# block 1

File: src/rtl/mem_data_assembler_if.sv
// rtl/mem_data_assembler_if.sv - load-side handshake bundle between the controller and mem_data_assembler
interface mem_data_assembler_if #(
  parameter int DATA_W = 32,
  parameter int BUS_W  = 8
);
  logic              start;
  logic [1:0]        size;
  logic              sign_ext;
  logic [BUS_W-1:0]  mem_data;
  logic              mem_valid;
  logic [DATA_W-1:0] data_out;
  logic              done;
  logic              busy;

  modport master (
    output start, size, sign_ext, mem_data, mem_valid,
    input  data_out, done, busy
  );

  modport slave (
    input  start, size, sign_ext, mem_data, mem_valid,
    output data_out, done, busy
  );
endinterface

File: src/rtl/mem_data_assembler.sv
// rtl/mem_data_assembler.sv - multi-beat little-endian load assembler with zero/sign extension
// Optional feature macro: MEMD_SIGN_EXT_EN (honour sign_ext; otherwise results are zero-extended)
module mem_data_assembler #(
  parameter int DATA_W = 32,
  parameter int BUS_W  = 8
) (
  input  logic                  clk,
  input  logic                  reset,
  mem_data_assembler_if.slave   bus
);
  localparam int CNT_W = $clog2(DATA_W / 8) + 1;

  typedef enum logic {
    IDLE    = 1'b0,
    COLLECT = 1'b1
  } state_t;

  state_t            r_state;
  logic [1:0]        r_size;
  logic [CNT_W-1:0]  r_cnt;
  logic [DATA_W-1:0] r_asm;
  logic [DATA_W-1:0] r_data_out;
  logic              r_done;
  logic              r_busy;

  logic [6:0]        w_abits;
  logic [CNT_W-1:0]  w_nbeats;
  logic              w_last;
  logic [7:0]        w_shift;
  logic [DATA_W-1:0] w_beat;
  logic [DATA_W-1:0] w_merged;
  logic [DATA_W-1:0] w_mask;
  logic              w_sign_bit;
  logic              w_sign;
  logic [DATA_W-1:0] w_result;

`ifdef MEMD_SIGN_EXT_EN
  logic r_sign;
  always_ff @(posedge clk or negedge reset) begin
    if (!reset) begin
      r_sign <= 1'b0;
    end else if (r_state == IDLE && bus.start) begin
      r_sign <= bus.sign_ext;
    end
  end
  assign w_sign = r_sign;
`else
  logic w_unused_sign_ext;
  assign w_unused_sign_ext = bus.sign_ext;
  assign w_sign            = 1'b0;
`endif

  always_comb begin
    w_abits = 7'd8;
    case (r_size)
      2'b00:   w_abits = 7'd8;
      2'b01:   w_abits = 7'd16;
      2'b10:   w_abits = 7'd32;
      default: w_abits = (DATA_W == 64) ? 7'd64 : 7'd32;
    endcase
  end

  // Bus wider than the access still takes exactly one beat.
  always_comb begin
    w_nbeats = CNT_W'(1);
    if (w_abits >= 7'(BUS_W)) begin
      w_nbeats = CNT_W'(w_abits / 7'(BUS_W));
    end
  end

  assign w_last   = (r_cnt == (w_nbeats - CNT_W'(1)));
  assign w_shift  = 8'(r_cnt) * 8'(BUS_W);
  assign w_beat   = DATA_W'(bus.mem_data) << w_shift;
  assign w_merged = r_asm | w_beat;

  // Shifting out of range yields 0, so A == DATA_W gives an all-ones mask.
  assign w_mask     = (DATA_W'(1) << w_abits) - DATA_W'(1);
  assign w_sign_bit = |(w_merged & (w_mask ^ (w_mask >> 1)));
  assign w_result   = (w_merged & w_mask) | ((w_sign && w_sign_bit) ? ~w_mask : '0);

  always_ff @(posedge clk or negedge reset) begin
    if (!reset) begin
      r_state    <= IDLE;
      r_size     <= 2'b00;
      r_cnt      <= '0;
      r_asm      <= '0;
      r_data_out <= '0;
      r_done     <= 1'b0;
      r_busy     <= 1'b0;
    end else begin
      r_done <= 1'b0;
      case (r_state)
        IDLE: begin
          if (bus.start) begin
            r_size  <= bus.size;
            r_cnt   <= '0;
            r_asm   <= '0;
            r_busy  <= 1'b1;
            r_state <= COLLECT;
          end
        end
        COLLECT: begin
          if (bus.mem_valid) begin
            r_asm <= w_merged;
            r_cnt <= r_cnt + CNT_W'(1);
            if (w_last) begin
              r_data_out <= w_result;
              r_done     <= 1'b1;
              r_busy     <= 1'b0;
              r_state    <= IDLE;
            end
          end
        end
        default: r_state <= IDLE;
      endcase
    end
  end

  assign bus.data_out = r_data_out;
  assign bus.done     = r_done;
  assign bus.busy     = r_busy;
endmodule
File: src/flat_wrapper.sv
// flat-port wrapper written by rule: the top's interface ports become plain ports
module mem_data_assembler_flat 
#(
  parameter int DATA_W = 32,
  parameter int BUS_W  = 8
)
  (clk, reset, bus_start, bus_size, bus_sign_ext, bus_mem_data, bus_mem_valid, bus_data_out, bus_done, bus_busy);
  mem_data_assembler_if #(.DATA_W(DATA_W), .BUS_W(BUS_W)) bus_i ();
  input  logic clk;
  input  logic reset;
  input wire logic [$bits(bus_i.start)-1:0] bus_start;
  input wire logic [$bits(bus_i.size)-1:0] bus_size;
  input wire logic [$bits(bus_i.sign_ext)-1:0] bus_sign_ext;
  input wire logic [$bits(bus_i.mem_data)-1:0] bus_mem_data;
  input wire logic [$bits(bus_i.mem_valid)-1:0] bus_mem_valid;
  output wire logic [$bits(bus_i.data_out)-1:0] bus_data_out;
  output wire logic [$bits(bus_i.done)-1:0] bus_done;
  output wire logic [$bits(bus_i.busy)-1:0] bus_busy;
  assign bus_i.start = bus_start;
  assign bus_i.size = bus_size;
  assign bus_i.sign_ext = bus_sign_ext;
  assign bus_i.mem_data = bus_mem_data;
  assign bus_i.mem_valid = bus_mem_valid;
  assign bus_data_out = bus_i.data_out;
  assign bus_done = bus_i.done;
  assign bus_busy = bus_i.busy;
  mem_data_assembler #(.DATA_W(DATA_W), .BUS_W(BUS_W)) u_core (.clk(clk), .reset(reset), .bus(bus_i));
endmodule
File: config.mk
export PLATFORM = sky130hd
export DESIGN_NAME = mem_data_assembler_flat
export DESIGN_NICKNAME = d
export VERILOG_FILES = /design/src/rtl/mem_data_assembler_if.sv /design/src/rtl/mem_data_assembler.sv /design/src/flat_wrapper.sv
export SDC_FILE = /design/constraint.sdc
export NUM_CORES = 1
export LEC_CHECK = 0
export ABC_CLOCK_PERIOD_IN_PS = 3600
export CAP_MARGIN = 20
export CORE_UTILIZATION = 35
export DETAILED_ROUTE_END_ITERATION = 6
export PLACE_DENSITY = 0.64
export SYNTH_ARGS = -nofsm -noshare
export SYNTH_HDL_FRONTEND = slang
export SYNTH_SLANG_ARGS = --single-unit
File: constraint.sdc
create_clock -name clk -period 3.6 [get_ports clk]
set_clock_uncertainty 0.15 [all_clocks]
set_input_delay 0.9 -clock clk [delete_from_list [all_inputs] [get_ports clk]]
set_output_delay 0.9 -clock clk [all_outputs]
set_load 0.01 [all_outputs]
Figure 1. Sequential cells grouped by signal name (block 1).
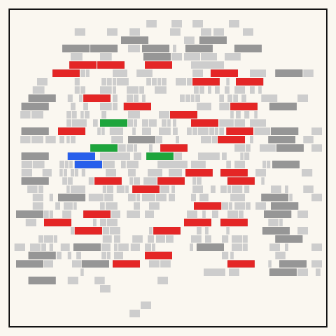
Key: red = `u_core.r_asm` [placed flops 32]; green = `u_core.r_cnt` [placed flops 3]; blue = `u_core.r_size` [placed flops 2]
Another 35 sequential cells are not colored.

Figure 2. The metal 2 layer (block 1).
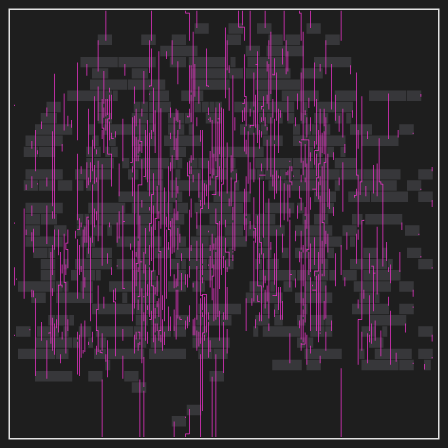
The longest straight run is 46.6 µm. The layer carries 3960 µm of wire. The wires run mostly vertical. 324 nets have wire on it.

==> changes_impl.md <==
### Physical design

- N_taps: 133
- CP startpoint: u_core.r_size[0]
- CP startpoint kind: register
- Total power: about 4.2 mW
- FF-to-FF End: u_core.bus.data_out[21]
- Non-clk invs: 34
- Mapped Avg Cell Area: 10.6 µm²
- Status: complete, no violations
- Static Leakage: ~1.9 nW
- Worst stage delay on the critical path: around 0.45 ns
- Top_reg_cell synth: dfrtp_1
- Vias: roughly 2700
- Crit-path cells: nor2_1, inv_1, ha_1, inv_1, ha_1, xor2_4, o2111a_1, buf_12, mux2_2
- Antenna violations before repair: 0
- Final period util: 0.825
- PD cells: just under 1000 mW/mm²
- Vias per inst: 5.30
- Internal power: about 2.5 mW
- Nets@finish: 399
- Final Critical Period: approximately 3.0 ns
- Sw Share: 0.402
Figure 3. Met1 routing (block 1).
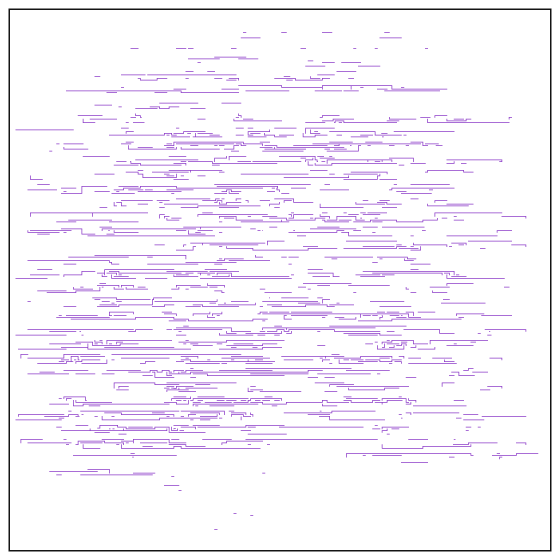
The layer holds 47% of the routed length. The layer carries 4050 µm of wire. 362 nets have wire on it. The wires run mostly horizontal.

stage by stage:
stage,setup WS [ns],utilization
global placement,0.680,0.423
floorplan,0.803,-
global route,0.438,0.441
CTS,0.614,0.441
finish,0.630,0.441
detailed placement,0.639,0.423
layout by cell type, fill, tap and decap left out, types with 9 or more instances in the layout:
master           synthesis  layout
nand2_1                  9       9
dfrtp_1                 72      72
clkbuf_8                 0       9
mux2_4                   9       9
o21ai_0                 12      12
nor2_1                  23      23
a31oi_1                 14      14
inv_1                   34      34
nand3_1                 19      19
clkdlybuf4s50_1          0      46
a21oi_1                 38      38
per-layer routing:
layer,up-vias,track usage,part of all wire
li1,1316,-,-
met5,-,0,0
met1,1343,0.216,0.47
met3,15,0.0384,0.041
met4,0,0.0724,0.025
met2,72,0.270,0.46
kinds of logic after synthesis:
logic type,count (synthesis),share of synthesized area
AND/OR/NAND/NOR,92,0.168
XOR/XNOR,3,0.0176
buffers and inverters,61,0.0773
multiplexers,25,0.0842
flip-flops,72,0.497
adder cells (fa/ha/maj),4,0.0138
AND-OR/OR-AND,84,0.142

# block 2

`src/rtl/fetch_pkg.sv`:
```
// Shared types and default widths for the decoupled instruction-fetch stage.
package fetch_pkg;

   localparam int unsigned DEFAULT_DATA_W = 16;
   localparam int unsigned DEFAULT_ADDR_W = 16;

   typedef enum logic {
      RUN    = 1'b0,
      HALTED = 1'b1
   } fetch_state_e;

   typedef struct packed {
      logic [DEFAULT_DATA_W-1:0] instr;
      logic [DEFAULT_ADDR_W-1:0] pc;
   } fetch_entry_t;

endpackage

```
`src/rtl/fetch_if.sv`:
```
// Instruction-memory and decode handshakes of the fetch stage.
interface fetch_if
   import fetch_pkg::*;
#(
   parameter int unsigned DATA_W = DEFAULT_DATA_W,
   parameter int unsigned ADDR_W = DEFAULT_ADDR_W
);

   logic              imem_req_valid;
   logic              imem_req_ready;
   logic [ADDR_W-1:0] imem_addr;
   logic              imem_rsp_valid;
   logic [DATA_W-1:0] imem_rsp_data;
   logic              dec_valid;
   logic              dec_ready;
   logic [DATA_W-1:0] dec_instr;
   logic [ADDR_W-1:0] dec_pc;
   logic [ADDR_W-1:0] dec_next_pc;

   modport master (
      output imem_req_valid, imem_addr, dec_valid, dec_instr, dec_pc, dec_next_pc,
      input  imem_req_ready, imem_rsp_valid, imem_rsp_data, dec_ready
   );

   modport slave (
      input  imem_req_valid, imem_addr, dec_valid, dec_instr, dec_pc, dec_next_pc,
      output imem_req_ready, imem_rsp_valid, imem_rsp_data, dec_ready
   );

endinterface

```
`src/rtl/fetch_fifo.sv`:
```
// Synchronous FIFO with flush; head reads as zero while empty.
module fetch_fifo #(
   parameter  int unsigned WIDTH = 8,
   parameter  int unsigned DEPTH = 4,
   localparam int unsigned CNT_W = $clog2(DEPTH) + 1
) (
   input  logic             clk,
   input  logic             rst,
   input  logic             push,
   input  logic             pop,
   input  logic             flush,
   input  logic [WIDTH-1:0] din,
   output logic [WIDTH-1:0] dout,
   output logic [CNT_W-1:0] count,
   output logic             full,
   output logic             empty
);

   localparam int unsigned PTR_W = $clog2(DEPTH);

   logic [WIDTH-1:0] mem [DEPTH];
   logic [PTR_W-1:0] wr_ptr_q, rd_ptr_q;
   logic [CNT_W-1:0] count_q;
   logic             do_push, do_pop;

   assign empty   = (count_q == '0);
   assign full    = (count_q == CNT_W'(DEPTH));
   assign count   = count_q;
   assign do_pop  = pop && !empty;
   assign do_push = push && (!full || do_pop);
   assign dout    = empty ? '0 : mem[rd_ptr_q];

   // NOTE: non-blocking assignments keep every flop sampling pre-edge values.
   always_ff @(posedge clk or negedge rst) begin
      if (!rst) begin
         wr_ptr_q <= '0;
         rd_ptr_q <= '0;
         count_q  <= '0;
      end else if (flush) begin
         wr_ptr_q <= '0;
         rd_ptr_q <= '0;
         count_q  <= '0;
      end else begin
         if (do_push) wr_ptr_q <= wr_ptr_q + PTR_W'(1);
         if (do_pop)  rd_ptr_q <= rd_ptr_q + PTR_W'(1);
         case ({do_push, do_pop})
            2'b10:   count_q <= count_q + CNT_W'(1);
            2'b01:   count_q <= count_q - CNT_W'(1);
            default: count_q <= count_q;
         endcase
      end
   end

   // NOTE: storage has no reset; validity is carried entirely by count_q.
   always_ff @(posedge clk) begin
      if (do_push && !flush) mem[wr_ptr_q] <= din;
   end

endmodule

```
`src/rtl/fetch_unit.sv`:
```
// Decoupled fetch: PC, credit-limited requests, in-order queue to decode,
// redirect flush with discard of in-flight responses, and halt.
module fetch_unit
   import fetch_pkg::*;
#(
   parameter int unsigned DATA_W    = DEFAULT_DATA_W,
   parameter int unsigned ADDR_W    = DEFAULT_ADDR_W,
   parameter int unsigned PC_STEP   = 1,
   parameter int unsigned RESET_PC  = 0,
   parameter int unsigned BUF_DEPTH = 4
) (
   input  logic              clk,
   input  logic              rst,
   fetch_if.master           bus,
   input  logic              redirect_valid,
   input  logic [ADDR_W-1:0] redirect_pc,
   input  logic              halt,
   output logic              halted
);

   localparam int unsigned       CNT_W = $clog2(BUF_DEPTH) + 1;
   localparam logic [ADDR_W-1:0] STEP  = ADDR_W'(PC_STEP);

   typedef logic [CNT_W-1:0] cnt_t;

   // Same layout as fetch_entry_t, sized by this instance's parameters.
   typedef struct packed {
      logic [DATA_W-1:0] instr;
      logic [ADDR_W-1:0] pc;
   } queue_entry_t;

   fetch_state_e      state_q, state_d;
   logic [ADDR_W-1:0] pc_q, rsp_addr;
   cnt_t              outstanding_q, outstanding_d, discard_q, discard_d;
   cnt_t              q_count, af_count;
   logic              accept, rsp, enq, deq;
   logic              q_full, q_empty, af_full, af_empty;
   queue_entry_t      q_din, q_head;

   assign rsp = bus.imem_rsp_valid;
   assign bus.imem_req_valid = rst && (state_q == RUN) &&
      (({1'b0, q_count} + {1'b0, outstanding_q}) < {1'b0, cnt_t'(BUF_DEPTH)});
   assign bus.imem_addr = pc_q;
   assign accept = bus.imem_req_valid && bus.imem_req_ready;

   assign enq   = rsp && (discard_q == '0) && !redirect_valid;
   assign deq   = bus.dec_valid && bus.dec_ready && !redirect_valid;
   assign q_din = '{instr: bus.imem_rsp_data, pc: rsp_addr};

   fetch_fifo #(.WIDTH(ADDR_W), .DEPTH(BUF_DEPTH)) u_addr_fifo (
      .clk   (clk),
      .rst   (rst),
      .push  (accept),
      .pop   (rsp),
      .flush (1'b0),
      .din   (pc_q),
      .dout  (rsp_addr),
      .count (af_count),
      .full  (af_full),
      .empty (af_empty)
   );

   fetch_fifo #(.WIDTH($bits(queue_entry_t)), .DEPTH(BUF_DEPTH)) u_queue (
      .clk   (clk),
      .rst   (rst),
      .push  (enq),
      .pop   (deq),
      .flush (redirect_valid),
      .din   (q_din),
      .dout  (q_head),
      .count (q_count),
      .full  (q_full),
      .empty (q_empty)
   );

   assign bus.dec_valid   = !q_empty;
   assign bus.dec_instr   = q_head.instr;
   assign bus.dec_pc      = q_head.pc;
   assign bus.dec_next_pc = q_head.pc + STEP;
   assign halted          = (state_q == HALTED) && (outstanding_q == '0);

   // NOTE: every always_comb output gets a default first so no latch is inferred.
   always_comb begin
      state_d       = state_q;
      outstanding_d = outstanding_q + cnt_t'(accept) - cnt_t'(rsp);
      discard_d     = discard_q;
      if (redirect_valid)  state_d = RUN;
      else if (halt)       state_d = HALTED;
      // Everything still in flight after a redirect belongs to the old path.
      if (redirect_valid)                 discard_d = outstanding_d;
      else if (rsp && discard_q != '0)    discard_d = discard_q - cnt_t'(1);
   end

   always_ff @(posedge clk or negedge rst) begin
      if (!rst) begin
         state_q       <= RUN;
         pc_q          <= ADDR_W'(RESET_PC);
         outstanding_q <= '0;
         discard_q     <= '0;
      end else begin
         state_q       <= state_d;
         outstanding_q <= outstanding_d;
         discard_q     <= discard_d;
         if (redirect_valid) pc_q <= redirect_pc;
         else if (accept)    pc_q <= pc_q + STEP;
      end
   end

   a_no_queue_overflow: assert property (@(posedge clk) disable iff (!rst)
      !(enq && q_full && !deq));
   a_rsp_has_request: assert property (@(posedge clk) disable iff (!rst)
      rsp |-> !af_empty);
   a_addr_fifo_room: assert property (@(posedge clk) disable iff (!rst)
      accept |-> !af_full);
   a_outstanding_tracks: assert property (@(posedge clk) disable iff (!rst)
      af_count == outstanding_q);

endmodule
```
`src/flat_wrapper.sv`:
```
// flat-port wrapper written by rule: the top's interface ports become plain ports
module fetch_unit_flat import fetch_pkg::*;
#(
   parameter int unsigned DATA_W    = DEFAULT_DATA_W,
   parameter int unsigned ADDR_W    = DEFAULT_ADDR_W,
   parameter int unsigned PC_STEP   = 1,
   parameter int unsigned RESET_PC  = 0,
   parameter int unsigned BUF_DEPTH = 4
)
  (clk, rst, redirect_valid, redirect_pc, halt, halted, bus_imem_req_valid, bus_imem_addr, bus_dec_valid, bus_dec_instr, bus_dec_pc, bus_dec_next_pc, bus_imem_req_ready, bus_imem_rsp_valid, bus_imem_rsp_data, bus_dec_ready);
  fetch_if #(.DATA_W(DATA_W), .ADDR_W(ADDR_W)) bus_i ();
  input  logic clk;
  input  logic rst;
  input  logic redirect_valid;
  input  logic [ADDR_W-1:0] redirect_pc;
  input  logic halt;
  output logic halted;
  output wire logic [$bits(bus_i.imem_req_valid)-1:0] bus_imem_req_valid;
  output wire logic [$bits(bus_i.imem_addr)-1:0] bus_imem_addr;
  output wire logic [$bits(bus_i.dec_valid)-1:0] bus_dec_valid;
  output wire logic [$bits(bus_i.dec_instr)-1:0] bus_dec_instr;
  output wire logic [$bits(bus_i.dec_pc)-1:0] bus_dec_pc;
  output wire logic [$bits(bus_i.dec_next_pc)-1:0] bus_dec_next_pc;
  input wire logic [$bits(bus_i.imem_req_ready)-1:0] bus_imem_req_ready;
  input wire logic [$bits(bus_i.imem_rsp_valid)-1:0] bus_imem_rsp_valid;
  input wire logic [$bits(bus_i.imem_rsp_data)-1:0] bus_imem_rsp_data;
  input wire logic [$bits(bus_i.dec_ready)-1:0] bus_dec_ready;
  assign bus_imem_req_valid = bus_i.imem_req_valid;
  assign bus_imem_addr = bus_i.imem_addr;
  assign bus_dec_valid = bus_i.dec_valid;
  assign bus_dec_instr = bus_i.dec_instr;
  assign bus_dec_pc = bus_i.dec_pc;
  assign bus_dec_next_pc = bus_i.dec_next_pc;
  assign bus_i.imem_req_ready = bus_imem_req_ready;
  assign bus_i.imem_rsp_valid = bus_imem_rsp_valid;
  assign bus_i.imem_rsp_data = bus_imem_rsp_data;
  assign bus_i.dec_ready = bus_dec_ready;
  fetch_unit #(.DATA_W(DATA_W), .ADDR_W(ADDR_W), .PC_STEP(PC_STEP), .RESET_PC(RESET_PC), .BUF_DEPTH(BUF_DEPTH)) u_core (.clk(clk), .rst(rst), .bus(bus_i), .redirect_valid(redirect_valid), .redirect_pc(redirect_pc), .halt(halt), .halted(halted));
endmodule
```
`config.mk`:
```
export PLATFORM = sky130hd
export DESIGN_NAME = fetch_unit_flat
export DESIGN_NICKNAME = d
export VERILOG_FILES = /design/src/rtl/fetch_pkg.sv /design/src/rtl/fetch_if.sv /design/src/rtl/fetch_fifo.sv /design/src/rtl/fetch_unit.sv /design/src/flat_wrapper.sv
export SDC_FILE = /design/constraint.sdc
export NUM_CORES = 1
export LEC_CHECK = 0
export ABC_CLOCK_PERIOD_IN_PS = 5710
export CORE_MARGIN = 2
export CORE_UTILIZATION = 57
export DETAILED_ROUTE_END_ITERATION = 8
export PLACE_DENSITY = 0.81
export SETUP_SLACK_MARGIN = 0.02
export SLEW_MARGIN = 0
export SYNTH_ARGS = -nofsm -noshare
export SYNTH_HDL_FRONTEND = slang
export SYNTH_HIERARCHICAL = 1
export SYNTH_SLANG_ARGS = --single-unit
```
`constraint.sdc`:
```
create_clock -name clk -period 5.71 [get_ports clk]
set_input_delay 1.4275 -clock clk [delete_from_list [all_inputs] [get_ports clk]]
set_output_delay 1.4275 -clock clk [all_outputs]
set_load 0.1 [all_outputs]
```
==> changes_impl.md <==
### Physical design

- Final Wtd Congestion: around 0.86
- Worst hold stages: 1
- Die X: about 140 µm
- IO buf count: 105
- Largest register FFs: roughly 130
- Fraction of layout cells with a size suffix above 1: 0.208
- DR pass1 iterations: 6
- Unrepaired setup endpoints after global routing: false
- Clock Skews: 0.00752 ns
- Dominant logic cell types in the final layout: edfxtp_1 (192), clkdlybuf4s50_1 (83), mux4_2 (48), buf_4 (38), dfrtp_1 (36)
- Total power: between 3 and 4 mW
- Clock tree buffer depth: 3
- CTS H-tree lvls: 1
- First-pass GRT wire length: approximately 31 mm
- Synth Warn #: 6
- PD cells: 312 mW/mm²
- Hold Crit Class: register to register
- Initial DRC Count: between 300 and 400
- Status: complete, no violations
- Core Box Area: 0.0172 mm²
- Max-slew headroom: 0.264
- Top reg by flops: u_core/u_queue/mem
- Gate Count Post-Synth: 617
- GR Overflow Total: 0
- Mapped Avg Cell Area: 16.2 µm²
- Final Critical Period: between 4 and 5 ns
- Antenna viol nets, final: 0
- Setup bufs post-CTS: 0
report_power, final:
group / internal (mW) / switching, mW
logic: 0.161 / 0.284
registers: 1.88 / 0.0589
clock network: 0.811 / 0.585
total: 2.85 / 0.928
final timing paths:
path | from | to | slack, ns
min in group asynchronous | rst | u_core/discard_q[0] | 1.01
min reg2reg | u_core/outstanding_q[2] | u_core/outstanding_q[2] | 0.54
max | u_core/u_queue/rd_ptr_q[0] | bus_dec_instr[6] | 0.91
max reg2reg | u_core/u_queue/count[1] | u_core/u_queue/count[2] | 2.39
min | u_core/outstanding_q[2] | u_core/outstanding_q[2] | 0.54
max in group asynchronous | rst | u_core/u_queue/rd_ptr_q[0] | 4.33
cell type report:
class / count / area share
clock inverters: 9 / 0.00423
repair buffers: 123 / 0.0942
multi-input cells: 337 / 0.265
well taps: 225 / 0.0232
inverters: 20 / 0.00620
clock buffers: 33 / 0.0548
flip-flops and latches: 229 / 0.552
metal layers:
layer	global-route usage	part of all wire	vias to the layer above
met1	0.286	0.41	2836
met4	0.0480	0.016	0
met3	0.0352	0.069	25
met2	0.362	0.51	209
met5	0	0	-
li1	-	-	2615
Figure 4. Met1 routing (block 2).
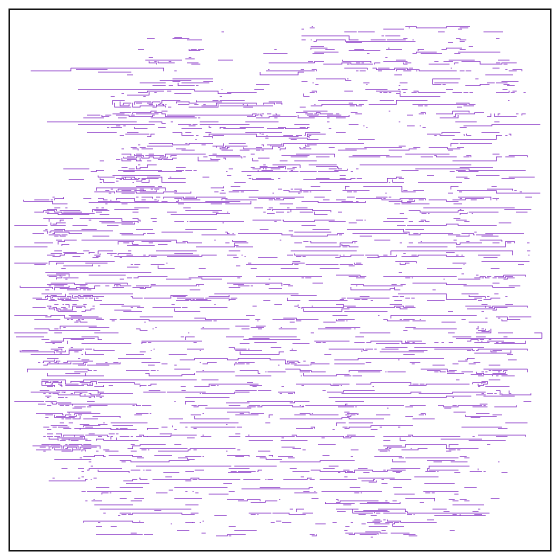
702 nets have wire on it. The layer holds 41% of the routed length.

Figure 5. The metal 2 layer (block 2).
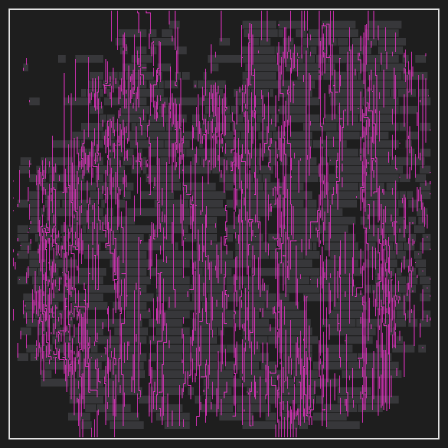
703 nets have wire on it. The longest straight run is 65.3 µm. The layer holds 51% of the routed length. The layer carries 9620 µm of wire. The wires run mostly vertical.


# block 3

## config.mk

```make
export PLATFORM = sky130hd
export DESIGN_NAME = vote_session_ctrl
export DESIGN_NICKNAME = d
export VERILOG_FILES = /design/src/rtl/vote_session_ctrl.sv
export SDC_FILE = /design/constraint.sdc
export NUM_CORES = 1
export LEC_CHECK = 0
export ABC_AREA = 1
export CAP_MARGIN = 10
export CORE_MARGIN = 3
export CORE_UTILIZATION = 52
export DETAILED_ROUTE_END_ITERATION = 12
export GPL_ROUTABILITY_DRIVEN = 0
export PLACE_DENSITY = 0.79
export SLEW_MARGIN = 5
export SYNTH_ARGS = -nofsm -noshare
export SYNTH_HDL_FRONTEND = slang
export SYNTH_SLANG_ARGS = --single-unit
```

## constraint.sdc

```tcl
create_clock -name clk -period 1.8 [get_ports clk]
set_input_delay 0.54 -clock clk [delete_from_list [all_inputs] [get_ports clk]]
set_output_delay 0.54 -clock clk [all_outputs]
set_load 0.005 [all_outputs]
```

## src/rtl/vote_session_ctrl.sv

```systemverilog
// vote_session_ctrl: 2-of-3 majority vote session sequencer with timeout, result hold window and saturating pass count
module vote_session_ctrl #(
  parameter int TIMEOUT = 16,
  parameter int HOLD    = 4,
  parameter int CNT_W   = 8
) (
  input  logic             clk,
  input  logic             reset,
  input  logic             start,
  input  logic             cast_a,
  input  logic             cast_b,
  input  logic             cast_c,
  input  logic             vote_a,
  input  logic             vote_b,
  input  logic             vote_c,
  output logic             busy,
  output logic [2:0]       voted,
  output logic             result,
  output logic             result_valid,
  output logic             timed_out,
  output logic [CNT_W-1:0] pass_count
);
  localparam int TW = $clog2((TIMEOUT > HOLD) ? TIMEOUT : HOLD) + 1;
  typedef enum logic [1:0] {S_IDLE, S_COLLECT, S_RESULT} state_t;
  state_t r_state, w_state_nx;
  logic [TW-1:0] r_timer;
  logic [2:0] r_votes, w_acc, w_voted_nx, w_votes_nx;
  logic w_close_all, w_close_to, w_close, w_hold_done, w_maj;
  // A cast counts only the first time a voter casts in a session
  assign w_acc       = {cast_c, cast_b, cast_a} & ~voted;
  assign w_voted_nx  = voted | w_acc;
  assign w_votes_nx  = (r_votes & ~w_acc) | ({vote_c, vote_b, vote_a} & w_acc);
  assign w_close_all = &w_voted_nx;
  assign w_close_to  = r_timer == TW'(TIMEOUT - 1);
  assign w_close     = w_close_all | w_close_to;
  assign w_hold_done = r_timer == TW'(HOLD - 1);
  assign w_maj       = (w_votes_nx[0] & w_votes_nx[1]) | (w_votes_nx[0] & w_votes_nx[2]) | (w_votes_nx[1] & w_votes_nx[2]);
  assign busy        = r_state != S_IDLE;
  // State register
  always_ff @(posedge clk or posedge reset) begin
    if (reset) r_state <= S_IDLE;
    else       r_state <= w_state_nx;
  end
  // Next-state selection
  always_comb begin
    w_state_nx = r_state;
    case (r_state)
      S_IDLE:    w_state_nx = start ? S_COLLECT : S_IDLE;
      S_COLLECT: w_state_nx = w_close ? S_RESULT : S_COLLECT;
      S_RESULT:  w_state_nx = w_hold_done ? S_IDLE : S_RESULT;
      default:   w_state_nx = S_IDLE;
    endcase
  end
  // Session datapath: timer, latched votes, result and pass counter
  always_ff @(posedge clk or posedge reset) begin
    if (reset) begin
      r_timer      <= '0;
      r_votes      <= '0;
      voted        <= '0;
      result       <= 1'b0;
      result_valid <= 1'b0;
      timed_out    <= 1'b0;
      pass_count   <= '0;
    end else begin
      case (r_state)
        S_IDLE: if (start) begin
          r_timer   <= '0;
          r_votes   <= '0;
          voted     <= '0;
          result    <= 1'b0;
          timed_out <= 1'b0;
        end
        S_COLLECT: begin
          voted   <= w_voted_nx;
          r_votes <= w_votes_nx;
          r_timer <= w_close ? '0 : r_timer + TW'(1);
          if (w_close) begin
            result       <= w_maj;
            result_valid <= 1'b1;
            timed_out    <= ~w_close_all;
            pass_count   <= (w_maj && !(&pass_count)) ? pass_count + CNT_W'(1) : pass_count;
          end
        end
        S_RESULT: begin
          r_timer <= r_timer + TW'(1);
          if (w_hold_done) result_valid <= 1'b0;
        end
        default: ;
      endcase
    end
  end
endmodule
```

Figure 6. The metal 2 layer (block 3).
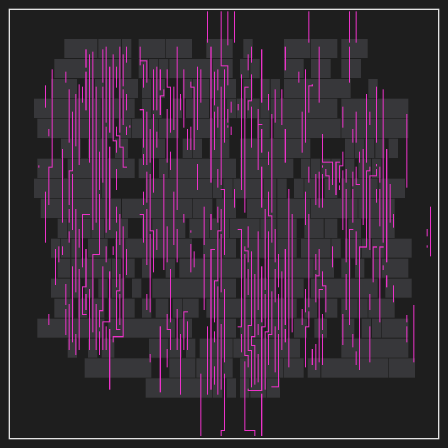
The longest straight run is 24.1 µm. The wires run mostly vertical. The layer holds 53% of the routed length. 200 nets have wire on it.

==> changes_impl.md <==
### Physical design

- # resized after CTS: 7
- IO buf count: 23
- Gate Count Post-Synth: between 150 and 200
- Worst hold stages: 2
- MaxCap Viol Count: 0
- Status: complete, no violations
- Antenna violations before repair: 0
- Worst Slack Setup Final: a little under 0.05 ns
- CP startpoint: timed_out
- Dominant logic cell types in the final layout: nand2_1 (53), nand3_1 (24), dfrtp_1 (22), clkdlybuf4s50_1 (21), buf_4 (21)
- Hold worst-path end: r_votes[1]
- Mapped Avg Cell Area: between 7 and 8 µm²
- Wire length per cell: 12.8 µm
- WP depth: 1
- Clock transition at path regs: between 0.1 and 0.15 ns
- Vias: between 1000 and 1500
- Final setup fails: 0
- MUX area fraction: 0
- Crit-path leading delay family: buffers and inverters
- CP startpoint kind: register
- Max-slew headroom: 0.788
- Number of standard cells in the final layout excluding fillers: between 200 and 300
- Final period util: 0.972
- Reg area: 603 µm²
- Core Box Area: 0.00254 mm²
- Post-synthesis sequential area ratio: 0.423
- Routed wl met2: between 1.5 and 2 mm
- Final Util: 0.764
- Reg2Reg Setup Slack: 0.12 ns
==> cell type report <==
class                   count  area share
well taps                  30      0.0193
clock inverters             1      0.0154
clock buffers               3      0.0116
flip-flops and latches     24       0.310
multi-input cells         130       0.387
repair buffers             45       0.208
inverters                  25      0.0483
==> registers in the layout (all words and copies together) (netlist names) <==
register / count
result_valid: 1
r_state: 2
pass_count: 8
r_timer: 5
voted: 3
timed_out: 1
r_votes: 3
result: 1
==> cell usage after synthesis, drive strengths merged <==
cell type | count | share of area
a21oi | 4 | 0.014
xnor2 | 1 | 0.0062
xor2 | 4 | 0.025
a21boi | 1 | 0.0053
clkbuf | 1 | 0.0053
nor2 | 8 | 0.026
nor3 | 1 | 0.011
o21a | 1 | 0.0053
o21ai | 9 | 0.032
nand3b | 1 | 0.0053
or2 | 1 | 0.0044
nand3 | 28 | 0.11
inv | 25 | 0.066
nand2 | 63 | 0.19
nand4 | 1 | 0.0044
ha | 7 | 0.062
dfrtp | 24 | 0.42
==> worst reg2reg max path, cell delays in order, from the launching register on <==
cell and delay, ns:
dfrtp_1 0.43, inv_2 0.10, ha_1 0.34, inv_1 0.09
o21ai_1 0.29, buf_4 0.20, nand3_1 0.07, o21ai_0 0.10

# block 4

Figure 7. Met1 routing (block 4).
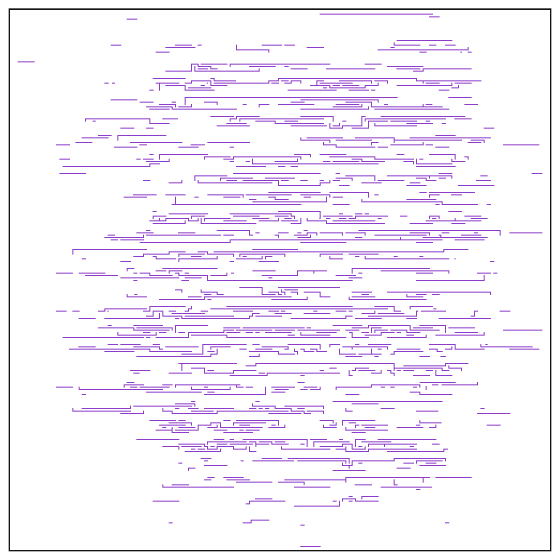
Figure 8. Cell outlines without signal wires (block 4).
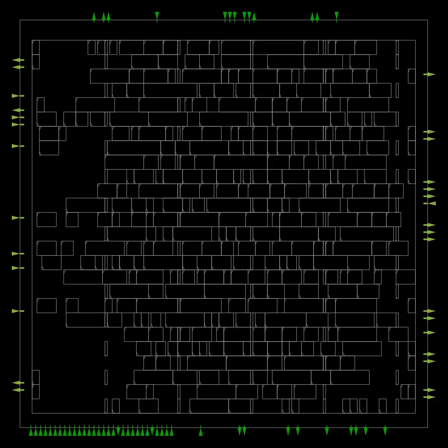
File: src/rtl/irq_ctrl_pkg.sv
// Shared definitions for the interrupt controller: register offsets, id width,
// and a lowest-set-index helper used by the priority encoders.
// Pure definitions; no timing or flow control.
package irq_ctrl_pkg;

  localparam int ID_W    = 3;
  localparam int MAX_SRC = 6;

  localparam logic [2:0] IRQ_PEND  = 3'd0;
  localparam logic [2:0] IRQ_MASK  = 3'd1;
  localparam logic [2:0] IRQ_MODE  = 3'd2;
  localparam logic [2:0] IRQ_CLAIM = 3'd3;
  localparam logic [2:0] IRQ_ISR   = 3'd4;

  // Returns {valid, index} of the lowest set bit; lower index means higher priority.
  function automatic logic [ID_W:0] lowest_set(input logic [MAX_SRC-1:0] v);
    lowest_set = '0;
    for (int k = MAX_SRC - 1; k >= 0; k--) begin
      if (v[k]) lowest_set = {1'b1, ID_W'(k)};
    end
  endfunction

endpackage

File: src/rtl/irq_prio_enc.sv
// Fixed-priority encoder: N-bit request vector -> {valid, id} of lowest set bit.
// Purely combinational, zero latency.
// No flow control; output follows input.
module irq_prio_enc
  import irq_ctrl_pkg::*;
#(
  parameter int N = 6
) (
  input  logic [N-1:0]    vec,
  output logic            vld,
  output logic [ID_W-1:0] id
);

  logic [MAX_SRC-1:0] vec_ext;

  // Widen to the helper's fixed width; unused upper bits stay zero.
  always_comb begin
    vec_ext        = '0;
    vec_ext[N-1:0] = vec;
  end

  assign {vld, id} = lowest_set(vec_ext);

endmodule

File: src/rtl/irq_ctrl.sv
// Interrupt controller: latches level/edge requests, masks, prioritises, tracks nesting, drives HWInt.
// hwint is registered: one cycle after PEND/MASK/ISR change; rdata is combinational.
// No backpressure; register reads/writes complete in the cycle they are strobed.
module irq_ctrl
  import irq_ctrl_pkg::*;
#(
  parameter int NSRC = 6
) (
  input  logic            clk,
  input  logic            reset,
  input  logic [NSRC-1:0] irq,
  input  logic [2:0]      addr,
  input  logic            we,
  input  logic            re,
  input  logic [31:0]     wdata,
  output logic [31:0]     rdata,
  output logic [5:0]      hwint
);

  logic [NSRC-1:0] irq_q,   irq_d;
  logic [NSRC-1:0] pend_q,  pend_d;
  logic [NSRC-1:0] mask_q,  mask_d;
  logic [NSRC-1:0] mode_q,  mode_d;
  logic [NSRC-1:0] isr_q,   isr_d;
  logic [NSRC-1:0] hwint_q, hwint_d;

  logic [NSRC-1:0] elig, thresh, rise, w1c, mode_chg, claim_oh, eoi_oh;
  logic            elig_vld, isr_vld, claim_en, eoi_en;
  logic [ID_W-1:0] elig_id, isr_id, eoi_id;

  // Highest-priority eligible source: the one a claim would hand out.
  irq_prio_enc #(.N(NSRC)) u_enc_elig (
    .vec (elig),
    .vld (elig_vld),
    .id  (elig_id)
  );

  // Highest-priority in-service source: only strictly higher priorities may nest.
  irq_prio_enc #(.N(NSRC)) u_enc_isr (
    .vec (isr_q),
    .vld (isr_vld),
    .id  (isr_id)
  );

  // Eligibility, strobe decode and per-bit side-effect masks.
  always_comb begin
    claim_en = re && !we && (addr == IRQ_CLAIM) && elig_vld;
    eoi_id   = wdata[ID_W-1:0];
    eoi_en   = we && (addr == IRQ_CLAIM) && (int'(eoi_id) < NSRC);
    rise     = irq & ~irq_q;
    w1c      = (we && addr == IRQ_PEND) ? (wdata[NSRC-1:0] & mode_q) : '0;
    mode_chg = (we && addr == IRQ_MODE) ? (wdata[NSRC-1:0] ^ mode_q) : '0;
    thresh   = '0;
    claim_oh = '0;
    eoi_oh   = '0;
    for (int k = 0; k < NSRC; k++) begin
      thresh[k]   = !isr_vld || (ID_W'(k) < isr_id);
      claim_oh[k] = claim_en && (elig_id == ID_W'(k));
      eoi_oh[k]   = eoi_en && (eoi_id == ID_W'(k));
    end
    elig = pend_q & mask_q & thresh;
  end

  // Next-state: level bits track irq; edge bits hold until cleared, a fresh edge beats a clear.
  always_comb begin
    irq_d   = irq;
    pend_d  = (mode_q & ((pend_q & ~w1c & ~claim_oh) | rise)) | (~mode_q & irq);
    pend_d  = pend_d & ~mode_chg;
    mask_d  = (we && addr == IRQ_MASK) ? wdata[NSRC-1:0] : mask_q;
    mode_d  = (we && addr == IRQ_MODE) ? wdata[NSRC-1:0] : mode_q;
    isr_d   = (isr_q | claim_oh) & ~eoi_oh;
    hwint_d = elig;
  end

  // State registers; reset drops all pending and in-service state.
  always_ff @(posedge clk) begin
    if (reset) begin
      irq_q   <= '0;
      pend_q  <= '0;
      mask_q  <= '0;
      mode_q  <= '0;
      isr_q   <= '0;
      hwint_q <= '0;
    end else begin
      irq_q   <= irq_d;
      pend_q  <= pend_d;
      mask_q  <= mask_d;
      mode_q  <= mode_d;
      isr_q   <= isr_d;
      hwint_q <= hwint_d;
    end
  end

  // Register read mux, zero-extended; CLAIM shows what a claim would return now.
  always_comb begin
    rdata = '0;
    case (addr)
      IRQ_PEND:  rdata = 32'(pend_q);
      IRQ_MASK:  rdata = 32'(mask_q);
      IRQ_MODE:  rdata = 32'(mode_q);
      IRQ_CLAIM: rdata = elig_vld ? {1'b1, 28'b0, elig_id} : 32'b0;
      IRQ_ISR:   rdata = 32'(isr_q);
      default:   rdata = '0;
    endcase
  end

  // Unused HWInt lines stay low.
  always_comb begin
    hwint            = '0;
    hwint[NSRC-1:0]  = hwint_q;
  end

endmodule

File: config.mk
export PLATFORM = sky130hd
export DESIGN_NAME = irq_ctrl
export DESIGN_NICKNAME = d
export VERILOG_FILES = /design/src/rtl/irq_ctrl_pkg.sv /design/src/rtl/irq_prio_enc.sv /design/src/rtl/irq_ctrl.sv
export SDC_FILE = /design/constraint.sdc
export NUM_CORES = 1
export LEC_CHECK = 0
export ABC_CLOCK_PERIOD_IN_PS = 1700
export CAP_MARGIN = 20
export CORE_MARGIN = 2
export CORE_UTILIZATION = 40
export CTS_CLUSTER_DIAMETER = 30
export DETAILED_ROUTE_END_ITERATION = 10
export PLACE_DENSITY = 0.77
export RECOVER_POWER = 50
export SYNTH_ARGS = -nofsm -noshare
export SYNTH_HDL_FRONTEND = slang
export SYNTH_SLANG_ARGS = --single-unit
File: constraint.sdc
create_clock -name clk -period 1.7 [get_ports clk]
set_input_delay 0.425 -clock clk [delete_from_list [all_inputs] [get_ports clk]]
set_output_delay 0.425 -clock clk [all_outputs]
set_load 0.02 [all_outputs]
==> changes_impl.md <==
### Physical design

- Status: finished with violations
- Failing checks: setup timing
- N_taps: about 70
- Antenna cells: 0
- Final Hold Slack: between 0.4 and 0.5 ns
- Die ar.: around 0.006 mm²
- Initial DRC Count: 274
- CTS tree: yes
- Setup_tns: -4.47 ns
- Antenna violations before repair: 0
- Post-synth ARST share: 0
- Non-clock buffer total of the final layout: 114
- Area delta synth->final: 65.0%
- Simple Share, Synth: 0.241
- Most common cell after layout, fill and taps aside: buf_4
- Final setup fails: 19
- Final hold vios: 0
- WL final: about 7.4 mm
- Ys cells: around 250
- DP Cell Count: just over 400
- YS chip area: roughly 0.0021 mm²
- Critical path required time: 1.27 ns
- Synth Warn #: 0
- Die X: 77.3 µm
- Vias per inst: approximately 5.4
- VDD IR max: 0.396 mV
- Vias in the first global route: 2143
- Worst Slack Setup Final: -0.723 ns
- IO buf count: 31
## Picture notes: Figure 7
The wires run mostly horizontal. The longest straight run is 32.9 µm. The layer carries 2870 µm of wire.

## Picture notes: Figure 8
Fillers: 389
Final Util: 0.690
sequential cell area share: 0.205
number of standard cells in the final layout excluding fillers: 427

final timing paths:
check / to / slack (ns) / cells after the start
worst max-delay path: rdata[2] / -0.72 / 6
worst min-delay path: hwint[4] / 0.49 / 2
worst max register to register: pend_q[4] / -0.19 / 7
worst min register to register: hwint[4] / 0.49 / 2
synth_stat cells, types with 3 or more instances:
cell type	instances	area (µm²)
nor2_1	23	86.3
nand2_1	21	78.8
a21boi_0	6	45.0
nor4b_1	3	26.3
buf_4	25	188
a31oi_1	3	18.8
nor3_1	8	40.0
a211oi_1	5	37.5
nor2b_1	8	50.1
inv_1	4	15.0
a21oi_1	12	60.1
o211ai_1	4	30.0
clkbuf_1	5	18.8
dfxtp_1	36	721
nor4_1	6	37.5
mux2i_1	18	180
ha_1	6	75.1
o21ai_0	7	35.0
nand3b_1	4	30.0
power by group through the flow:
stage	Clock, mW	Sequential (mW)	Combinational (mW)
floorplan	0	0.898	0.203
global placement	0	0.895	0.306
detailed placement	0	0.896	0.314
CTS	0.676	0.877	0.359
global route	0.723	0.881	0.407
finish	0.677	0.878	0.387
per-layer routing:
metal	vias to the layer above	part of all wire
li1	1070	-
met1	1090	0.39
met2	121	0.48
met3	41	0.071
met4	0	0.061
met5	-	0

# block 5

Figure 9. The metal 2 layer (block 5).
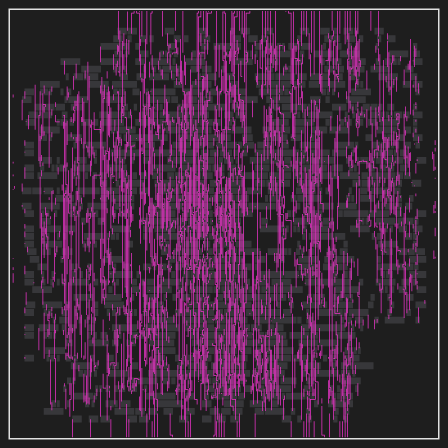
<file path="config.mk">
export PLATFORM = sky130hd
export DESIGN_NAME = if_stage_fetch
export DESIGN_NICKNAME = d
export VERILOG_FILES = /design/src/rtl/if_pkg.sv /design/src/rtl/if_hold_buf.sv /design/src/rtl/if_stage_fetch.sv
export SDC_FILE = /design/constraint.sdc
export NUM_CORES = 1
export LEC_CHECK = 0
export CELL_PAD_IN_SITES_DETAIL_PLACEMENT = 0
export CELL_PAD_IN_SITES_GLOBAL_PLACEMENT = 1
export CORE_MARGIN = 4
export CORE_UTILIZATION = 32
export DETAILED_ROUTE_END_ITERATION = 10
export GPL_TIMING_DRIVEN = 0
export PLACE_DENSITY_LB_ADDON = 0.1
export SLEW_MARGIN = 0
export SYNTH_ARGS = -nofsm -noshare
export SYNTH_HDL_FRONTEND = slang
export SYNTH_SLANG_ARGS = --single-unit
</file>
<file path="constraint.sdc">
create_clock -name clk -period 2 [get_ports clk]
set_input_delay 0.4 -clock clk [delete_from_list [all_inputs] [get_ports clk]]
set_output_delay 0.4 -clock clk [all_outputs]
set_load 0.01 [all_outputs]
</file>
<file path="src/rtl/if_pkg.sv">
// Shared types and constants for the instruction fetch stage.
package if_pkg;

    typedef enum logic [1:0] {
        FETCH = 2'd0,
        HOLD  = 2'd1,
        DRAIN = 2'd2
    } if_state_e;

    localparam logic [31:0] PC_INC   = 32'd4;
    localparam logic [31:0] NOP_WORD = 32'h0;

    typedef struct packed {
        logic [31:0] pc;
        logic [31:0] instr;
    } fetch_rsp_t;

endpackage

</file>
<file path="src/rtl/if_hold_buf.sv">
// Holds the {PC, Instruction} pair captured while ID freezes the pipeline.
module if_hold_buf
    import if_pkg::*;
(
    input  logic       clk,
    input  logic       rst,
    input  logic       load,
    input  logic       clear,
    input  fetch_rsp_t din,
    output fetch_rsp_t dout
);

    always_ff @(posedge clk) begin
        if (rst || clear)
            dout <= '0;
        else if (load)
            dout <= din;
    end

endmodule

</file>
<file path="src/rtl/if_stage_fetch.sv">
// IF stage fetch controller with wait-state, freeze-hold and branch-drain handling.
// Optional IF_PERF_CNT_EN adds stall_cycles/redirects performance counters.
module if_stage_fetch
    import if_pkg::*;
#(
    parameter logic [31:0] RESET_PC = 32'h0000_0000
) (
    input  logic        clk,
    input  logic        rst,
    input  logic        freeze,
    input  logic        Branch_taken,
    input  logic [31:0] BranchAddr,
    output logic        imem_req,
    output logic [31:0] imem_addr,
    input  logic [31:0] imem_rdata,
    input  logic        imem_ready,
    output logic [31:0] PC,
    output logic [31:0] Instruction,
    output logic        fetch_stall
`ifdef IF_PERF_CNT_EN
    ,
    output logic [31:0] stall_cycles,
    output logic [31:0] redirects
`endif
);

    if_state_e   state, state_nxt;
    logic [31:0] pc_reg, pc_nxt;
    logic [31:0] redirect, redirect_nxt;
    logic [31:0] pc_inc;
    logic        hold_load, hold_clear;
    fetch_rsp_t  rsp, hold_q;

    assign pc_inc    = pc_reg + PC_INC;
    assign imem_addr = pc_reg;

    always_ff @(posedge clk) begin
        if (rst) begin
            state    <= FETCH;
            pc_reg   <= RESET_PC;
            redirect <= '0;
        end else begin
            state    <= state_nxt;
            pc_reg   <= pc_nxt;
            redirect <= redirect_nxt;
        end
    end

    always_comb begin
        state_nxt    = state;
        pc_nxt       = pc_reg;
        redirect_nxt = redirect;
        imem_req     = 1'b1;
        fetch_stall  = 1'b1;
        rsp          = '{pc: '0, instr: NOP_WORD};
        hold_load    = 1'b0;
        hold_clear   = 1'b0;
        case (state)
            FETCH: begin
                if (imem_ready) begin
                    if (Branch_taken) begin
                        pc_nxt = BranchAddr;
                    end else begin
                        fetch_stall = 1'b0;
                        rsp         = '{pc: pc_inc, instr: imem_rdata};
                        if (freeze) begin
                            hold_load = 1'b1;
                            state_nxt = HOLD;
                        end else begin
                            pc_nxt = pc_inc;
                        end
                    end
                end else if (Branch_taken) begin
                    redirect_nxt = BranchAddr;
                    state_nxt    = DRAIN;
                end
            end
            DRAIN: begin
                // The outstanding word is dropped; a branch in this very cycle is the latest target.
                if (Branch_taken)
                    redirect_nxt = BranchAddr;
                if (imem_ready) begin
                    pc_nxt    = Branch_taken ? BranchAddr : redirect;
                    state_nxt = FETCH;
                end
            end
            HOLD: begin
                imem_req    = 1'b0;
                fetch_stall = 1'b0;
                rsp         = hold_q;
                if (Branch_taken) begin
                    pc_nxt     = BranchAddr;
                    hold_clear = 1'b1;
                    state_nxt  = FETCH;
                end else if (!freeze) begin
                    pc_nxt     = pc_inc;
                    hold_clear = 1'b1;
                    state_nxt  = FETCH;
                end
            end
            default: state_nxt = FETCH;
        endcase
    end

    assign PC          = rsp.pc;
    assign Instruction = rsp.instr;

    if_hold_buf u_hold_buf (
        .clk   (clk),
        .rst   (rst),
        .load  (hold_load),
        .clear (hold_clear),
        .din   (rsp),
        .dout  (hold_q)
    );

`ifdef IF_PERF_CNT_EN
    always_ff @(posedge clk) begin
        if (rst) begin
            stall_cycles <= '0;
            redirects    <= '0;
        end else begin
            stall_cycles <= stall_cycles + {31'd0, fetch_stall};
            redirects    <= redirects + {31'd0, Branch_taken};
        end
    end
`endif

endmodule

</file>
==> changes_impl.md <==
### Physical design

- Status: finished with violations
- Failing checks: setup timing
- Fraction of layout cells with a size suffix above 1: 0.350
- Flop pwr share: 0.378
- Clock transition at path regs: 0.06 ns
- Crit-path cells: nand4_4, buf_4, nor4_4, xnor2_2, o41ai_4, buf_2
- Final hold vios: 0
- Routed wl met2: between 10 and 15 mm
- Worst Slack Setup Final: -0.620 ns
- Top pwr grp: the clock network
- Worst Setup End Kind: primary output
- Ys cells: 902
- Met3 Track Usage GR: 0.0393
- Cell Area, Synth: a little under 0.007 mm²
- Final setup fails: ~65
About Figure 9:
1061 nets have wire on it. The layer holds 45% of the routed length. The wires run mostly vertical.

[cells in the final DEF, fill, tap and decap left out, types with 9 or more instances in the layout]
cell type        count
clkbuf_2            10
o21ai_1             26
clkdlybuf4s50_1     97
xor2_2               9
a21oi_1            110
buf_2               67
dfxtp_4             22
dfxtp_1            104
buf_6               47
xnor2_2             12
clkbuf_16           25
buf_4              136
o21ai_2              9
nand3_1             10
a211oi_1            12
nand4_1             10
o21ai_0             39
nor2_1              33
nand2_1            225
clkbuf_1            24
a22o_1              40
[flip-flops by register name, indices dropped and copies added, names as in the netlist]
signal and count:
u_hold_buf.dout 64, redirect 32, state 2, imem_addr 32
[area by class of cell]
cell class                 instances  share of cell area
multi-input combinational        690               0.388
buffer                            74              0.0542
clock buffer                      18              0.0370
sequential                       130               0.232
clock inverter                    14              0.0143
inverter                           5             0.00227
antenna                            1            0.000216
tap                              270              0.0292
timing repair buffer             333               0.243
[final timing paths]
check | slack [ns] | to | start
worst min-delay path | 0.45 | u_hold_buf.dout[56] | u_hold_buf.dout[56]
worst max register to register | -0.08 | imem_addr[25] | imem_addr[7]
worst max-delay path | -0.62 | PC[13] | imem_addr[6]
worst min register to register | 0.45 | u_hold_buf.dout[56] | u_hold_buf.dout[56]

# block 6

Figure 10. Met1 routing (block 6).
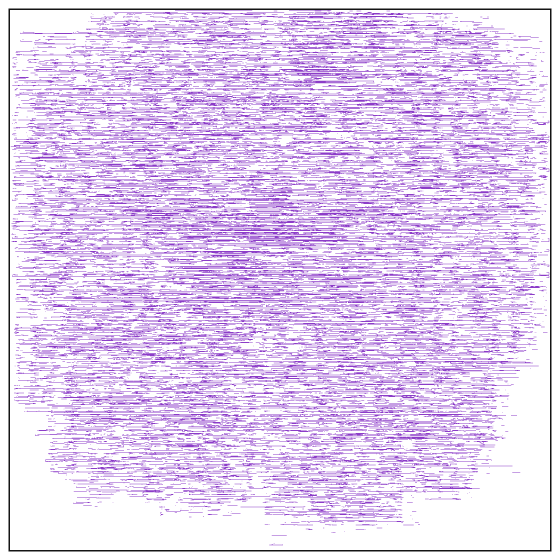
Figure 11. Cell outlines without signal wires (block 6).
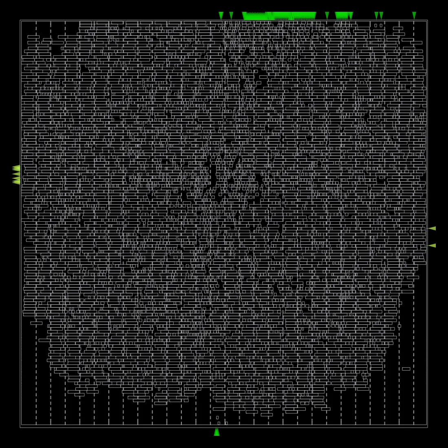
==> config.mk <==
export PLATFORM = sky130hd
export DESIGN_NAME = data_mem_ctrl
export DESIGN_NICKNAME = d
export VERILOG_FILES = /design/src/rtl/data_mem_ctrl.sv
export SDC_FILE = /design/constraint.sdc
export NUM_CORES = 2
export LEC_CHECK = 0
export CORE_UTILIZATION = 55
export DETAILED_ROUTE_END_ITERATION = 8
export PLACE_DENSITY_LB_ADDON = 0.25
export SLEW_MARGIN = 20
export SYNTH_ARGS = -nofsm -noshare
export SYNTH_HDL_FRONTEND = slang
export SYNTH_SLANG_ARGS = --single-unit
==> constraint.sdc <==
create_clock -name clk -period 3.07 [get_ports clk]
set_input_delay 0.614 -clock clk [delete_from_list [all_inputs] [get_ports clk]]
set_output_delay 0.614 -clock clk [all_outputs]
set_load 0.005 [all_outputs]
==> src/rtl/data_mem_ctrl.sv <==
// Byte-addressable data memory with valid/ready request and response ports and an RD_LAT-deep read pipeline.
// Optional macro DMEM_ALIGN_CHECK_EN: misaligned half-word/word accesses become faults instead of being truncated.
module data_mem_ctrl #(
  parameter int DATA_W = 32,
  parameter int ADDR_W = 32,
  parameter int DEPTH  = 64,
  parameter int RD_LAT = 1
) (
  input  logic              clk,
  input  logic              rst_n,
  input  logic              req_valid,
  output logic              req_ready,
  input  logic              req_we,
  input  logic [1:0]        req_size,
  input  logic              req_signed,
  input  logic [ADDR_W-1:0] req_addr,
  input  logic [DATA_W-1:0] req_wdata,
  output logic              rsp_valid,
  input  logic              rsp_ready,
  output logic [DATA_W-1:0] rsp_rdata,
  output logic              rsp_err
);
  localparam int LANES = DATA_W / 8;
  localparam int OFF_W = $clog2(LANES);
  localparam int IDX_W = $clog2(DEPTH);

  typedef struct packed {
    logic             valid;
    logic             err;
    logic             load;
    logic [1:0]       size;
    logic             sgn;
    logic [OFF_W-1:0] off;
  } meta_t;

  meta_t             meta_q [RD_LAT];
  logic [DATA_W-1:0] raw_q  [RD_LAT];
  // Contents are never reset; only the pipeline state is.
  logic [DATA_W-1:0] mem    [DEPTH];

  logic [OFF_W-1:0]  off;
  logic [OFF_W-1:0]  eff_off;
  logic [IDX_W-1:0]  idx;
  logic              in_range;
  logic              fault;
  logic              advance;
  logic              accept;
  logic              do_write;
  logic [LANES-1:0]  be;
  logic [DATA_W-1:0] wdata_rep;
  meta_t             meta_in;

  assign off      = req_addr[OFF_W-1:0];
  assign idx      = req_addr[OFF_W +: IDX_W];
  assign in_range = (req_addr >> OFF_W) < ADDR_W'(DEPTH);

  always_comb begin
    case (req_size)
      2'b00:   eff_off = off;
      2'b01:   eff_off = {off[OFF_W-1:1], 1'b0};
      default: eff_off = '0;
    endcase
  end

`ifdef DMEM_ALIGN_CHECK_EN
  logic misaligned;
  assign misaligned = ((req_size == 2'b01) && off[0]) ||
                      ((req_size == 2'b10) && (off != '0));
  assign fault = !in_range || (req_size == 2'b11) || misaligned;
`else
  assign fault = !in_range || (req_size == 2'b11);
`endif

  assign advance   = !(rsp_valid && !rsp_ready);
  assign req_ready = advance && rst_n;
  assign accept    = req_valid && req_ready;
  assign do_write  = accept && req_we && !fault;

  // Sub-word store data is replicated across the word so each lane just picks its own byte.
  for (genvar gi = 0; gi < LANES; gi++) begin : g_lane
    assign be[gi] = (req_size == 2'b10) ||
                    ((req_size == 2'b00) && (eff_off == OFF_W'(gi))) ||
                    ((req_size == 2'b01) && (eff_off[OFF_W-1:1] == (OFF_W-1)'(gi / 2)));
    assign wdata_rep[gi*8 +: 8] = (req_size == 2'b00) ? req_wdata[7:0] :
                                  (req_size == 2'b01) ? req_wdata[(gi % 2)*8 +: 8] :
                                                        req_wdata[gi*8 +: 8];
  end

  always_ff @(posedge clk) begin
    if (do_write) begin
      for (int i = 0; i < LANES; i++) begin
        if (be[i]) mem[idx][i*8 +: 8] <= wdata_rep[i*8 +: 8];
      end
    end
    if (accept) raw_q[0] <= mem[idx];
    if (advance) begin
      for (int k = 1; k < RD_LAT; k++) raw_q[k] <= raw_q[k-1];
    end
  end

  assign meta_in = '{valid: accept, err: fault, load: !req_we, size: req_size,
                     sgn: req_signed, off: eff_off};

  always_ff @(posedge clk or negedge rst_n) begin
    if (!rst_n) begin
      for (int k = 0; k < RD_LAT; k++) meta_q[k] <= '0;
    end else if (advance) begin
      meta_q[0] <= meta_in;
      for (int k = 1; k < RD_LAT; k++) meta_q[k] <= meta_q[k-1];
    end
  end

  // Lane extraction and extension happen on the held raw word, so a stalled response stays stable.
  meta_t             last;
  logic [DATA_W-1:0] last_raw;
  logic [DATA_W-1:0] ext;
  logic [7:0]        ld_byte;
  logic [15:0]       ld_half;

  assign last     = meta_q[RD_LAT-1];
  assign last_raw = raw_q[RD_LAT-1];

  always_comb begin
    ld_byte = last_raw[{last.off, 3'b000} +: 8];
    ld_half = last_raw[{last.off[OFF_W-1:1], 4'b0000} +: 16];
    case (last.size)
      2'b00:   ext = {{(DATA_W-8){last.sgn & ld_byte[7]}}, ld_byte};
      2'b01:   ext = {{(DATA_W-16){last.sgn & ld_half[15]}}, ld_half};
      default: ext = last_raw;
    endcase
  end

  assign rsp_valid = last.valid;
  assign rsp_err   = last.valid && last.err;
  assign rsp_rdata = (last.valid && last.load && !last.err) ? ext : '0;
endmodule
==> changes_impl.md <==
### Physical design

- Met3 Track Usage GR: 0.128
- Fraction of layout cells with a size suffix above 1: 0.273
- Final instance area: between 0.09 and 0.1 mm²
- Final Wtd Congestion: between 1 and 1.5
- Final Critical Period: between 3 and 4 ns
- Status: finished with violations
- Worst stage delay on the critical path: between 0.4 and 0.5 ns
- Core Box Area: between 0.1 and 0.15 mm²
- Worst Slack Setup Final: -0.349 ns
- Reg2Reg Setup Slack: 0.48 ns
- Max-slew headroom: 0.345
- Final setup fails: 29
- Vias per inst: around 7.0
- Fillers: roughly 9800
- Cell Area, Synth: ~0.082 mm²
- Crit-path leading delay family: buffers and inverters
- First-pass GRT wire length: around 400 mm
- Routed wl met2: between 100 and 150 mm
- Failing checks: setup timing
- # IOs: around 110
- Cts hold-fix bufs: 0
- YS chip area: 0.0817 mm²
Notes on Figure 10 above:
5607 nets have wire on it. The wires run mostly horizontal.

Notes on Figure 11 above:
number of standard cells in the final layout excluding fillers: 7871
n_taps: 1930

-- power by group --
part	switching, mW	internal [mW]
clock network	10.7	13.1
logic	3.02	1.61
registers	0.0614	31.6
total	13.8	46.3
-- state kept, by name, indices dropped and copies added, names as in the netlist --
name,cells
mem,2048
rsp_valid,1
raw_q,32
last,7
-- kinds of logic (layout without fill, tap and decap cells) --
kind of cell | after synthesis | after routing | share of synthesized area
other | 0 | 5 | 0
AND/OR/NAND/NOR | 832 | 832 | 0.0492
AND-OR/OR-AND | 1156 | 1156 | 0.107
multiplexers | 325 | 325 | 0.0537
buffers and inverters | 404 | 1535 | 0.0227
flip-flops | 2088 | 2088 | 0.767
-- layout make-up --
class / count / area (µm²) / area share
Sequential cell: 2088 / 62700 / 0.627
Multi-Input combinational cell: 2313 / 17700 / 0.177
Timing Repair Buffer: 1151 / 10900 / 0.109
Clock buffer: 267 / 5320 / 0.0532
Tap cell: 1930 / 2410 / 0.0242
Clock inverter: 93 / 906 / 0.00906
Inverter: 24 / 97.6 / 0.000976
Antenna cell: 5 / 12.5 / 0.000125

# block 7

Figure 12. Sequential cells grouped by signal name (block 7).
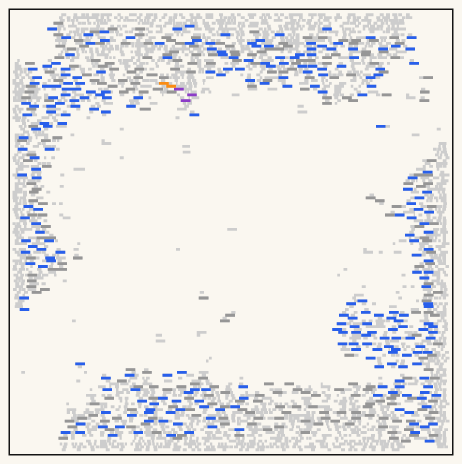
Figure 13. The metal 2 layer (block 7).
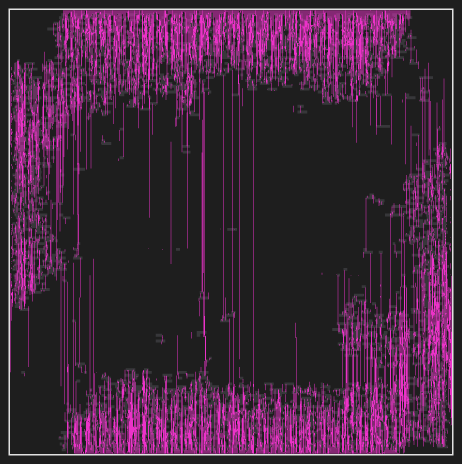
==> src/rtl/array_rw_port_arbiter_if.sv <==
// ----------------------------------------------------------------------------
// array_rw_port_arbiter_if
//   Bundles every handshake and macro signal of the read/write port arbiter.
//   The arbiter connects through the slave modport. The pipeline and SRAM
//   side (or a testbench) connects through the master modport.
//
//   Parameters
//     DATA_W  entry width in bits
//     ADDR_W  address width in bits
//
//   Signals (direction seen from the arbiter)
//     init_busy      out  high while the zero-init sweep runs
//     rd_req_*       in   read request (valid/addr), ready is out
//     rd_resp_*      out  read response (valid/data), no backpressure
//     wr_req_*       in   write request (valid/addr/data), ready is out
//     sram_*         out  macro pins (en/wmode/addr/wmask/wdata)
//     sram_rdata     in   macro read data, valid the cycle after a read
// ----------------------------------------------------------------------------
interface array_rw_port_arbiter_if #(
    parameter int DATA_W = 261,
    parameter int ADDR_W = 2
);
    logic              init_busy;

    logic              rd_req_valid;
    logic              rd_req_ready;
    logic [ADDR_W-1:0] rd_req_addr;
    logic              rd_resp_valid;
    logic [DATA_W-1:0] rd_resp_data;

    logic              wr_req_valid;
    logic              wr_req_ready;
    logic [ADDR_W-1:0] wr_req_addr;
    logic [DATA_W-1:0] wr_req_data;

    logic              sram_en;
    logic              sram_wmode;
    logic [ADDR_W-1:0] sram_addr;
    logic              sram_wmask;
    logic [DATA_W-1:0] sram_wdata;
    logic [DATA_W-1:0] sram_rdata;

    modport slave (
        output init_busy,
        input  rd_req_valid, rd_req_addr,
        output rd_req_ready,
        output rd_resp_valid, rd_resp_data,
        input  wr_req_valid, wr_req_addr, wr_req_data,
        output wr_req_ready,
        output sram_en, sram_wmode, sram_addr, sram_wmask, sram_wdata,
        input  sram_rdata
    );

    modport master (
        input  init_busy,
        output rd_req_valid, rd_req_addr,
        input  rd_req_ready,
        input  rd_resp_valid, rd_resp_data,
        output wr_req_valid, wr_req_addr, wr_req_data,
        input  wr_req_ready,
        input  sram_en, sram_wmode, sram_addr, sram_wmask, sram_wdata,
        output sram_rdata
    );
endinterface

==> src/rtl/array_rw_port_arbiter.sv <==
// ----------------------------------------------------------------------------
// array_rw_port_arbiter
//   Shares one single-port RW SRAM macro (1-cycle read latency) between a
//   read requester and a write requester. After reset, the arbiter sweeps
//   the whole array with zeros. It then arbitrates with reads first. One
//   write is held in a buffer. A read that matches the buffered address gets
//   the buffered data forwarded to it. A buffered write may lose arbitration
//   to reads for at most STARVE_LIM cycles. After that, reads are blocked for
//   one cycle so the write can drain.
//
//   Ports
//     clock    rising-edge clock
//     reset_n  asynchronous, active-low reset
//     bus      array_rw_port_arbiter_if.slave (requests, response, macro pins)
//     perf_*   32-bit saturating event counters (optional, see below)
//
//   Optional feature macro: ARRAY_ARB_PERF_EN
//     When defined, the module adds the outputs perf_rd_cnt, perf_wr_cnt and
//     perf_byp_cnt. These count accepted reads, granted array writes (the
//     init sweep is not counted) and forwarded reads.
// ----------------------------------------------------------------------------
module array_rw_port_arbiter #(
    parameter int DATA_W     = 261,
    parameter int ADDR_W     = 2,
    parameter int DEPTH      = 4,
    parameter int STARVE_LIM = 4
) (
    input  logic                   clock,
    input  logic                   reset_n,
    array_rw_port_arbiter_if.slave bus
`ifdef ARRAY_ARB_PERF_EN
    ,
    output logic [31:0]            perf_rd_cnt,
    output logic [31:0]            perf_wr_cnt,
    output logic [31:0]            perf_byp_cnt
`endif
);

    localparam int STARVE_W = $clog2(STARVE_LIM + 1);

    typedef enum logic {
        ST_INIT,
        ST_RUN
    } state_t;

    state_t              state;
    logic [ADDR_W-1:0]   init_cnt;
    logic                init_busy_q;

    logic                wbuf_valid;
    logic [ADDR_W-1:0]   wbuf_addr;
    logic [DATA_W-1:0]   wbuf_data;
    logic [STARVE_W-1:0] starve_cnt;

    logic                rd_resp_valid_q;
    logic                bypass_q;
    logic [DATA_W-1:0]   byp_data_q;

    logic                run;
    logic                starved;
    logic                rd_fire;
    logic                wr_fire;
    logic                wr_grant;
    logic                fwd_hit;

    logic                sram_en_c;
    logic                sram_wmode_c;
    logic [ADDR_W-1:0]   sram_addr_c;
    logic [DATA_W-1:0]   sram_wdata_c;

    // Reads have priority. The exception is a saturated starvation counter,
    // which holds reads off for one cycle so the buffered write gets the port.
    assign run      = (state == ST_RUN);
    assign starved  = wbuf_valid && (starve_cnt == STARVE_W'(STARVE_LIM));
    assign rd_fire  = bus.rd_req_valid && bus.rd_req_ready;
    assign wr_fire  = bus.wr_req_valid && bus.wr_req_ready;
    assign wr_grant = run && wbuf_valid && !rd_fire;
    assign fwd_hit  = rd_fire && wbuf_valid && (wbuf_addr == bus.rd_req_addr);

    // The buffer can accept a new write when it is empty, or when its current
    // entry drains this cycle. A write to the same address as the buffered
    // entry therefore lands only after that entry has reached the array.
    assign bus.rd_req_ready = run && !starved;
    assign bus.wr_req_ready = run && (!wbuf_valid || !rd_fire);

    assign bus.init_busy     = init_busy_q;
    assign bus.rd_resp_valid = rd_resp_valid_q;
    assign bus.rd_resp_data  = rd_resp_valid_q ? (bypass_q ? byp_data_q : bus.sram_rdata)
                                                : '0;

    // Macro pin mux. While reset_n is held low the state is INIT, so the sweep
    // drive is qualified with reset_n to keep the pins at zero during reset.
    always_comb begin
        sram_en_c    = 1'b0;
        sram_wmode_c = 1'b0;
        sram_addr_c  = '0;
        sram_wdata_c = '0;
        if (state == ST_INIT) begin
            sram_en_c    = reset_n;
            sram_wmode_c = reset_n;
            sram_addr_c  = init_cnt;
        end else if (rd_fire) begin
            sram_en_c    = 1'b1;
            sram_addr_c  = bus.rd_req_addr;
        end else if (wbuf_valid) begin
            sram_en_c    = 1'b1;
            sram_wmode_c = 1'b1;
            sram_addr_c  = wbuf_addr;
            sram_wdata_c = wbuf_data;
        end
    end

    assign bus.sram_en    = sram_en_c;
    assign bus.sram_wmode = sram_wmode_c;
    assign bus.sram_addr  = sram_addr_c;
    assign bus.sram_wmask = 1'b1;
    assign bus.sram_wdata = sram_wdata_c;

    // Init sweep FSM together with the write buffer, starvation counter and
    // response pipeline. The sweep lasts DEPTH cycles and RUN is terminal
    // until the next reset.
    always_ff @(posedge clock or negedge reset_n) begin
        if (!reset_n) begin
            state           <= ST_INIT;
            init_cnt        <= '0;
            init_busy_q     <= 1'b1;
            wbuf_valid      <= 1'b0;
            wbuf_addr       <= '0;
            wbuf_data       <= '0;
            starve_cnt      <= '0;
            rd_resp_valid_q <= 1'b0;
            bypass_q        <= 1'b0;
            byp_data_q      <= '0;
        end else begin
            case (state)
                ST_INIT: begin
                    init_cnt <= init_cnt + 1'b1;
                    if (init_cnt == ADDR_W'(DEPTH - 1)) begin
                        state       <= ST_RUN;
                        init_busy_q <= 1'b0;
                    end
                end
                ST_RUN: begin
                    state <= ST_RUN;
                end
                default: begin
                    state <= ST_INIT;
                end
            endcase

            rd_resp_valid_q <= rd_fire;
            bypass_q        <= fwd_hit;
            if (fwd_hit) begin
                byp_data_q <= wbuf_data;
            end

            if (wr_fire) begin
                wbuf_valid <= 1'b1;
                wbuf_addr  <= bus.wr_req_addr;
                wbuf_data  <= bus.wr_req_data;
            end else if (wr_grant) begin
                wbuf_valid <= 1'b0;
            end

            if (wr_grant || (wr_fire && !wbuf_valid)) begin
                starve_cnt <= '0;
            end else if (wbuf_valid && rd_fire && !starved) begin
                starve_cnt <= starve_cnt + 1'b1;
            end
        end
    end

`ifdef ARRAY_ARB_PERF_EN
    // Saturating event counters.
    always_ff @(posedge clock or negedge reset_n) begin
        if (!reset_n) begin
            perf_rd_cnt  <= '0;
            perf_wr_cnt  <= '0;
            perf_byp_cnt <= '0;
        end else begin
            if (rd_fire && (perf_rd_cnt != '1)) begin
                perf_rd_cnt <= perf_rd_cnt + 1'b1;
            end
            if (wr_grant && (perf_wr_cnt != '1)) begin
                perf_wr_cnt <= perf_wr_cnt + 1'b1;
            end
            if (fwd_hit && (perf_byp_cnt != '1)) begin
                perf_byp_cnt <= perf_byp_cnt + 1'b1;
            end
        end
    end
`endif

endmodule
==> src/flat_wrapper.sv <==
// flat-port wrapper written by rule: the top's interface ports become plain ports
module array_rw_port_arbiter_flat 
#(
    parameter int DATA_W     = 261,
    parameter int ADDR_W     = 2,
    parameter int DEPTH      = 4,
    parameter int STARVE_LIM = 4
)
  (clock, reset_n, bus_init_busy, bus_rd_req_valid, bus_rd_req_addr, bus_rd_req_ready, bus_rd_resp_valid, bus_rd_resp_data, bus_wr_req_valid, bus_wr_req_addr, bus_wr_req_data, bus_wr_req_ready, bus_sram_en, bus_sram_wmode, bus_sram_addr, bus_sram_wmask, bus_sram_wdata, bus_sram_rdata);
  array_rw_port_arbiter_if #(.DATA_W(DATA_W), .ADDR_W(ADDR_W)) bus_i ();
  input  logic clock;
  input  logic reset_n;
  output wire logic [$bits(bus_i.init_busy)-1:0] bus_init_busy;
  input wire logic [$bits(bus_i.rd_req_valid)-1:0] bus_rd_req_valid;
  input wire logic [$bits(bus_i.rd_req_addr)-1:0] bus_rd_req_addr;
  output wire logic [$bits(bus_i.rd_req_ready)-1:0] bus_rd_req_ready;
  output wire logic [$bits(bus_i.rd_resp_valid)-1:0] bus_rd_resp_valid;
  output wire logic [$bits(bus_i.rd_resp_data)-1:0] bus_rd_resp_data;
  input wire logic [$bits(bus_i.wr_req_valid)-1:0] bus_wr_req_valid;
  input wire logic [$bits(bus_i.wr_req_addr)-1:0] bus_wr_req_addr;
  input wire logic [$bits(bus_i.wr_req_data)-1:0] bus_wr_req_data;
  output wire logic [$bits(bus_i.wr_req_ready)-1:0] bus_wr_req_ready;
  output wire logic [$bits(bus_i.sram_en)-1:0] bus_sram_en;
  output wire logic [$bits(bus_i.sram_wmode)-1:0] bus_sram_wmode;
  output wire logic [$bits(bus_i.sram_addr)-1:0] bus_sram_addr;
  output wire logic [$bits(bus_i.sram_wmask)-1:0] bus_sram_wmask;
  output wire logic [$bits(bus_i.sram_wdata)-1:0] bus_sram_wdata;
  input wire logic [$bits(bus_i.sram_rdata)-1:0] bus_sram_rdata;
  assign bus_init_busy = bus_i.init_busy;
  assign bus_i.rd_req_valid = bus_rd_req_valid;
  assign bus_i.rd_req_addr = bus_rd_req_addr;
  assign bus_rd_req_ready = bus_i.rd_req_ready;
  assign bus_rd_resp_valid = bus_i.rd_resp_valid;
  assign bus_rd_resp_data = bus_i.rd_resp_data;
  assign bus_i.wr_req_valid = bus_wr_req_valid;
  assign bus_i.wr_req_addr = bus_wr_req_addr;
  assign bus_i.wr_req_data = bus_wr_req_data;
  assign bus_wr_req_ready = bus_i.wr_req_ready;
  assign bus_sram_en = bus_i.sram_en;
  assign bus_sram_wmode = bus_i.sram_wmode;
  assign bus_sram_addr = bus_i.sram_addr;
  assign bus_sram_wmask = bus_i.sram_wmask;
  assign bus_sram_wdata = bus_i.sram_wdata;
  assign bus_i.sram_rdata = bus_sram_rdata;
  array_rw_port_arbiter #(.DATA_W(DATA_W), .ADDR_W(ADDR_W), .DEPTH(DEPTH), .STARVE_LIM(STARVE_LIM)) u_core (.clock(clock), .reset_n(reset_n), .bus(bus_i));
endmodule
==> config.mk <==
export PLATFORM = sky130hd
export DESIGN_NAME = array_rw_port_arbiter_flat
export DESIGN_NICKNAME = d
export VERILOG_FILES = /design/src/rtl/array_rw_port_arbiter_if.sv /design/src/rtl/array_rw_port_arbiter.sv /design/src/flat_wrapper.sv
export SDC_FILE = /design/constraint.sdc
export NUM_CORES = 1
export LEC_CHECK = 0
export CAP_MARGIN = 20
export CORE_AREA = 2 2 418 420
export DETAILED_ROUTE_END_ITERATION = 16
export DIE_AREA = 0 0 420 422
export MAX_ROUTING_LAYER = met4
export SLEW_MARGIN = 0
export SYNTH_ARGS = -nofsm -noshare
export SYNTH_HDL_FRONTEND = slang
export SYNTH_SLANG_ARGS = --single-unit
==> constraint.sdc <==
create_clock -name clock -period 5 [get_ports clock]
set_input_delay 1.5 -clock clock [delete_from_list [all_inputs] [get_ports clock]]
set_output_delay 1.5 -clock clock [all_outputs]
set_load 0.02 [all_outputs]
==> changes_impl.md <==
### Physical design

- Clk sinks: about 530
- Worst path bufs/invs: 4
- Worst stage delay on the critical path: approximately 0.60 ns
- Mapped Avg Cell Area: around 13 µm²
- WP depth: 7
- Flip-flops: approximately 530
- Total power: 21.2 mW
- Max-slew headroom: 0.315
- Origin of the critical flop-to-flop path: u_core.starve_cnt[0]
- Synth Warn #: 0
- Worst hold stages: 1
- Status: complete, no violations
- Nets@finish: between 3000 and 4000
- Wire length per cell: ~22 µm
- Vias in the first global route: approximately 21000
- Fraction of layout cells with a size suffix above 1: 0.182
Notes on Figure 12 above:
Key: orange = `u_core.init_cnt` [placed flops 2]; purple = `u_core.starve_cnt` [placed flops 3]; blue = `u_core.wbuf_data` [placed flops 261, where all over the die]
Another 268 sequential cells are not colored.

Notes on Figure 13 above:
The longest straight run is 299 µm. The layer carries 61.8 mm of wire. 3268 nets have wire on it.

[registers in the layout, summed over array words and instances, names as in the netlist]
signal,count
u_core.byp_data_q,261
u_core.init_cnt,2
u_core.wbuf_addr,2
u_core.wbuf_valid,1
u_core.starve_cnt,3
u_core.run,1
u_core.wbuf_data,261
u_core.bus.init_busy,1
u_core.bypass_q,1
u_core.bus.rd_resp_valid,1
[cells by family (layout without fill, tap and decap cells)]
family / Yosys count / after routing / synth area share
AND-OR/OR-AND: 14 / 14 / 0.00395
XOR/XNOR: 3 / 3 / 0.00100
adder cells (fa/ha/maj): 3 / 3 / 0.00143
buffers and inverters: 155 / 1268 / 0.0332
flip-flops: 534 / 534 / 0.508
multiplexers: 787 / 787 / 0.325
other: 1 / 24 / 0.000143
AND/OR/NAND/NOR: 536 / 536 / 0.127
[where the power goes]
group | total [mW] | leakage [nW] | switching, mW | internal (mW)
clock network | 4.95 | 1.07 | 2.09 | 2.86
registers | 8.08 | 6.30 | 1.92 | 6.16
logic | 8.19 | 9.79 | 3.86 | 4.33

# block 8

Figure 14. Placement density heat map (block 8).
5 x 6 tiles, from white (low) to dark blue (high), 0 to 100% covered.
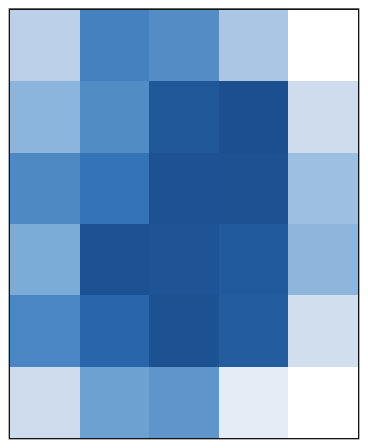
Figure 15. Met1 routing (block 8).
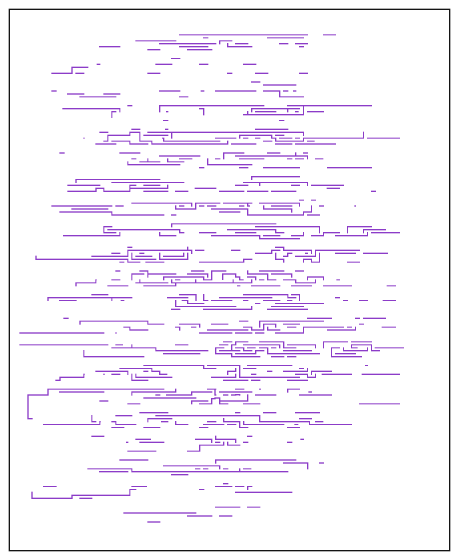
<file path="src/rtl/ext_irq_controller.sv">
// External interrupt controller: latches up to 8 peripheral lines, presents the
// highest-priority enabled one to the core, tracks claim/complete. Option: IRQ_SYNC_EN.
module ext_irq_controller #(
    parameter int          NUM_SRC   = 8,
    parameter logic [7:0]  EDGE_MASK = 8'hFF
) (
    input  logic               i_clk,
    input  logic               i_rst,
    input  logic [NUM_SRC-1:0] i_irq_src,
    input  logic [NUM_SRC-1:0] i_src_en,
    input  logic               i_claim,
    input  logic               i_complete,
    output logic               o_meip,
    output logic               o_e_irq,
    output logic [3:0]         o_vecto_no,
    output logic [NUM_SRC-1:0] o_pending,
    output logic               o_busy,
    output logic [1:0]         o_state
);

    typedef enum logic [1:0] {
        IDLE    = 2'd0,
        REQUEST = 2'd1,
        SERVICE = 2'd2
    } state_t;

    localparam logic [NUM_SRC-1:0] EDGE_SRC = EDGE_MASK[NUM_SRC-1:0];

    state_t             state;
    logic [2:0]         sel_id;
    logic [NUM_SRC-1:0] src;
    logic [NUM_SRC-1:0] src_prev;
    logic [NUM_SRC-1:0] pending;
    logic [NUM_SRC-1:0] pend_nxt;
    logic [NUM_SRC-1:0] edge_det;
    logic [NUM_SRC-1:0] cand;
    logic               sel_vld;
    logic [2:0]         sel_k;
    logic               claim_hit;

`ifdef IRQ_SYNC_EN
    logic [NUM_SRC-1:0] sync_q1;
    logic [NUM_SRC-1:0] sync_q2;

    always_ff @(posedge i_clk) begin
        if (i_rst) begin
            sync_q1 <= '0;
            sync_q2 <= '0;
        end else begin
            sync_q1 <= i_irq_src;
            sync_q2 <= sync_q1;
        end
    end

    assign src = sync_q2;
`else
    assign src = i_irq_src;
`endif

    // src_prev keeps tracking the lines through reset, so a line already high
    // when reset releases is not mistaken for a fresh rising edge.
    always_ff @(posedge i_clk) begin
        src_prev <= src;
    end

    assign edge_det  = src & ~src_prev;
    assign cand      = pending & i_src_en;
    assign claim_hit = (state == REQUEST) && i_claim;

    always_comb begin
        sel_vld = 1'b0;
        sel_k   = 3'd0;
        for (int k = NUM_SRC - 1; k >= 0; k--) begin
            if (cand[k]) begin
                sel_vld = 1'b1;
                sel_k   = 3'(k);
            end
        end
    end

    // Edge sources: a new edge beats the claim clear. Level sources follow the
    // line except while they are the one in service.
    always_comb begin
        pend_nxt = pending;
        for (int k = 0; k < NUM_SRC; k++) begin
            if (EDGE_SRC[k]) begin
                if (edge_det[k])
                    pend_nxt[k] = 1'b1;
                else if (claim_hit && (sel_id == 3'(k)))
                    pend_nxt[k] = 1'b0;
            end else if (!((state == SERVICE) && (sel_id == 3'(k)))) begin
                pend_nxt[k] = src[k];
            end
        end
    end

    always_ff @(posedge i_clk) begin
        if (i_rst) begin
            state      <= IDLE;
            sel_id     <= 3'd0;
            pending    <= '0;
            o_meip     <= 1'b0;
            o_e_irq    <= 1'b0;
            o_vecto_no <= 4'd0;
            o_busy     <= 1'b0;
        end else begin
            pending <= pend_nxt;
            o_e_irq <= 1'b0;
            case (state)
                IDLE: begin
                    o_meip     <= 1'b0;
                    o_vecto_no <= 4'd0;
                    o_busy     <= 1'b0;
                    if (sel_vld) begin
                        sel_id     <= sel_k;
                        o_e_irq    <= 1'b1;
                        o_meip     <= 1'b1;
                        o_vecto_no <= {1'b0, sel_k} + 4'd1;
                        state      <= REQUEST;
                    end
                end
                REQUEST: begin
                    if (i_claim) begin
                        o_meip <= 1'b0;
                        o_busy <= 1'b1;
                        state  <= SERVICE;
                    end else if (!cand[sel_id]) begin
                        o_meip     <= 1'b0;
                        o_vecto_no <= 4'd0;
                        state      <= IDLE;
                    end
                end
                SERVICE: begin
                    if (i_complete) begin
                        o_busy     <= 1'b0;
                        o_vecto_no <= 4'd0;
                        state      <= IDLE;
                    end
                end
                default: begin
                    o_meip     <= 1'b0;
                    o_vecto_no <= 4'd0;
                    o_busy     <= 1'b0;
                    state      <= IDLE;
                end
            endcase
        end
    end

    assign o_pending = pending;
    assign o_state   = state;

endmodule

</file>
<file path="config.mk">
export PLATFORM = sky130hd
export DESIGN_NAME = ext_irq_controller
export DESIGN_NICKNAME = d
export VERILOG_FILES = /design/src/rtl/ext_irq_controller.sv
export SDC_FILE = /design/constraint.sdc
export NUM_CORES = 1
export LEC_CHECK = 0
export CORE_ASPECT_RATIO = 1.25
export CORE_MARGIN = 2
export CORE_UTILIZATION = 49
export CTS_BUF_LIST = sky130_fd_sc_hd__clkbuf_8
export CTS_CLUSTER_DIAMETER = 80
export CTS_CLUSTER_SIZE = 25
export DETAILED_ROUTE_END_ITERATION = 16
export GPL_ROUTABILITY_DRIVEN = 0
export PLACE_DENSITY = 0.92
export RECOVER_POWER = 100
export SLEW_MARGIN = 25
export SYNTH_ARGS = -nofsm -noshare
export SYNTH_HDL_FRONTEND = slang
export SYNTH_SLANG_ARGS = --single-unit
</file>
<file path="constraint.sdc">
create_clock -name i_clk -period 2.45 [get_ports i_clk]
set_clock_uncertainty 0.1 [all_clocks]
set_input_delay 0.49 -clock i_clk [delete_from_list [all_inputs] [get_ports i_clk]]
set_output_delay 0.49 -clock i_clk [all_outputs]
set_load 0.05 [all_outputs]
</file>
==> changes_impl.md <==
### Physical design

- Num CTS Buffers: 3
- Die ar.: 0.00314 mm²
- Dpl cell area: around 0.0017 mm²
- # resized after CTS: 0
- Total power: between 1 and 1.5 mW
- Status: complete, no violations
- Ys cells: around 150
- Crit-path cells: clkdlybuf4s50_1, a22o_1, a221o_1, and2_0, ha_1, a21boi_0, o21ai_0, o221ai_1
- Worst Slack Setup Final: ~0.18 ns
- Setup CP Type: input pin to register
- Synth Warn #: 0
- Post-synthesis sequential area ratio: 0.422
- Clock tree buffer depth: 2
- Top cells, area: dfxtp_1 (42%), nand2b_1 (6.6%), nand2_1 (4.8%), a21oi_1 (4.5%), a22oi_2 (3.8%)
- Flop pwr share: 0.457
- PD cells: between 600 and 700 mW/mm²
- Nets@finish: between 200 and 250
- WL final: roughly 3.2 mm
- Worst stage delay on the critical path: ~0.44 ns
- Worst Setup End Kind: register
- XOR/XNOR share of the synthesized area: 0
- Critical path required time: 2.51 ns
- Final Hold Slack: approximately 0.36 ns
- CTS H-tree lvls: 1
- Hold_sp: o_busy
- Post-synth ARST share: 0
- Worst EP arrival: around 2.3 ns
Notes on Figure 14 above:
The fullest tile reaches 87%. The mean over all tiles is 56%. 33% of the tiles are over 75% full. The densest ninth of the die: middle. The emptiest ninth of the die: bottom right.

Notes on Figure 15 above:
The longest straight run is 17.9 µm. 183 nets have wire on it. The wires run mostly horizontal.

sequential cells by signal, indices dropped and copies added, names as in the netlist:
register / flops
o_meip: 1
sel_id: 3
o_state: 2
o_e_irq: 1
o_vecto_no: 4
src_prev: 8
o_busy: 1
o_pending: 8
path summary, 6_finish.rpt:
kind / cells after the start / end
setup / recovery: 8 / o_vecto_no[2]
hold / removal: 2 / o_busy
setup reg to reg: 7 / o_vecto_no[2]
hold reg to reg: 2 / o_busy
area by class of cell:
cell class | instances | area, µm²
timing repair buffer | 41 | 398
fill | 208 | 838
inverter | 7 | 26.3
sequential | 28 | 561
tap | 34 | 42.5
clock buffer | 4 | 55.1
multi-input combinational | 107 | 707
power by group through the flow:
stage          Clock [mW]  Sequential [mW]  Combinational (mW)
6_report            0.285            0.529               0.345
5_1_grt             0.311            0.536               0.369
4_1_cts             0.286            0.531               0.356
3_5_place_dp            0            0.541               0.354
3_3_place_gp            0            0.538               0.346
2_1_floorplan           0            0.616               0.149
routing by layer:
metal  routed length (µm)  global-route usage  vias to the layer above
li1                     -                   -                      618
met1                 1290               0.260                      572
met2                 1640               0.368                       54
met3                  171              0.0313                       14
met4                  105               0.128                        0
met5                    0                   0                        -

# block 9

Figure 16. The metal 2 layer (block 9).
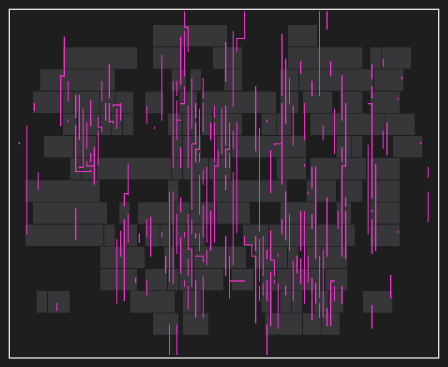
Figure 17. Sequential cells grouped by signal name (block 9).
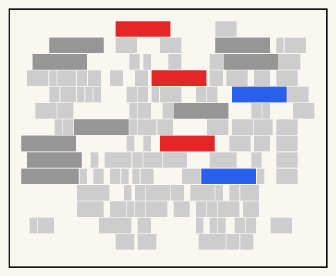
[src/rtl/print_arbiter_if.sv]
// print_arbiter_if: bundle of the request/grant handshake and the printer
// control lines shared between the requesters, the printer and print_arbiter.
// The slave modport is the arbiter's view. The master modport is the view of
// whatever drives the requests and the printer completion.
interface print_arbiter_if #(
  parameter int NUM_REQ  = 3,
  parameter int STR_ID_W = 2
);
  logic [NUM_REQ-1:0]          req_valid;
  logic [NUM_REQ*STR_ID_W-1:0] req_str_id;
  logic [NUM_REQ-1:0]          req_grant;
  logic [NUM_REQ-1:0]          req_done;
  logic [STR_ID_W-1:0]         printer_str_id;
  logic                        printer_enable;
  logic                        printer_done;

  modport slave (
    input  req_valid,
    input  req_str_id,
    input  printer_done,
    output req_grant,
    output req_done,
    output printer_str_id,
    output printer_enable
  );

  modport master (
    output req_valid,
    output req_str_id,
    output printer_done,
    input  req_grant,
    input  req_done,
    input  printer_str_id,
    input  printer_enable
  );
endinterface

[src/rtl/print_arbiter.sv]
// print_arbiter: round-robin owner of the shared printer string engine.
// One requester is granted at a time. Its string id is latched and the printer
// is enabled until printer_done. The owner then gets a one-cycle req_done and
// the arbiter waits for printer_done to fall before arbitrating again, so both
// pulse-style and level-style done signals are handled.
//
// Optional feature: define PRINT_ARB_TIMEOUT_EN to add a RUN watchdog of
// TIMEOUT_CYCLES clocks. On expiry the print is ended as if done had arrived,
// and the sticky timeout_err flag is raised. Without the macro, RUN waits
// forever and timeout_err is constant 0.
module print_arbiter #(
  parameter int NUM_REQ        = 3,
  parameter int STR_ID_W       = 2,
  parameter int TIMEOUT_CYCLES = 1000000
) (
  input  logic              clk,
  input  logic              rst,
  print_arbiter_if.slave    bus,
  output logic              busy,
  output logic              timeout_err
);

  localparam int IDX_W = (NUM_REQ > 1) ? $clog2(NUM_REQ) : 1;
  localparam logic [IDX_W-1:0] LAST_RESET = IDX_W'(NUM_REQ - 1);

  typedef enum logic [1:0] {
    IDLE    = 2'd0,
    RUN     = 2'd1,
    RELEASE = 2'd2
  } state_t;

  state_t              state;
  state_t              state_next;
  logic [NUM_REQ-1:0]  grant_q;
  logic [NUM_REQ-1:0]  grant_next;
  logic [NUM_REQ-1:0]  done_q;
  logic [NUM_REQ-1:0]  done_next;
  logic [STR_ID_W-1:0] str_id_q;
  logic [STR_ID_W-1:0] str_id_next;
  logic                enable_q;
  logic                enable_next;
  logic                busy_q;
  logic                busy_next;
  logic [IDX_W-1:0]    last_ptr;
  logic [IDX_W-1:0]    last_ptr_next;

  logic                pick_valid;
  logic [IDX_W-1:0]    pick_idx;
  logic [IDX_W-1:0]    cand;
  logic [STR_ID_W-1:0] pick_str_id;
  logic                run_entry;
  logic                expired;

  // Rotating-priority search: the requester after the previous owner is
  // looked at first, so the previous owner is looked at last.
  always_comb begin
    pick_valid = 1'b0;
    pick_idx   = '0;
    cand       = '0;
    for (int k = 1; k <= NUM_REQ; k++) begin
      cand = IDX_W'((int'(last_ptr) + k) % NUM_REQ);
      if (!pick_valid && bus.req_valid[cand]) begin
        pick_valid = 1'b1;
        pick_idx   = cand;
      end
    end
  end

  assign pick_str_id = bus.req_str_id[pick_idx*STR_ID_W +: STR_ID_W];
  assign run_entry   = (state == IDLE) && pick_valid;

  // Next-state and next-output logic. Every output is computed one cycle
  // ahead and registered, so nothing downstream sees combinational paths.
  always_comb begin
    state_next    = state;
    grant_next    = grant_q;
    done_next     = '0;
    str_id_next   = str_id_q;
    enable_next   = enable_q;
    last_ptr_next = last_ptr;
    case (state)
      IDLE: begin
        if (pick_valid) begin
          state_next           = RUN;
          grant_next           = '0;
          grant_next[pick_idx] = 1'b1;
          str_id_next          = pick_str_id;
          enable_next          = 1'b1;
          last_ptr_next        = pick_idx;
        end
      end
      RUN: begin
        if (bus.printer_done || expired) begin
          state_next  = RELEASE;
          enable_next = 1'b0;
          grant_next  = '0;
          done_next   = grant_q;
        end
      end
      RELEASE: begin
        enable_next = 1'b0;
        if (!bus.printer_done) begin
          state_next = IDLE;
        end
      end
      default: begin
        state_next  = IDLE;
        grant_next  = '0;
        enable_next = 1'b0;
      end
    endcase
    busy_next = (state_next != IDLE);
  end

  // State and output registers. Reset clears everything immediately so the
  // printer sees enable fall without waiting for a clock.
  always_ff @(posedge clk or posedge rst) begin
    if (rst) begin
      state    <= IDLE;
      grant_q  <= '0;
      done_q   <= '0;
      str_id_q <= '0;
      enable_q <= 1'b0;
      busy_q   <= 1'b0;
      last_ptr <= LAST_RESET;
    end else begin
      state    <= state_next;
      grant_q  <= grant_next;
      done_q   <= done_next;
      str_id_q <= str_id_next;
      enable_q <= enable_next;
      busy_q   <= busy_next;
      last_ptr <= last_ptr_next;
    end
  end

`ifdef PRINT_ARB_TIMEOUT_EN
  localparam int CNT_W = (TIMEOUT_CYCLES > 1) ? $clog2(TIMEOUT_CYCLES + 1) : 1;
  localparam logic [CNT_W-1:0] CNT_LAST = CNT_W'(TIMEOUT_CYCLES - 1);

  logic [CNT_W-1:0] run_cnt;
  logic             timeout_q;

  // Count completed RUN cycles. The count restarts on every grant and stops
  // at the last value, where the expiry condition below takes over.
  always_ff @(posedge clk or posedge rst) begin
    if (rst) begin
      run_cnt <= '0;
    end else if (run_entry) begin
      run_cnt <= '0;
    end else if ((state == RUN) && (run_cnt != CNT_LAST)) begin
      run_cnt <= run_cnt + CNT_W'(1);
    end
  end

  assign expired = (state == RUN) && (run_cnt == CNT_LAST);

  // Sticky error flag. A done arriving in the expiry cycle wins and is
  // treated as an ordinary completion.
  always_ff @(posedge clk or posedge rst) begin
    if (rst) begin
      timeout_q <= 1'b0;
    end else if (expired && !bus.printer_done) begin
      timeout_q <= 1'b1;
    end
  end

  assign timeout_err = timeout_q;
`else
  logic unused_timeout;

  assign expired        = 1'b0;
  assign timeout_err    = 1'b0;
  assign unused_timeout = TIMEOUT_CYCLES[0] ^ run_entry;
`endif

  assign bus.req_grant      = grant_q;
  assign bus.req_done       = done_q;
  assign bus.printer_str_id = str_id_q;
  assign bus.printer_enable = enable_q;
  assign busy               = busy_q;

endmodule

[src/flat_wrapper.sv]
// flat-port wrapper written by rule: the top's interface ports become plain ports
module print_arbiter_flat 
#(
  parameter int NUM_REQ        = 3,
  parameter int STR_ID_W       = 2,
  parameter int TIMEOUT_CYCLES = 1000000
)
  (clk, rst, busy, timeout_err, bus_req_valid, bus_req_str_id, bus_printer_done, bus_req_grant, bus_req_done, bus_printer_str_id, bus_printer_enable);
  print_arbiter_if #(.NUM_REQ(NUM_REQ), .STR_ID_W(STR_ID_W)) bus_i ();
  input  logic clk;
  input  logic rst;
  output logic busy;
  output logic timeout_err;
  input wire logic [$bits(bus_i.req_valid)-1:0] bus_req_valid;
  input wire logic [$bits(bus_i.req_str_id)-1:0] bus_req_str_id;
  input wire logic [$bits(bus_i.printer_done)-1:0] bus_printer_done;
  output wire logic [$bits(bus_i.req_grant)-1:0] bus_req_grant;
  output wire logic [$bits(bus_i.req_done)-1:0] bus_req_done;
  output wire logic [$bits(bus_i.printer_str_id)-1:0] bus_printer_str_id;
  output wire logic [$bits(bus_i.printer_enable)-1:0] bus_printer_enable;
  assign bus_i.req_valid = bus_req_valid;
  assign bus_i.req_str_id = bus_req_str_id;
  assign bus_i.printer_done = bus_printer_done;
  assign bus_req_grant = bus_i.req_grant;
  assign bus_req_done = bus_i.req_done;
  assign bus_printer_str_id = bus_i.printer_str_id;
  assign bus_printer_enable = bus_i.printer_enable;
  print_arbiter #(.NUM_REQ(NUM_REQ), .STR_ID_W(STR_ID_W), .TIMEOUT_CYCLES(TIMEOUT_CYCLES)) u_core (.clk(clk), .rst(rst), .bus(bus_i), .busy(busy), .timeout_err(timeout_err));
endmodule
[config.mk]
export PLATFORM = sky130hd
export DESIGN_NAME = print_arbiter_flat
export DESIGN_NICKNAME = d
export VERILOG_FILES = /design/src/rtl/print_arbiter_if.sv /design/src/rtl/print_arbiter.sv /design/src/flat_wrapper.sv
export SDC_FILE = /design/constraint.sdc
export NUM_CORES = 1
export LEC_CHECK = 0
export CAP_MARGIN = 20
export CORE_ASPECT_RATIO = 0.8
export CORE_MARGIN = 1.5
export CORE_UTILIZATION = 44
export CTS_BUF_LIST = sky130_fd_sc_hd__clkbuf_2
export CTS_CLUSTER_SIZE = 8
export DETAILED_ROUTE_END_ITERATION = 12
export GPL_TIMING_DRIVEN = 0
export PLACE_DENSITY_LB_ADDON = 0.05
export SLEW_MARGIN = 25
export SYNTH_ARGS = -nofsm -noshare
export SYNTH_HDL_FRONTEND = slang
export SYNTH_SLANG_ARGS = --single-unit
[constraint.sdc]
create_clock -name clk -period 2.5 [get_ports clk]
set_input_delay 0.75 -clock clk [delete_from_list [all_inputs] [get_ports clk]]
set_output_delay 0.75 -clock clk [all_outputs]
set_load 0.02 [all_outputs]
==> changes_impl.md <==
### Physical design

- Status: complete, no violations
- Mapped Avg Cell Area: ~9.0 µm²
- Root Driver: clkbuf_2
- First-pass GRT wire length: around 3.0 mm
- Tool warning count: 29
- Cell Area, Synth: roughly 860 µm²
- Max-slew headroom: 0.646
- Final Hold Slack: 0.525 ns
- Sw Share: 0.435
- Die ar.: ~0.0022 mm²
- Max Slew Vio Count: 0
- DR pass1 iterations: 4
- Core Box Area: about 0.0019 mm²
- Fp_density: 0.464
- DP HPWL: about 1.4 mm
- MaxCap Viol Count: 0
- Row Count: 14
- Clock transition at path regs: 0.13 ns
- Top pwr grp: combinational cells
- Final Util: 0.607
- Internal power: between 0.7 and 0.8 mW
- Flip-flops: 14
- Die Ht: approximately 43 µm
- VDD IR max: approximately 0.7 mV
- Slowest CP cell: or4_4
- Cts hold-fix bufs: 0
- Ys cells: between 90 and 100
Notes on Figure 16 above:
The longest straight run is 13.4 µm. The layer holds 42% of the routed length. 114 nets have wire on it.

Notes on Figure 17 above:
Key: red = `u_core.bus.req_grant` [placed flops 3]; blue = `u_core.bus.printer_str_id` [placed flops 2]

## path summary, 6_finish.rpt
path	cells after the start	startpoint	slack [ns]	end
max	8	u_core.last_ptr[1]	0.1	u_core.bus.req_grant[1]
min	1	u_core.bus.req_grant[0]	0.52	u_core.bus.req_done[0]
max reg2reg	8	u_core.last_ptr[1]	0.1	u_core.bus.req_grant[1]
min reg2reg	1	u_core.bus.req_grant[0]	0.52	u_core.bus.req_done[0]
max in group asynchronous	2	rst	1.32	u_core.last_ptr[1]
min in group asynchronous	2	rst	0.79	u_core.bus.req_done[1]
## kinds of logic after synthesis
| group | synth area share |
|---|---|
| AOI/OAI and AO/OA | 0.203 |
| xor gates and xnor gates | 0.0102 |
| adders and majority gates | 0.0581 |
| buffers and inverters | 0.0711 |
| DFF | 0.408 |
| muxes | 0.0348 |
| other | 0.00435 |
| and+or+nand+nor | 0.210 |
## synthesized netlist by cell type, drive strengths merged (3+ instances only)
cell | count | share of area
buf | 4 | 0.036
inv | 7 | 0.030
nor2 | 9 | 0.039
a21oi | 8 | 0.046
ha | 4 | 0.058
o21ai | 9 | 0.052
dfrtp | 13 | 0.38
mux2i | 3 | 0.035
nand2 | 7 | 0.030
and2 | 4 | 0.032
nand3b | 4 | 0.035

# block 10

Figure 18. Cell outlines without signal wires (block 10).
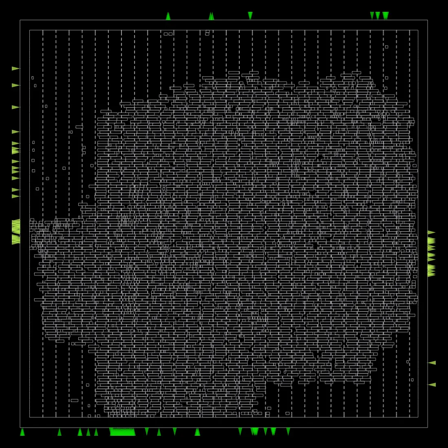
Figure 19. The metal 2 layer (block 10).
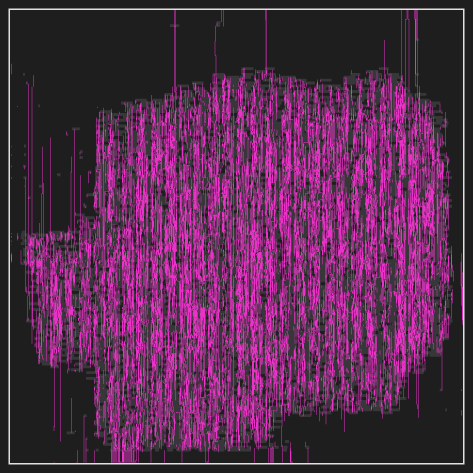
**src/rtl/imem_pkg.sv**
```systemverilog
// Shared definitions for the loadable instruction memory: FSM states, default NOP, index-width helper.
package imem_pkg;

    typedef enum logic {
        IMEM_LOAD = 1'b0,
        IMEM_RUN  = 1'b1
    } imem_state_e;

    // MIPS NOP is sll $0,$0,0, which encodes as all zeros.
    localparam logic [31:0] MIPS_NOP = 32'h0000_0000;

    function automatic int imem_idx_w(input int depth);
        return (depth > 1) ? $clog2(depth) : 1;
    endfunction

endpackage

```
**src/rtl/imem_ram_1r1w.sv**
```systemverilog
// DEPTH x DATA_W simple dual-port array: synchronous write, registered read with enable.
module imem_ram_1r1w #(
    parameter int DATA_W = 32,
    parameter int DEPTH  = 64,
    parameter int IDX_W  = 6
) (
    input  logic              clk,
    input  logic              rst_i,
    input  logic              we_i,
    input  logic [IDX_W-1:0]  waddr_i,
    input  logic [DATA_W-1:0] wdata_i,
    input  logic              re_i,
    input  logic [IDX_W-1:0]  raddr_i,
    output logic [DATA_W-1:0] rdata_o
);

    logic [DATA_W-1:0] mem_q [DEPTH];
    logic [DATA_W-1:0] rdata_q;

    always_ff @(posedge clk) begin
        if (we_i) begin
            mem_q[raddr_sel(waddr_i)] <= wdata_i;
        end
    end

    // Output register holds its value between reads so the fetched word stays stable.
    always_ff @(posedge clk) begin
        if (rst_i) begin
            rdata_q <= '0;
        end else if (re_i) begin
            rdata_q <= mem_q[raddr_i];
        end
    end

    assign rdata_o = rdata_q;

    function automatic logic [IDX_W-1:0] raddr_sel(input logic [IDX_W-1:0] a);
        return a;
    endfunction

endmodule

```
**src/rtl/imem_loadable.sv**
```systemverilog
// Loadable instruction memory: boot-time load handshake, then 1-cycle fetch with NOP masking.
// Optional IMEM_ALIGN_CHECK_EN adds a fetch_fault output for misaligned fetch addresses.
module imem_loadable
    import imem_pkg::*;
#(
    parameter int                DATA_W   = 32,
    parameter int                DEPTH    = 64,
    parameter logic [DATA_W-1:0] NOP_WORD = DATA_W'(MIPS_NOP),
    localparam int               IDX_W    = imem_idx_w(DEPTH)
) (
    input  logic              clk,
    input  logic              reset,
    input  logic              load_start,
    input  logic              load_valid,
    output logic              load_ready,
    input  logic [DATA_W-1:0] load_data,
    input  logic              load_last,
    output logic              load_done,
    input  logic              fetch_req,
    input  logic [31:0]       fetch_addr,
    output logic              fetch_valid,
    output logic [DATA_W-1:0] fetch_data,
    output logic [IDX_W:0]    loaded_count
`ifdef IMEM_ALIGN_CHECK_EN
    ,
    output logic              fetch_fault
`endif
);

    imem_state_e       state_q, state_d;
    logic [IDX_W-1:0]  wr_ptr_q, wr_ptr_d;
    logic [IDX_W:0]    count_q, count_d;
    logic              valid_q;
    logic              nop_q, nop_d;
    logic              wr_en;
    logic              fetch_accept;
    logic [IDX_W-1:0]  fetch_idx;
    logic              out_of_range;
    logic              past_loaded;
    logic              misaligned;
    logic [DATA_W-1:0] ram_rdata;

    assign fetch_idx    = fetch_addr[IDX_W+1:2];
    assign out_of_range = |fetch_addr[31:IDX_W+2];
    assign past_loaded  = ({1'b0, fetch_idx} >= count_q);

`ifdef IMEM_ALIGN_CHECK_EN
    assign misaligned = |fetch_addr[1:0];
`else
    logic unused_addr_bits;
    assign misaligned       = 1'b0;
    assign unused_addr_bits = ^fetch_addr[1:0];
`endif

    always_comb begin
        state_d      = state_q;
        wr_ptr_d     = wr_ptr_q;
        count_d      = count_q;
        nop_d        = nop_q;
        load_ready   = (state_q == IMEM_LOAD);
        load_done    = (state_q == IMEM_RUN);
        wr_en        = 1'b0;
        fetch_accept = 1'b0;

        case (state_q)
            IMEM_LOAD: begin
                if (load_valid) begin
                    wr_en    = 1'b1;
                    wr_ptr_d = wr_ptr_q + 1'b1;
                    count_d  = count_q + 1'b1;
                    // Writing the last slot ends the load even without load_last.
                    if (load_last || (wr_ptr_q == IDX_W'(DEPTH - 1))) begin
                        state_d = IMEM_RUN;
                    end
                end
            end
            IMEM_RUN: begin
                if (load_start) begin
                    state_d  = IMEM_LOAD;
                    wr_ptr_d = '0;
                    count_d  = '0;
                end else begin
                    fetch_accept = fetch_req;
                end
            end
            default: state_d = IMEM_LOAD;
        endcase

        if (fetch_accept) begin
            nop_d = out_of_range | past_loaded | misaligned;
        end
    end

    always_ff @(posedge clk) begin
        if (reset) begin
            state_q  <= IMEM_LOAD;
            wr_ptr_q <= '0;
            count_q  <= '0;
            valid_q  <= 1'b0;
            nop_q    <= 1'b0;
        end else begin
            state_q  <= state_d;
            wr_ptr_q <= wr_ptr_d;
            count_q  <= count_d;
            valid_q  <= fetch_accept;
            nop_q    <= nop_d;
        end
    end

`ifdef IMEM_ALIGN_CHECK_EN
    logic fault_q;

    always_ff @(posedge clk) begin
        if (reset) begin
            fault_q <= 1'b0;
        end else begin
            fault_q <= fetch_accept & misaligned;
        end
    end

    assign fetch_fault = fault_q;
`endif

    imem_ram_1r1w #(
        .DATA_W (DATA_W),
        .DEPTH  (DEPTH),
        .IDX_W  (IDX_W)
    ) u_ram (
        .clk     (clk),
        .rst_i   (reset),
        .we_i    (wr_en),
        .waddr_i (wr_ptr_q),
        .wdata_i (load_data),
        .re_i    (fetch_accept),
        .raddr_i (fetch_idx),
        .rdata_o (ram_rdata)
    );

    assign fetch_valid  = valid_q;
    assign fetch_data   = nop_q ? NOP_WORD : ram_rdata;
    assign loaded_count = count_q;

endmodule

```
**config.mk**
```make
export PLATFORM = sky130hd
export DESIGN_NAME = imem_loadable
export DESIGN_NICKNAME = d
export VERILOG_FILES = /design/src/rtl/imem_pkg.sv /design/src/rtl/imem_ram_1r1w.sv /design/src/rtl/imem_loadable.sv
export SDC_FILE = /design/constraint.sdc
export NUM_CORES = 2
export LEC_CHECK = 0
export CORE_MARGIN = 10
export CORE_UTILIZATION = 48
export CTS_CLUSTER_DIAMETER = 200
export DETAILED_ROUTE_END_ITERATION = 8
export HOLD_SLACK_MARGIN = 0.03
export PLACE_DENSITY = 0.74
export SLEW_MARGIN = 20
export SYNTH_ARGS = -nofsm -noshare
export SYNTH_HDL_FRONTEND = slang
export SYNTH_SLANG_ARGS = --single-unit
```
**constraint.sdc**
```tcl
create_clock -name clk -period 4.25 [get_ports clk]
set_input_delay 1.275 -clock clk [delete_from_list [all_inputs] [get_ports clk]]
set_output_delay 1.275 -clock clk [all_outputs]
set_load 0.02 [all_outputs]
```
==> changes_impl.md <==
### Physical design

- Status: complete, no violations
- Top pwr grp: registers
- Hold Crit Class: register to register
- Hold_sp: u_ram.rdata_o[15]
- Ys cells: between 3000 and 4000
- Comb group: approximately 2.0 mW
- Mapped Avg Cell Area: 21.2 µm²
- Combinational gate area: 0.0173 mm²
- NetSw: just under 9 mW
- Antenna violations before repair: 13
- Post-synthesis sequential area ratio: 0.776
- Clock power share: 0.410
- Row Count: 150
- Flop pwr share: 0.543
- Clk cell area share: 0.0678
- Cell with the most instances after synthesis: edfxtp_1
About Figure 18:
sequential cell area share: 0.672
flip-flops: 2096
n_taps: 2204

About Figure 19:
The longest straight run is 153 µm. The wires run mostly vertical. The layer holds 48% of the routed length. The layer carries 100 mm of wire. 3810 nets have wire on it.

==> final timing paths <==
| path | to | slack [ns] | cells past startpoint |
|---|---|---|---|
| worst max-delay path | fetch_data[8] | 0.13 | 2 |
| worst min-delay path | u_ram.rdata_o[15] | 0.50 | 2 |
| worst min register to register | u_ram.rdata_o[15] | 0.50 | 2 |
| worst max register to register | u_ram.rdata_o[10] | 1.45 | 7 |
==> per-layer routing <==
metal	routed length (µm)	track usage
met3	21600	0.0448
met2	100000	0.351
met4	7030	0.0788
met1	78200	0.303
met5	58	0
==> cells by family (layout without fill, tap and decap cells) <==
kind of cell / Yosys count / count (layout) / synth area share
compound gates: 469 / 469 / 0.0410
xor+xnor: 1 / 1 / 0.000109
fa+ha+maj: 8 / 8 / 0.00124
buf+inv: 235 / 754 / 0.0157
flops: 2096 / 2096 / 0.776
mux: 660 / 660 / 0.147
other cells: 0 / 3 / 0
simple gates: 327 / 327 / 0.0194
==> sequential cells by signal, summed over array words and instances, names as in the netlist <==
register       cells
u_ram.mem_q     2048
nop_q              1
load_done          1
loaded_count       7
fetch_valid        1
wr_ptr_q           6
u_ram.rdata_o     32

# block 11

Figure 20. Cell outlines without signal wires (block 11).
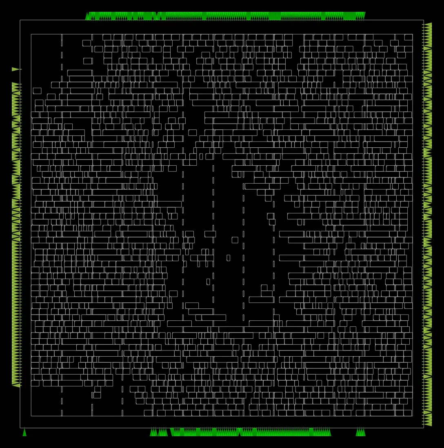
Figure 21. Placement density heat map (block 11).
18 x 19 tiles, from white (low) to dark blue (high), 0 to 100% covered.
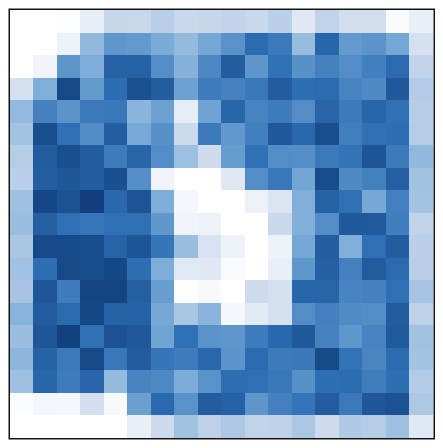
==> src/rtl/operand_bypass.sv <==
// ---------------------------------------------------------------------------
// operand_bypass
//
// Operand forwarding and load-use interlock for the execute stage. Each
// source operand is resolved against the in-flight writes of every
// downstream stage and lane. It is then resolved against a short history of
// writes that retired while the consumer was stalled. If nothing matches,
// the operand falls back to the register-file read data. A load that is
// still in flight in an early stage raises a combinational stall.
//
// Ports
//   clk           : clock
//   rst           : synchronous active-high reset
//   clk_en        : global advance enable, all state holds when low
//   flush         : exception/rfe in writeback, kills stall and history
//   src_valid     : consumer instruction is not a bubble
//   src_used      : per-source "operand actually read"
//   src_idx       : packed source register indices, source j at j*REG_BITS
//   rf_data       : packed register-file read data, source j at j*WIDTH
//   stg_valid     : per-stage non-bubble flag
//   stg_load      : per-stage "instruction is a load" flag
//   stg_tgt       : packed write targets, slot (s,l) at (s*LANES+l)*REG_BITS
//   stg_data      : packed write data, slot (s,l) at (s*LANES+l)*WIDTH
//   operand       : resolved operands (combinational)
//   stall         : load-use interlock (combinational)
//   stall_cycles  : saturating count of stalled clk_en edges
//   hist_overflow : sticky, a valid history entry was dropped
// ---------------------------------------------------------------------------
module operand_bypass #(
   parameter int WIDTH       = 32,
   parameter int REG_BITS    = 5,
   parameter int SRCS        = 2,
   parameter int STAGES      = 4,
   parameter int LANES       = 2,
   parameter int LOAD_STAGES = 3,
   parameter int HIST        = 2
) (
   input  logic                             clk,
   input  logic                             rst,
   input  logic                             clk_en,
   input  logic                             flush,
   input  logic                             src_valid,
   input  logic [SRCS-1:0]                  src_used,
   input  logic [SRCS*REG_BITS-1:0]         src_idx,
   input  logic [SRCS*WIDTH-1:0]            rf_data,
   input  logic [STAGES-1:0]                stg_valid,
   input  logic [STAGES-1:0]                stg_load,
   input  logic [STAGES*LANES*REG_BITS-1:0] stg_tgt,
   input  logic [STAGES*LANES*WIDTH-1:0]    stg_data,
   output logic [SRCS*WIDTH-1:0]            operand,
   output logic                             stall,
   output logic [15:0]                      stall_cycles,
   output logic                             hist_overflow
);

   // History of retired writeback data. Entry 0 is the newest.
   logic [LANES-1:0]                r_histValid [HIST];
   logic [LANES-1:0][REG_BITS-1:0]  r_histTgt   [HIST];
   logic [LANES-1:0][WIDTH-1:0]     r_histData  [HIST];
   logic [15:0]                     r_stallCycles;
   logic                            r_histOverflow;

   logic [STAGES-1:0][LANES-1:0]    w_match [SRCS];
   logic                            w_hazard;

   // Per-source, per-slot match against in-flight writes. Register 0 is
   // never forwarded, so a zero source index matches nothing.
   always_comb begin
      w_match = '{default: '0};
      for (int j = 0; j < SRCS; j++) begin
         for (int s = 0; s < STAGES; s++) begin
            for (int l = 0; l < LANES; l++) begin
               w_match[j][s][l] = stg_valid[s]
                  && (src_idx[j*REG_BITS +: REG_BITS] != '0)
                  && (stg_tgt[(s*LANES+l)*REG_BITS +: REG_BITS] == src_idx[j*REG_BITS +: REG_BITS]);
            end
         end
      end
   end

   // Operand selection walks the sources from lowest to highest priority,
   // so the last assignment that hits is the winner. The order is register
   // file, then oldest history, then newest history, then writeback stage,
   // then the youngest stage. Within a stage or entry, lane 0 is applied
   // last so that it outranks the higher lanes.
   always_comb begin
      operand = rf_data;
      for (int j = 0; j < SRCS; j++) begin
         for (int h = HIST-1; h >= 0; h--) begin
            for (int l = LANES-1; l >= 0; l--) begin
               if (r_histValid[h][l] && (r_histTgt[h][l] != '0)
                   && (r_histTgt[h][l] == src_idx[j*REG_BITS +: REG_BITS])) begin
                  operand[j*WIDTH +: WIDTH] = r_histData[h][l];
               end
            end
         end
         for (int s = STAGES-1; s >= 0; s--) begin
            for (int l = LANES-1; l >= 0; l--) begin
               if (w_match[j][s][l]) begin
                  operand[j*WIDTH +: WIDTH] = stg_data[(s*LANES+l)*WIDTH +: WIDTH];
               end
            end
         end
      end
   end

   // A load in one of the early stages has no data yet. Any source that is
   // actually read and matches such a load must wait. Loads that reach the
   // later stages forward normally.
   always_comb begin
      w_hazard = 1'b0;
      for (int j = 0; j < SRCS; j++) begin
         for (int s = 0; s < STAGES; s++) begin
            if ((s < LOAD_STAGES) && src_used[j] && stg_load[s] && (|w_match[j][s])) begin
               w_hazard = 1'b1;
            end
         end
      end
   end

   assign stall = !rst && !flush && src_valid && w_hazard;

   // History, stall counter and overflow flag. While the consumer is stalled,
   // each advancing edge captures the writeback stage into entry 0 and ages
   // the older entries. Any non-stalled advance retires the consumer, so the
   // history is emptied. A flush also takes this path because it forces
   // stall low.
   always_ff @(posedge clk) begin
      if (rst) begin
         for (int h = 0; h < HIST; h++) begin
            r_histValid[h] <= '0;
         end
         r_stallCycles  <= '0;
         r_histOverflow <= 1'b0;
      end else if (clk_en) begin
         if (stall) begin
            for (int h = HIST-1; h > 0; h--) begin
               r_histValid[h] <= r_histValid[h-1];
               r_histTgt[h]   <= r_histTgt[h-1];
               r_histData[h]  <= r_histData[h-1];
            end
            for (int l = 0; l < LANES; l++) begin
               r_histValid[0][l] <= stg_valid[STAGES-1];
               r_histTgt[0][l]   <= stg_tgt[((STAGES-1)*LANES+l)*REG_BITS +: REG_BITS];
               r_histData[0][l]  <= stg_data[((STAGES-1)*LANES+l)*WIDTH +: WIDTH];
            end
            if (|r_histValid[HIST-1]) begin
               r_histOverflow <= 1'b1;
            end
            if (r_stallCycles != 16'hFFFF) begin
               r_stallCycles <= r_stallCycles + 16'd1;
            end
         end else begin
            for (int h = 0; h < HIST; h++) begin
               r_histValid[h] <= '0;
            end
         end
      end
   end

   assign stall_cycles  = r_stallCycles;
   assign hist_overflow = r_histOverflow;

endmodule
==> config.mk <==
export PLATFORM = sky130hd
export DESIGN_NAME = operand_bypass
export DESIGN_NICKNAME = d
export VERILOG_FILES = /design/src/rtl/operand_bypass.sv
export SDC_FILE = /design/constraint.sdc
export NUM_CORES = 1
export LEC_CHECK = 0
export CAP_MARGIN = 20
export CORE_AREA = 5 5 179 181
export CTS_BUF_LIST = sky130_fd_sc_hd__clkbuf_4 sky130_fd_sc_hd__clkbuf_8
export DETAILED_ROUTE_END_ITERATION = 10
export DIE_AREA = 0 0 184 186
export PLACE_DENSITY = 0.82
export SYNTH_ARGS = -nofsm -noshare
export SYNTH_HDL_FRONTEND = slang
export SYNTH_SLANG_ARGS = --single-unit
==> constraint.sdc <==
create_clock -name clk -period 24.8 [get_ports clk]
set_input_delay 3.72 -clock clk [delete_from_list [all_inputs] [get_ports clk]]
set_output_delay 3.72 -clock clk [all_outputs]
set_load 0.05 [all_outputs]
==> changes_impl.md <==
### Physical design

- Die ar.: roughly 0.034 mm²
- Worst Slack Setup Final: 11.67 ns
- IO buf count: ~470
- M1 WL: 24.2 mm
- Top routing layer in use: met5
- Area delta synth->final: 39.5%
- # resized after CTS: 0
- VDD IR max: just over 0.03 mV
- Antenna viol nets, final: 0
- Gate Count Post-Synth: about 1500
- CTS tree: yes
- Initial DRC Count: approximately 2500
- Flop pwr share: 0.393
- Origin of the critical flop-to-flop path: stall_cycles[6]
- Synth logic family: AND-OR/OR-AND gates
- Top cells, area: edfxtp_1 (33%), a211oi_1 (6.9%), o22ai_1 (5.1%), mux2i_1 (4.8%), a221oi_1 (4.3%)
- Crit path max fanout: 32
- Status: complete, no violations
- Post-synth ARST share: 0
- Synth Warn #: 0
## Picture notes: Figure 20
Core Box Area: 0.0303 mm²
n_taps: 396
Final Util: 0.624
sequential cell area share: 0.258

## Picture notes: Figure 21
The mean over all tiles is 54%. The emptiest ninth of the die: middle. The densest ninth of the die: left middle. 27% of the tiles are over 75% full. The fullest tile reaches 94%. 6.4% of the tiles are nearly empty.

-- placed cells by master (no fill, tap or decap), types with 18 or more instances in the layout --
master	instances
o221a_2	19
a22oi_1	64
or4_1	37
o211ai_1	29
o211a_1	29
a211oi_1	124
edfxtp_1	149
o22ai_1	110
nand2_1	37
xor2_1	55
nand3_1	31
dfxtp_1	20
mux2i_1	65
xnor2_1	66
buf_4	25
a221oi_1	67
a21oi_1	54
clkdlybuf4s50_1	465
or3_1	18
o21ai_0	57
nor2_1	131
-- final cells by class --
type,count,share of cell area
Antenna cell,10,0.00133
Timing Repair Buffer,492,0.258
Clock buffer,17,0.0124
Clock inverter,15,0.00828
Multi-Input combinational cell,1149,0.433
Sequential cell,169,0.258
Tap cell,396,0.0262
Inverter,16,0.00318
-- power groups by stage --
stage	Sequential [mW]	Clock, mW	Combinational [mW]
CTS	0.308	0.207	0.263
detailed placement	0.315	0	0.261
finish	0.308	0.208	0.268
global placement	0.315	0	0.259
floorplan	0.315	0	0.126
global route	0.308	0.220	0.278
-- registers in the layout, indices dropped and copies added (netlist names) --
register and cells:
r_histData 128, r_histValid 4, r_histTgt 20, hist_overflow 1
stall_cycles 16

# block 12

### src/rtl/timer_sequencer.sv
// timer_sequencer: command-driven prescaled modulo interval timer with one-shot/periodic expiry.
module timer_sequencer #(
  parameter int PRESCALE = 10,
  parameter int WIDTH    = 8
) (
  input  logic             clk,
  input  logic             reset,
  input  logic             cmd_valid,
  output logic             cmd_ready,
  input  logic [1:0]       cmd_op,
  input  logic [WIDTH-1:0] period,
  input  logic             periodic,
  output logic [WIDTH-1:0] count,
  output logic [1:0]       state,
  output logic             busy,
  output logic             tick,
  output logic             expired,
  output logic             cmd_err
);
  typedef enum logic [1:0] {IDLE, RUN, PAUSED, DONE} state_t;
  localparam int PW = PRESCALE > 1 ? $clog2(PRESCALE) : 1;
  localparam logic [PW-1:0] PS_MAX = PW'(PRESCALE - 1);
  state_t           state_q;
  logic [PW-1:0]    pre_q;
  logic [WIDTH-1:0] count_q, period_q;
  logic             periodic_q, ready_q, err_q;
  logic             acc, term, done_now, illegal;
  assign acc      = cmd_valid && ready_q;
  assign tick     = state_q == RUN && pre_q == PS_MAX;
  assign term     = tick && count_q == period_q - WIDTH'(1);
  assign done_now = term && !periodic_q;
  // a PAUSE landing on a one-shot expiry loses to DONE and counts as illegal
  always_comb begin
    illegal = cmd_op == 2'b00 ? period == '0 :
              cmd_op == 2'b10 ? (state_q != RUN || done_now) :
              cmd_op == 2'b11 ? state_q != PAUSED : 1'b0;
  end
  always_ff @(posedge clk) begin
    if (reset) begin
      state_q    <= IDLE;
      pre_q      <= '0;
      count_q    <= '0;
      period_q   <= '0;
      periodic_q <= 1'b0;
      ready_q    <= 1'b1;
      err_q      <= 1'b0;
    end else begin
      ready_q <= !acc;
      err_q   <= acc && illegal;
      if (state_q == RUN) pre_q <= tick ? '0 : pre_q + 1'b1;
      if (tick) begin
        count_q <= term ? '0 : count_q + 1'b1;
        if (done_now) state_q <= DONE;
      end
      // accepted legal commands override the tick's update
      if (acc && !illegal) begin
        if (cmd_op == 2'b00) begin
          period_q   <= period;
          periodic_q <= periodic;
          count_q    <= '0;
          pre_q      <= '0;
          state_q    <= RUN;
        end else if (cmd_op == 2'b01) begin
          count_q <= '0;
          pre_q   <= '0;
          state_q <= IDLE;
        end else begin
          state_q <= cmd_op == 2'b10 ? PAUSED : RUN;
        end
      end
    end
  end
  assign cmd_ready = ready_q;
  assign count     = count_q;
  assign state     = state_q;
  assign busy      = state_q == RUN || state_q == PAUSED;
  assign expired   = term;
  assign cmd_err   = err_q;
endmodule

### config.mk
export PLATFORM = sky130hd
export DESIGN_NAME = timer_sequencer
export DESIGN_NICKNAME = d
export VERILOG_FILES = /design/src/rtl/timer_sequencer.sv
export SDC_FILE = /design/constraint.sdc
export NUM_CORES = 1
export LEC_CHECK = 0
export CAP_MARGIN = 40
export CORE_MARGIN = 3
export CORE_UTILIZATION = 50
export DETAILED_ROUTE_END_ITERATION = 8
export PLACE_DENSITY_LB_ADDON = 0.08
export SLEW_MARGIN = 40
export SYNTH_ARGS = -nofsm -noshare
export SYNTH_HDL_FRONTEND = slang
export SYNTH_SLANG_ARGS = --single-unit
### constraint.sdc
create_clock -name clk -period 3.2 [get_ports clk]
set_input_delay 0.48 -clock clk [delete_from_list [all_inputs] [get_ports clk]]
set_output_delay 0.48 -clock clk [all_outputs]
set_load 0.005 [all_outputs]
Figure 22. Placement density heat map (block 12).
6 x 6 tiles, from white (low) to dark blue (high), 0 to 100% covered.
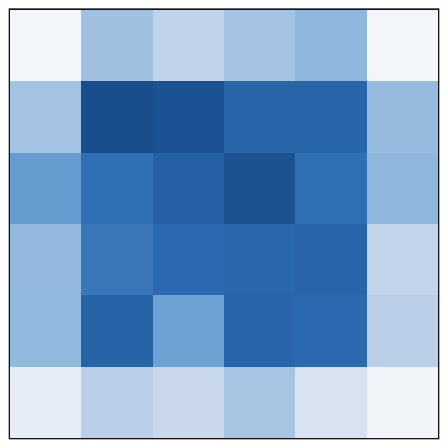
The fullest tile reaches 88%. 33% of the tiles are over 75% full. The densest ninth of the die: middle. The mean over all tiles is 51%. The emptiest ninth of the die: bottom right.

Figure 23. Cell outlines without signal wires (block 12).
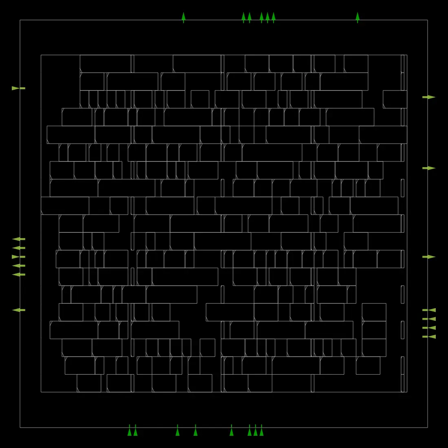
flip-flops: 25
sequential cell area share: 0.251
Core Box Area: 0.00290 mm²
n_taps: 42
Final Util: 0.704

==> changes_impl.md <==
### Physical design

- Mapped Avg Cell Area: 8.96 µm²
- CP startpoint kind: register
- Commonest cells post-synth: dfxtp_1 (25), nor2_1 (17), inv_1 (13), nand2_1 (13), xnor2_1 (12)
- VDD IR max: 0.253 mV
- Routed wl met2: around 1.9 mm
- Worst EP arrival: approximately 2.6 ns
- Status: complete, no violations
- Worst hold stages: 1
- Initial DRC Count: ~96
- Top pwr grp: registers
- Internal power: approximately 0.43 mW
- Total power: just under 0.6 mW
- Sw Share: 0.278
- Syn nets: a little over 200
- Num CTS Buffers: 3
Figure 24. Sequential cells grouped by signal name (block 12).
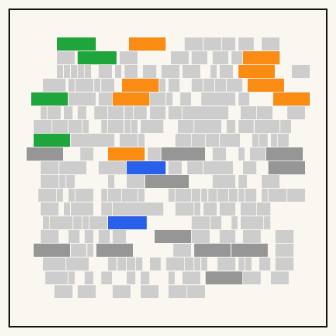
Key: blue = `state` [placed flops 2]; green = `pre_q` [placed flops 4, where top left]; orange = `count` [placed flops 8]
Another 11 sequential cells are not colored.

==> placed cells by master (no fill, tap or decap), types with 2 or more instances in the layout <==
master,synthesis,routed
nand2_1,13,13
dfxtp_2,0,4
dfxtp_1,25,19
xor2_1,4,4
mux2i_1,10,10
dfxtp_4,0,2
nand3_1,2,2
and3_2,4,4
inv_1,13,13
nand2b_1,3,3
ha_2,0,2
nand4_1,4,4
buf_4,0,9
and3_1,4,4
ha_1,10,7
o21ai_0,4,4
xnor2_1,12,11
nor3_1,5,5
nor3_2,2,2
clkbuf_4,0,3
nor2_1,17,17
clkdlybuf4s50_1,0,28
nor4_1,3,2
a21oi_1,8,8
nor3b_1,2,2
==> final cells by class <==
class / instances / area [µm²]
tap: 42 / 52.6
sequential: 25 / 513
timing repair buffer: 37 / 348
clock buffer: 4 / 26.3
inverter: 14 / 57.6
fill: 248 / 857
multi-input combinational: 134 / 1050
==> what timing repair did <==
item,CTS,global route
resized,4,11
pin swaps,0,1
cloned,0,0
endpoints found under the setup margin,1,1
hold buffers,0,0
buffers inserted,0,6
==> registers in the layout (all words and copies together) (netlist names) <==
name and count:
cmd_err 1, cmd_ready 1, count 8, period_q 8
periodic_q 1, pre_q 4, state 2


==> screenshots <==
Sequential cells grouped by signal name.
image #1
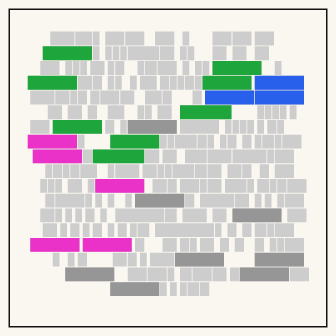
image #2
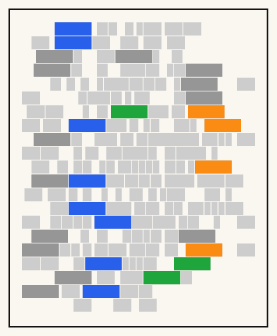
image #3
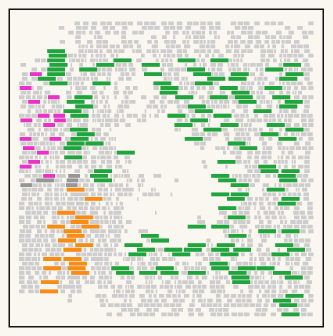
image #4
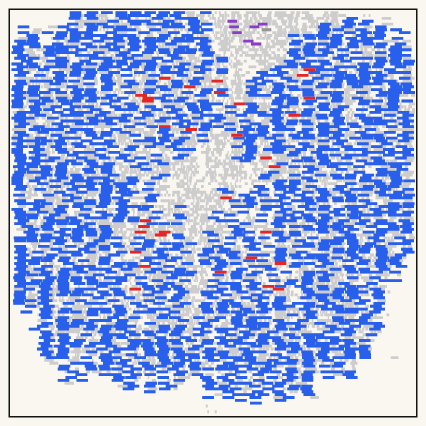
image #5
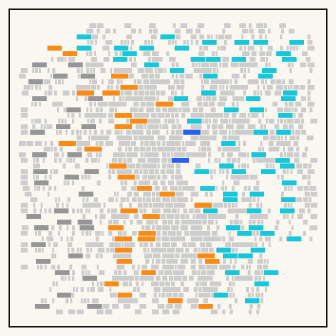
image #6
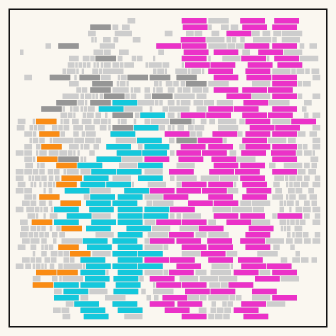
- image #2 = block 8
- image #1 = block 3
- image #6 = block 2
- image #4 = block 6
- image #5 = block 5
- image #3 = block 11


==> notes/layouts.md <==
Pictures saved along the way, in no particular order.

Cell outlines without signal wires.
Plate I
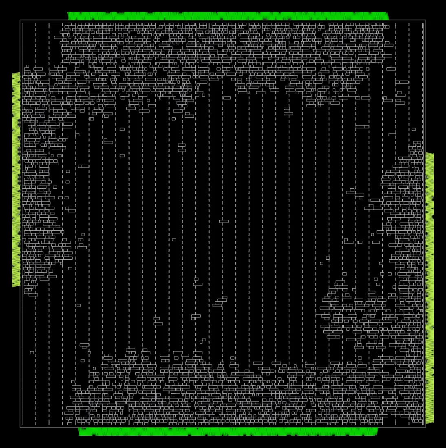
Plate II
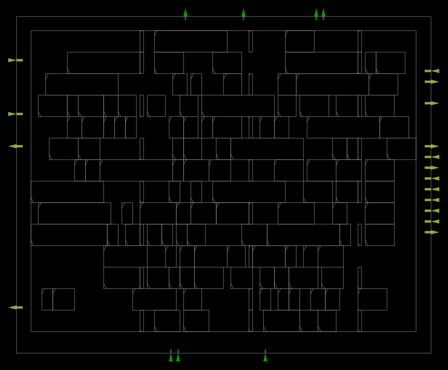
Plate III
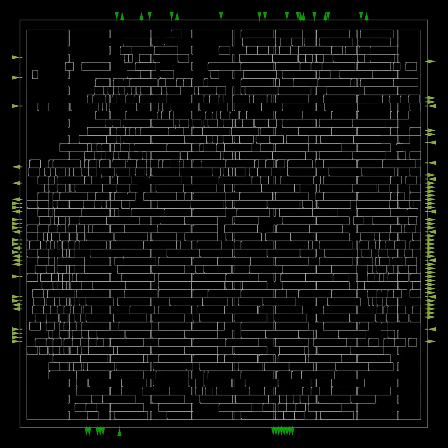
Plate IV
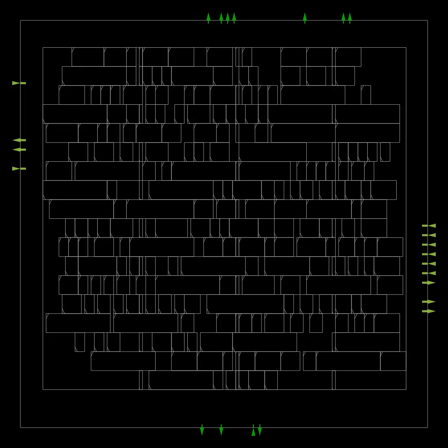
Plate V
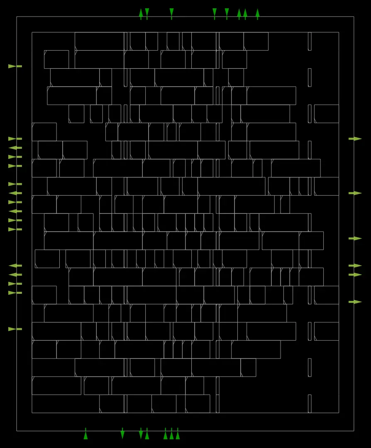
Plate VI
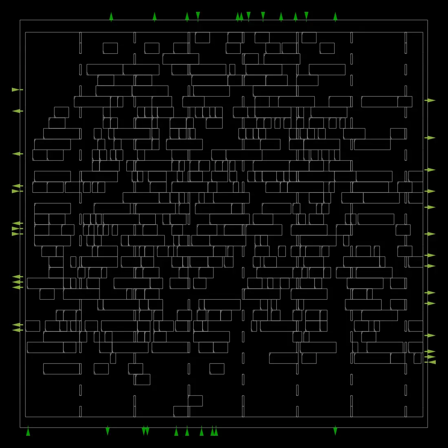
- block 1 = Plate VI
- block 2 = Plate III
- block 7 = Plate I
- block 9 = Plate II
- block 3 = Plate IV
- block 8 = Plate V
Of these, most cells: Plate I
Of these, most sequential cells: Plate I

Power is estimated from default activity; no workload was simulated.
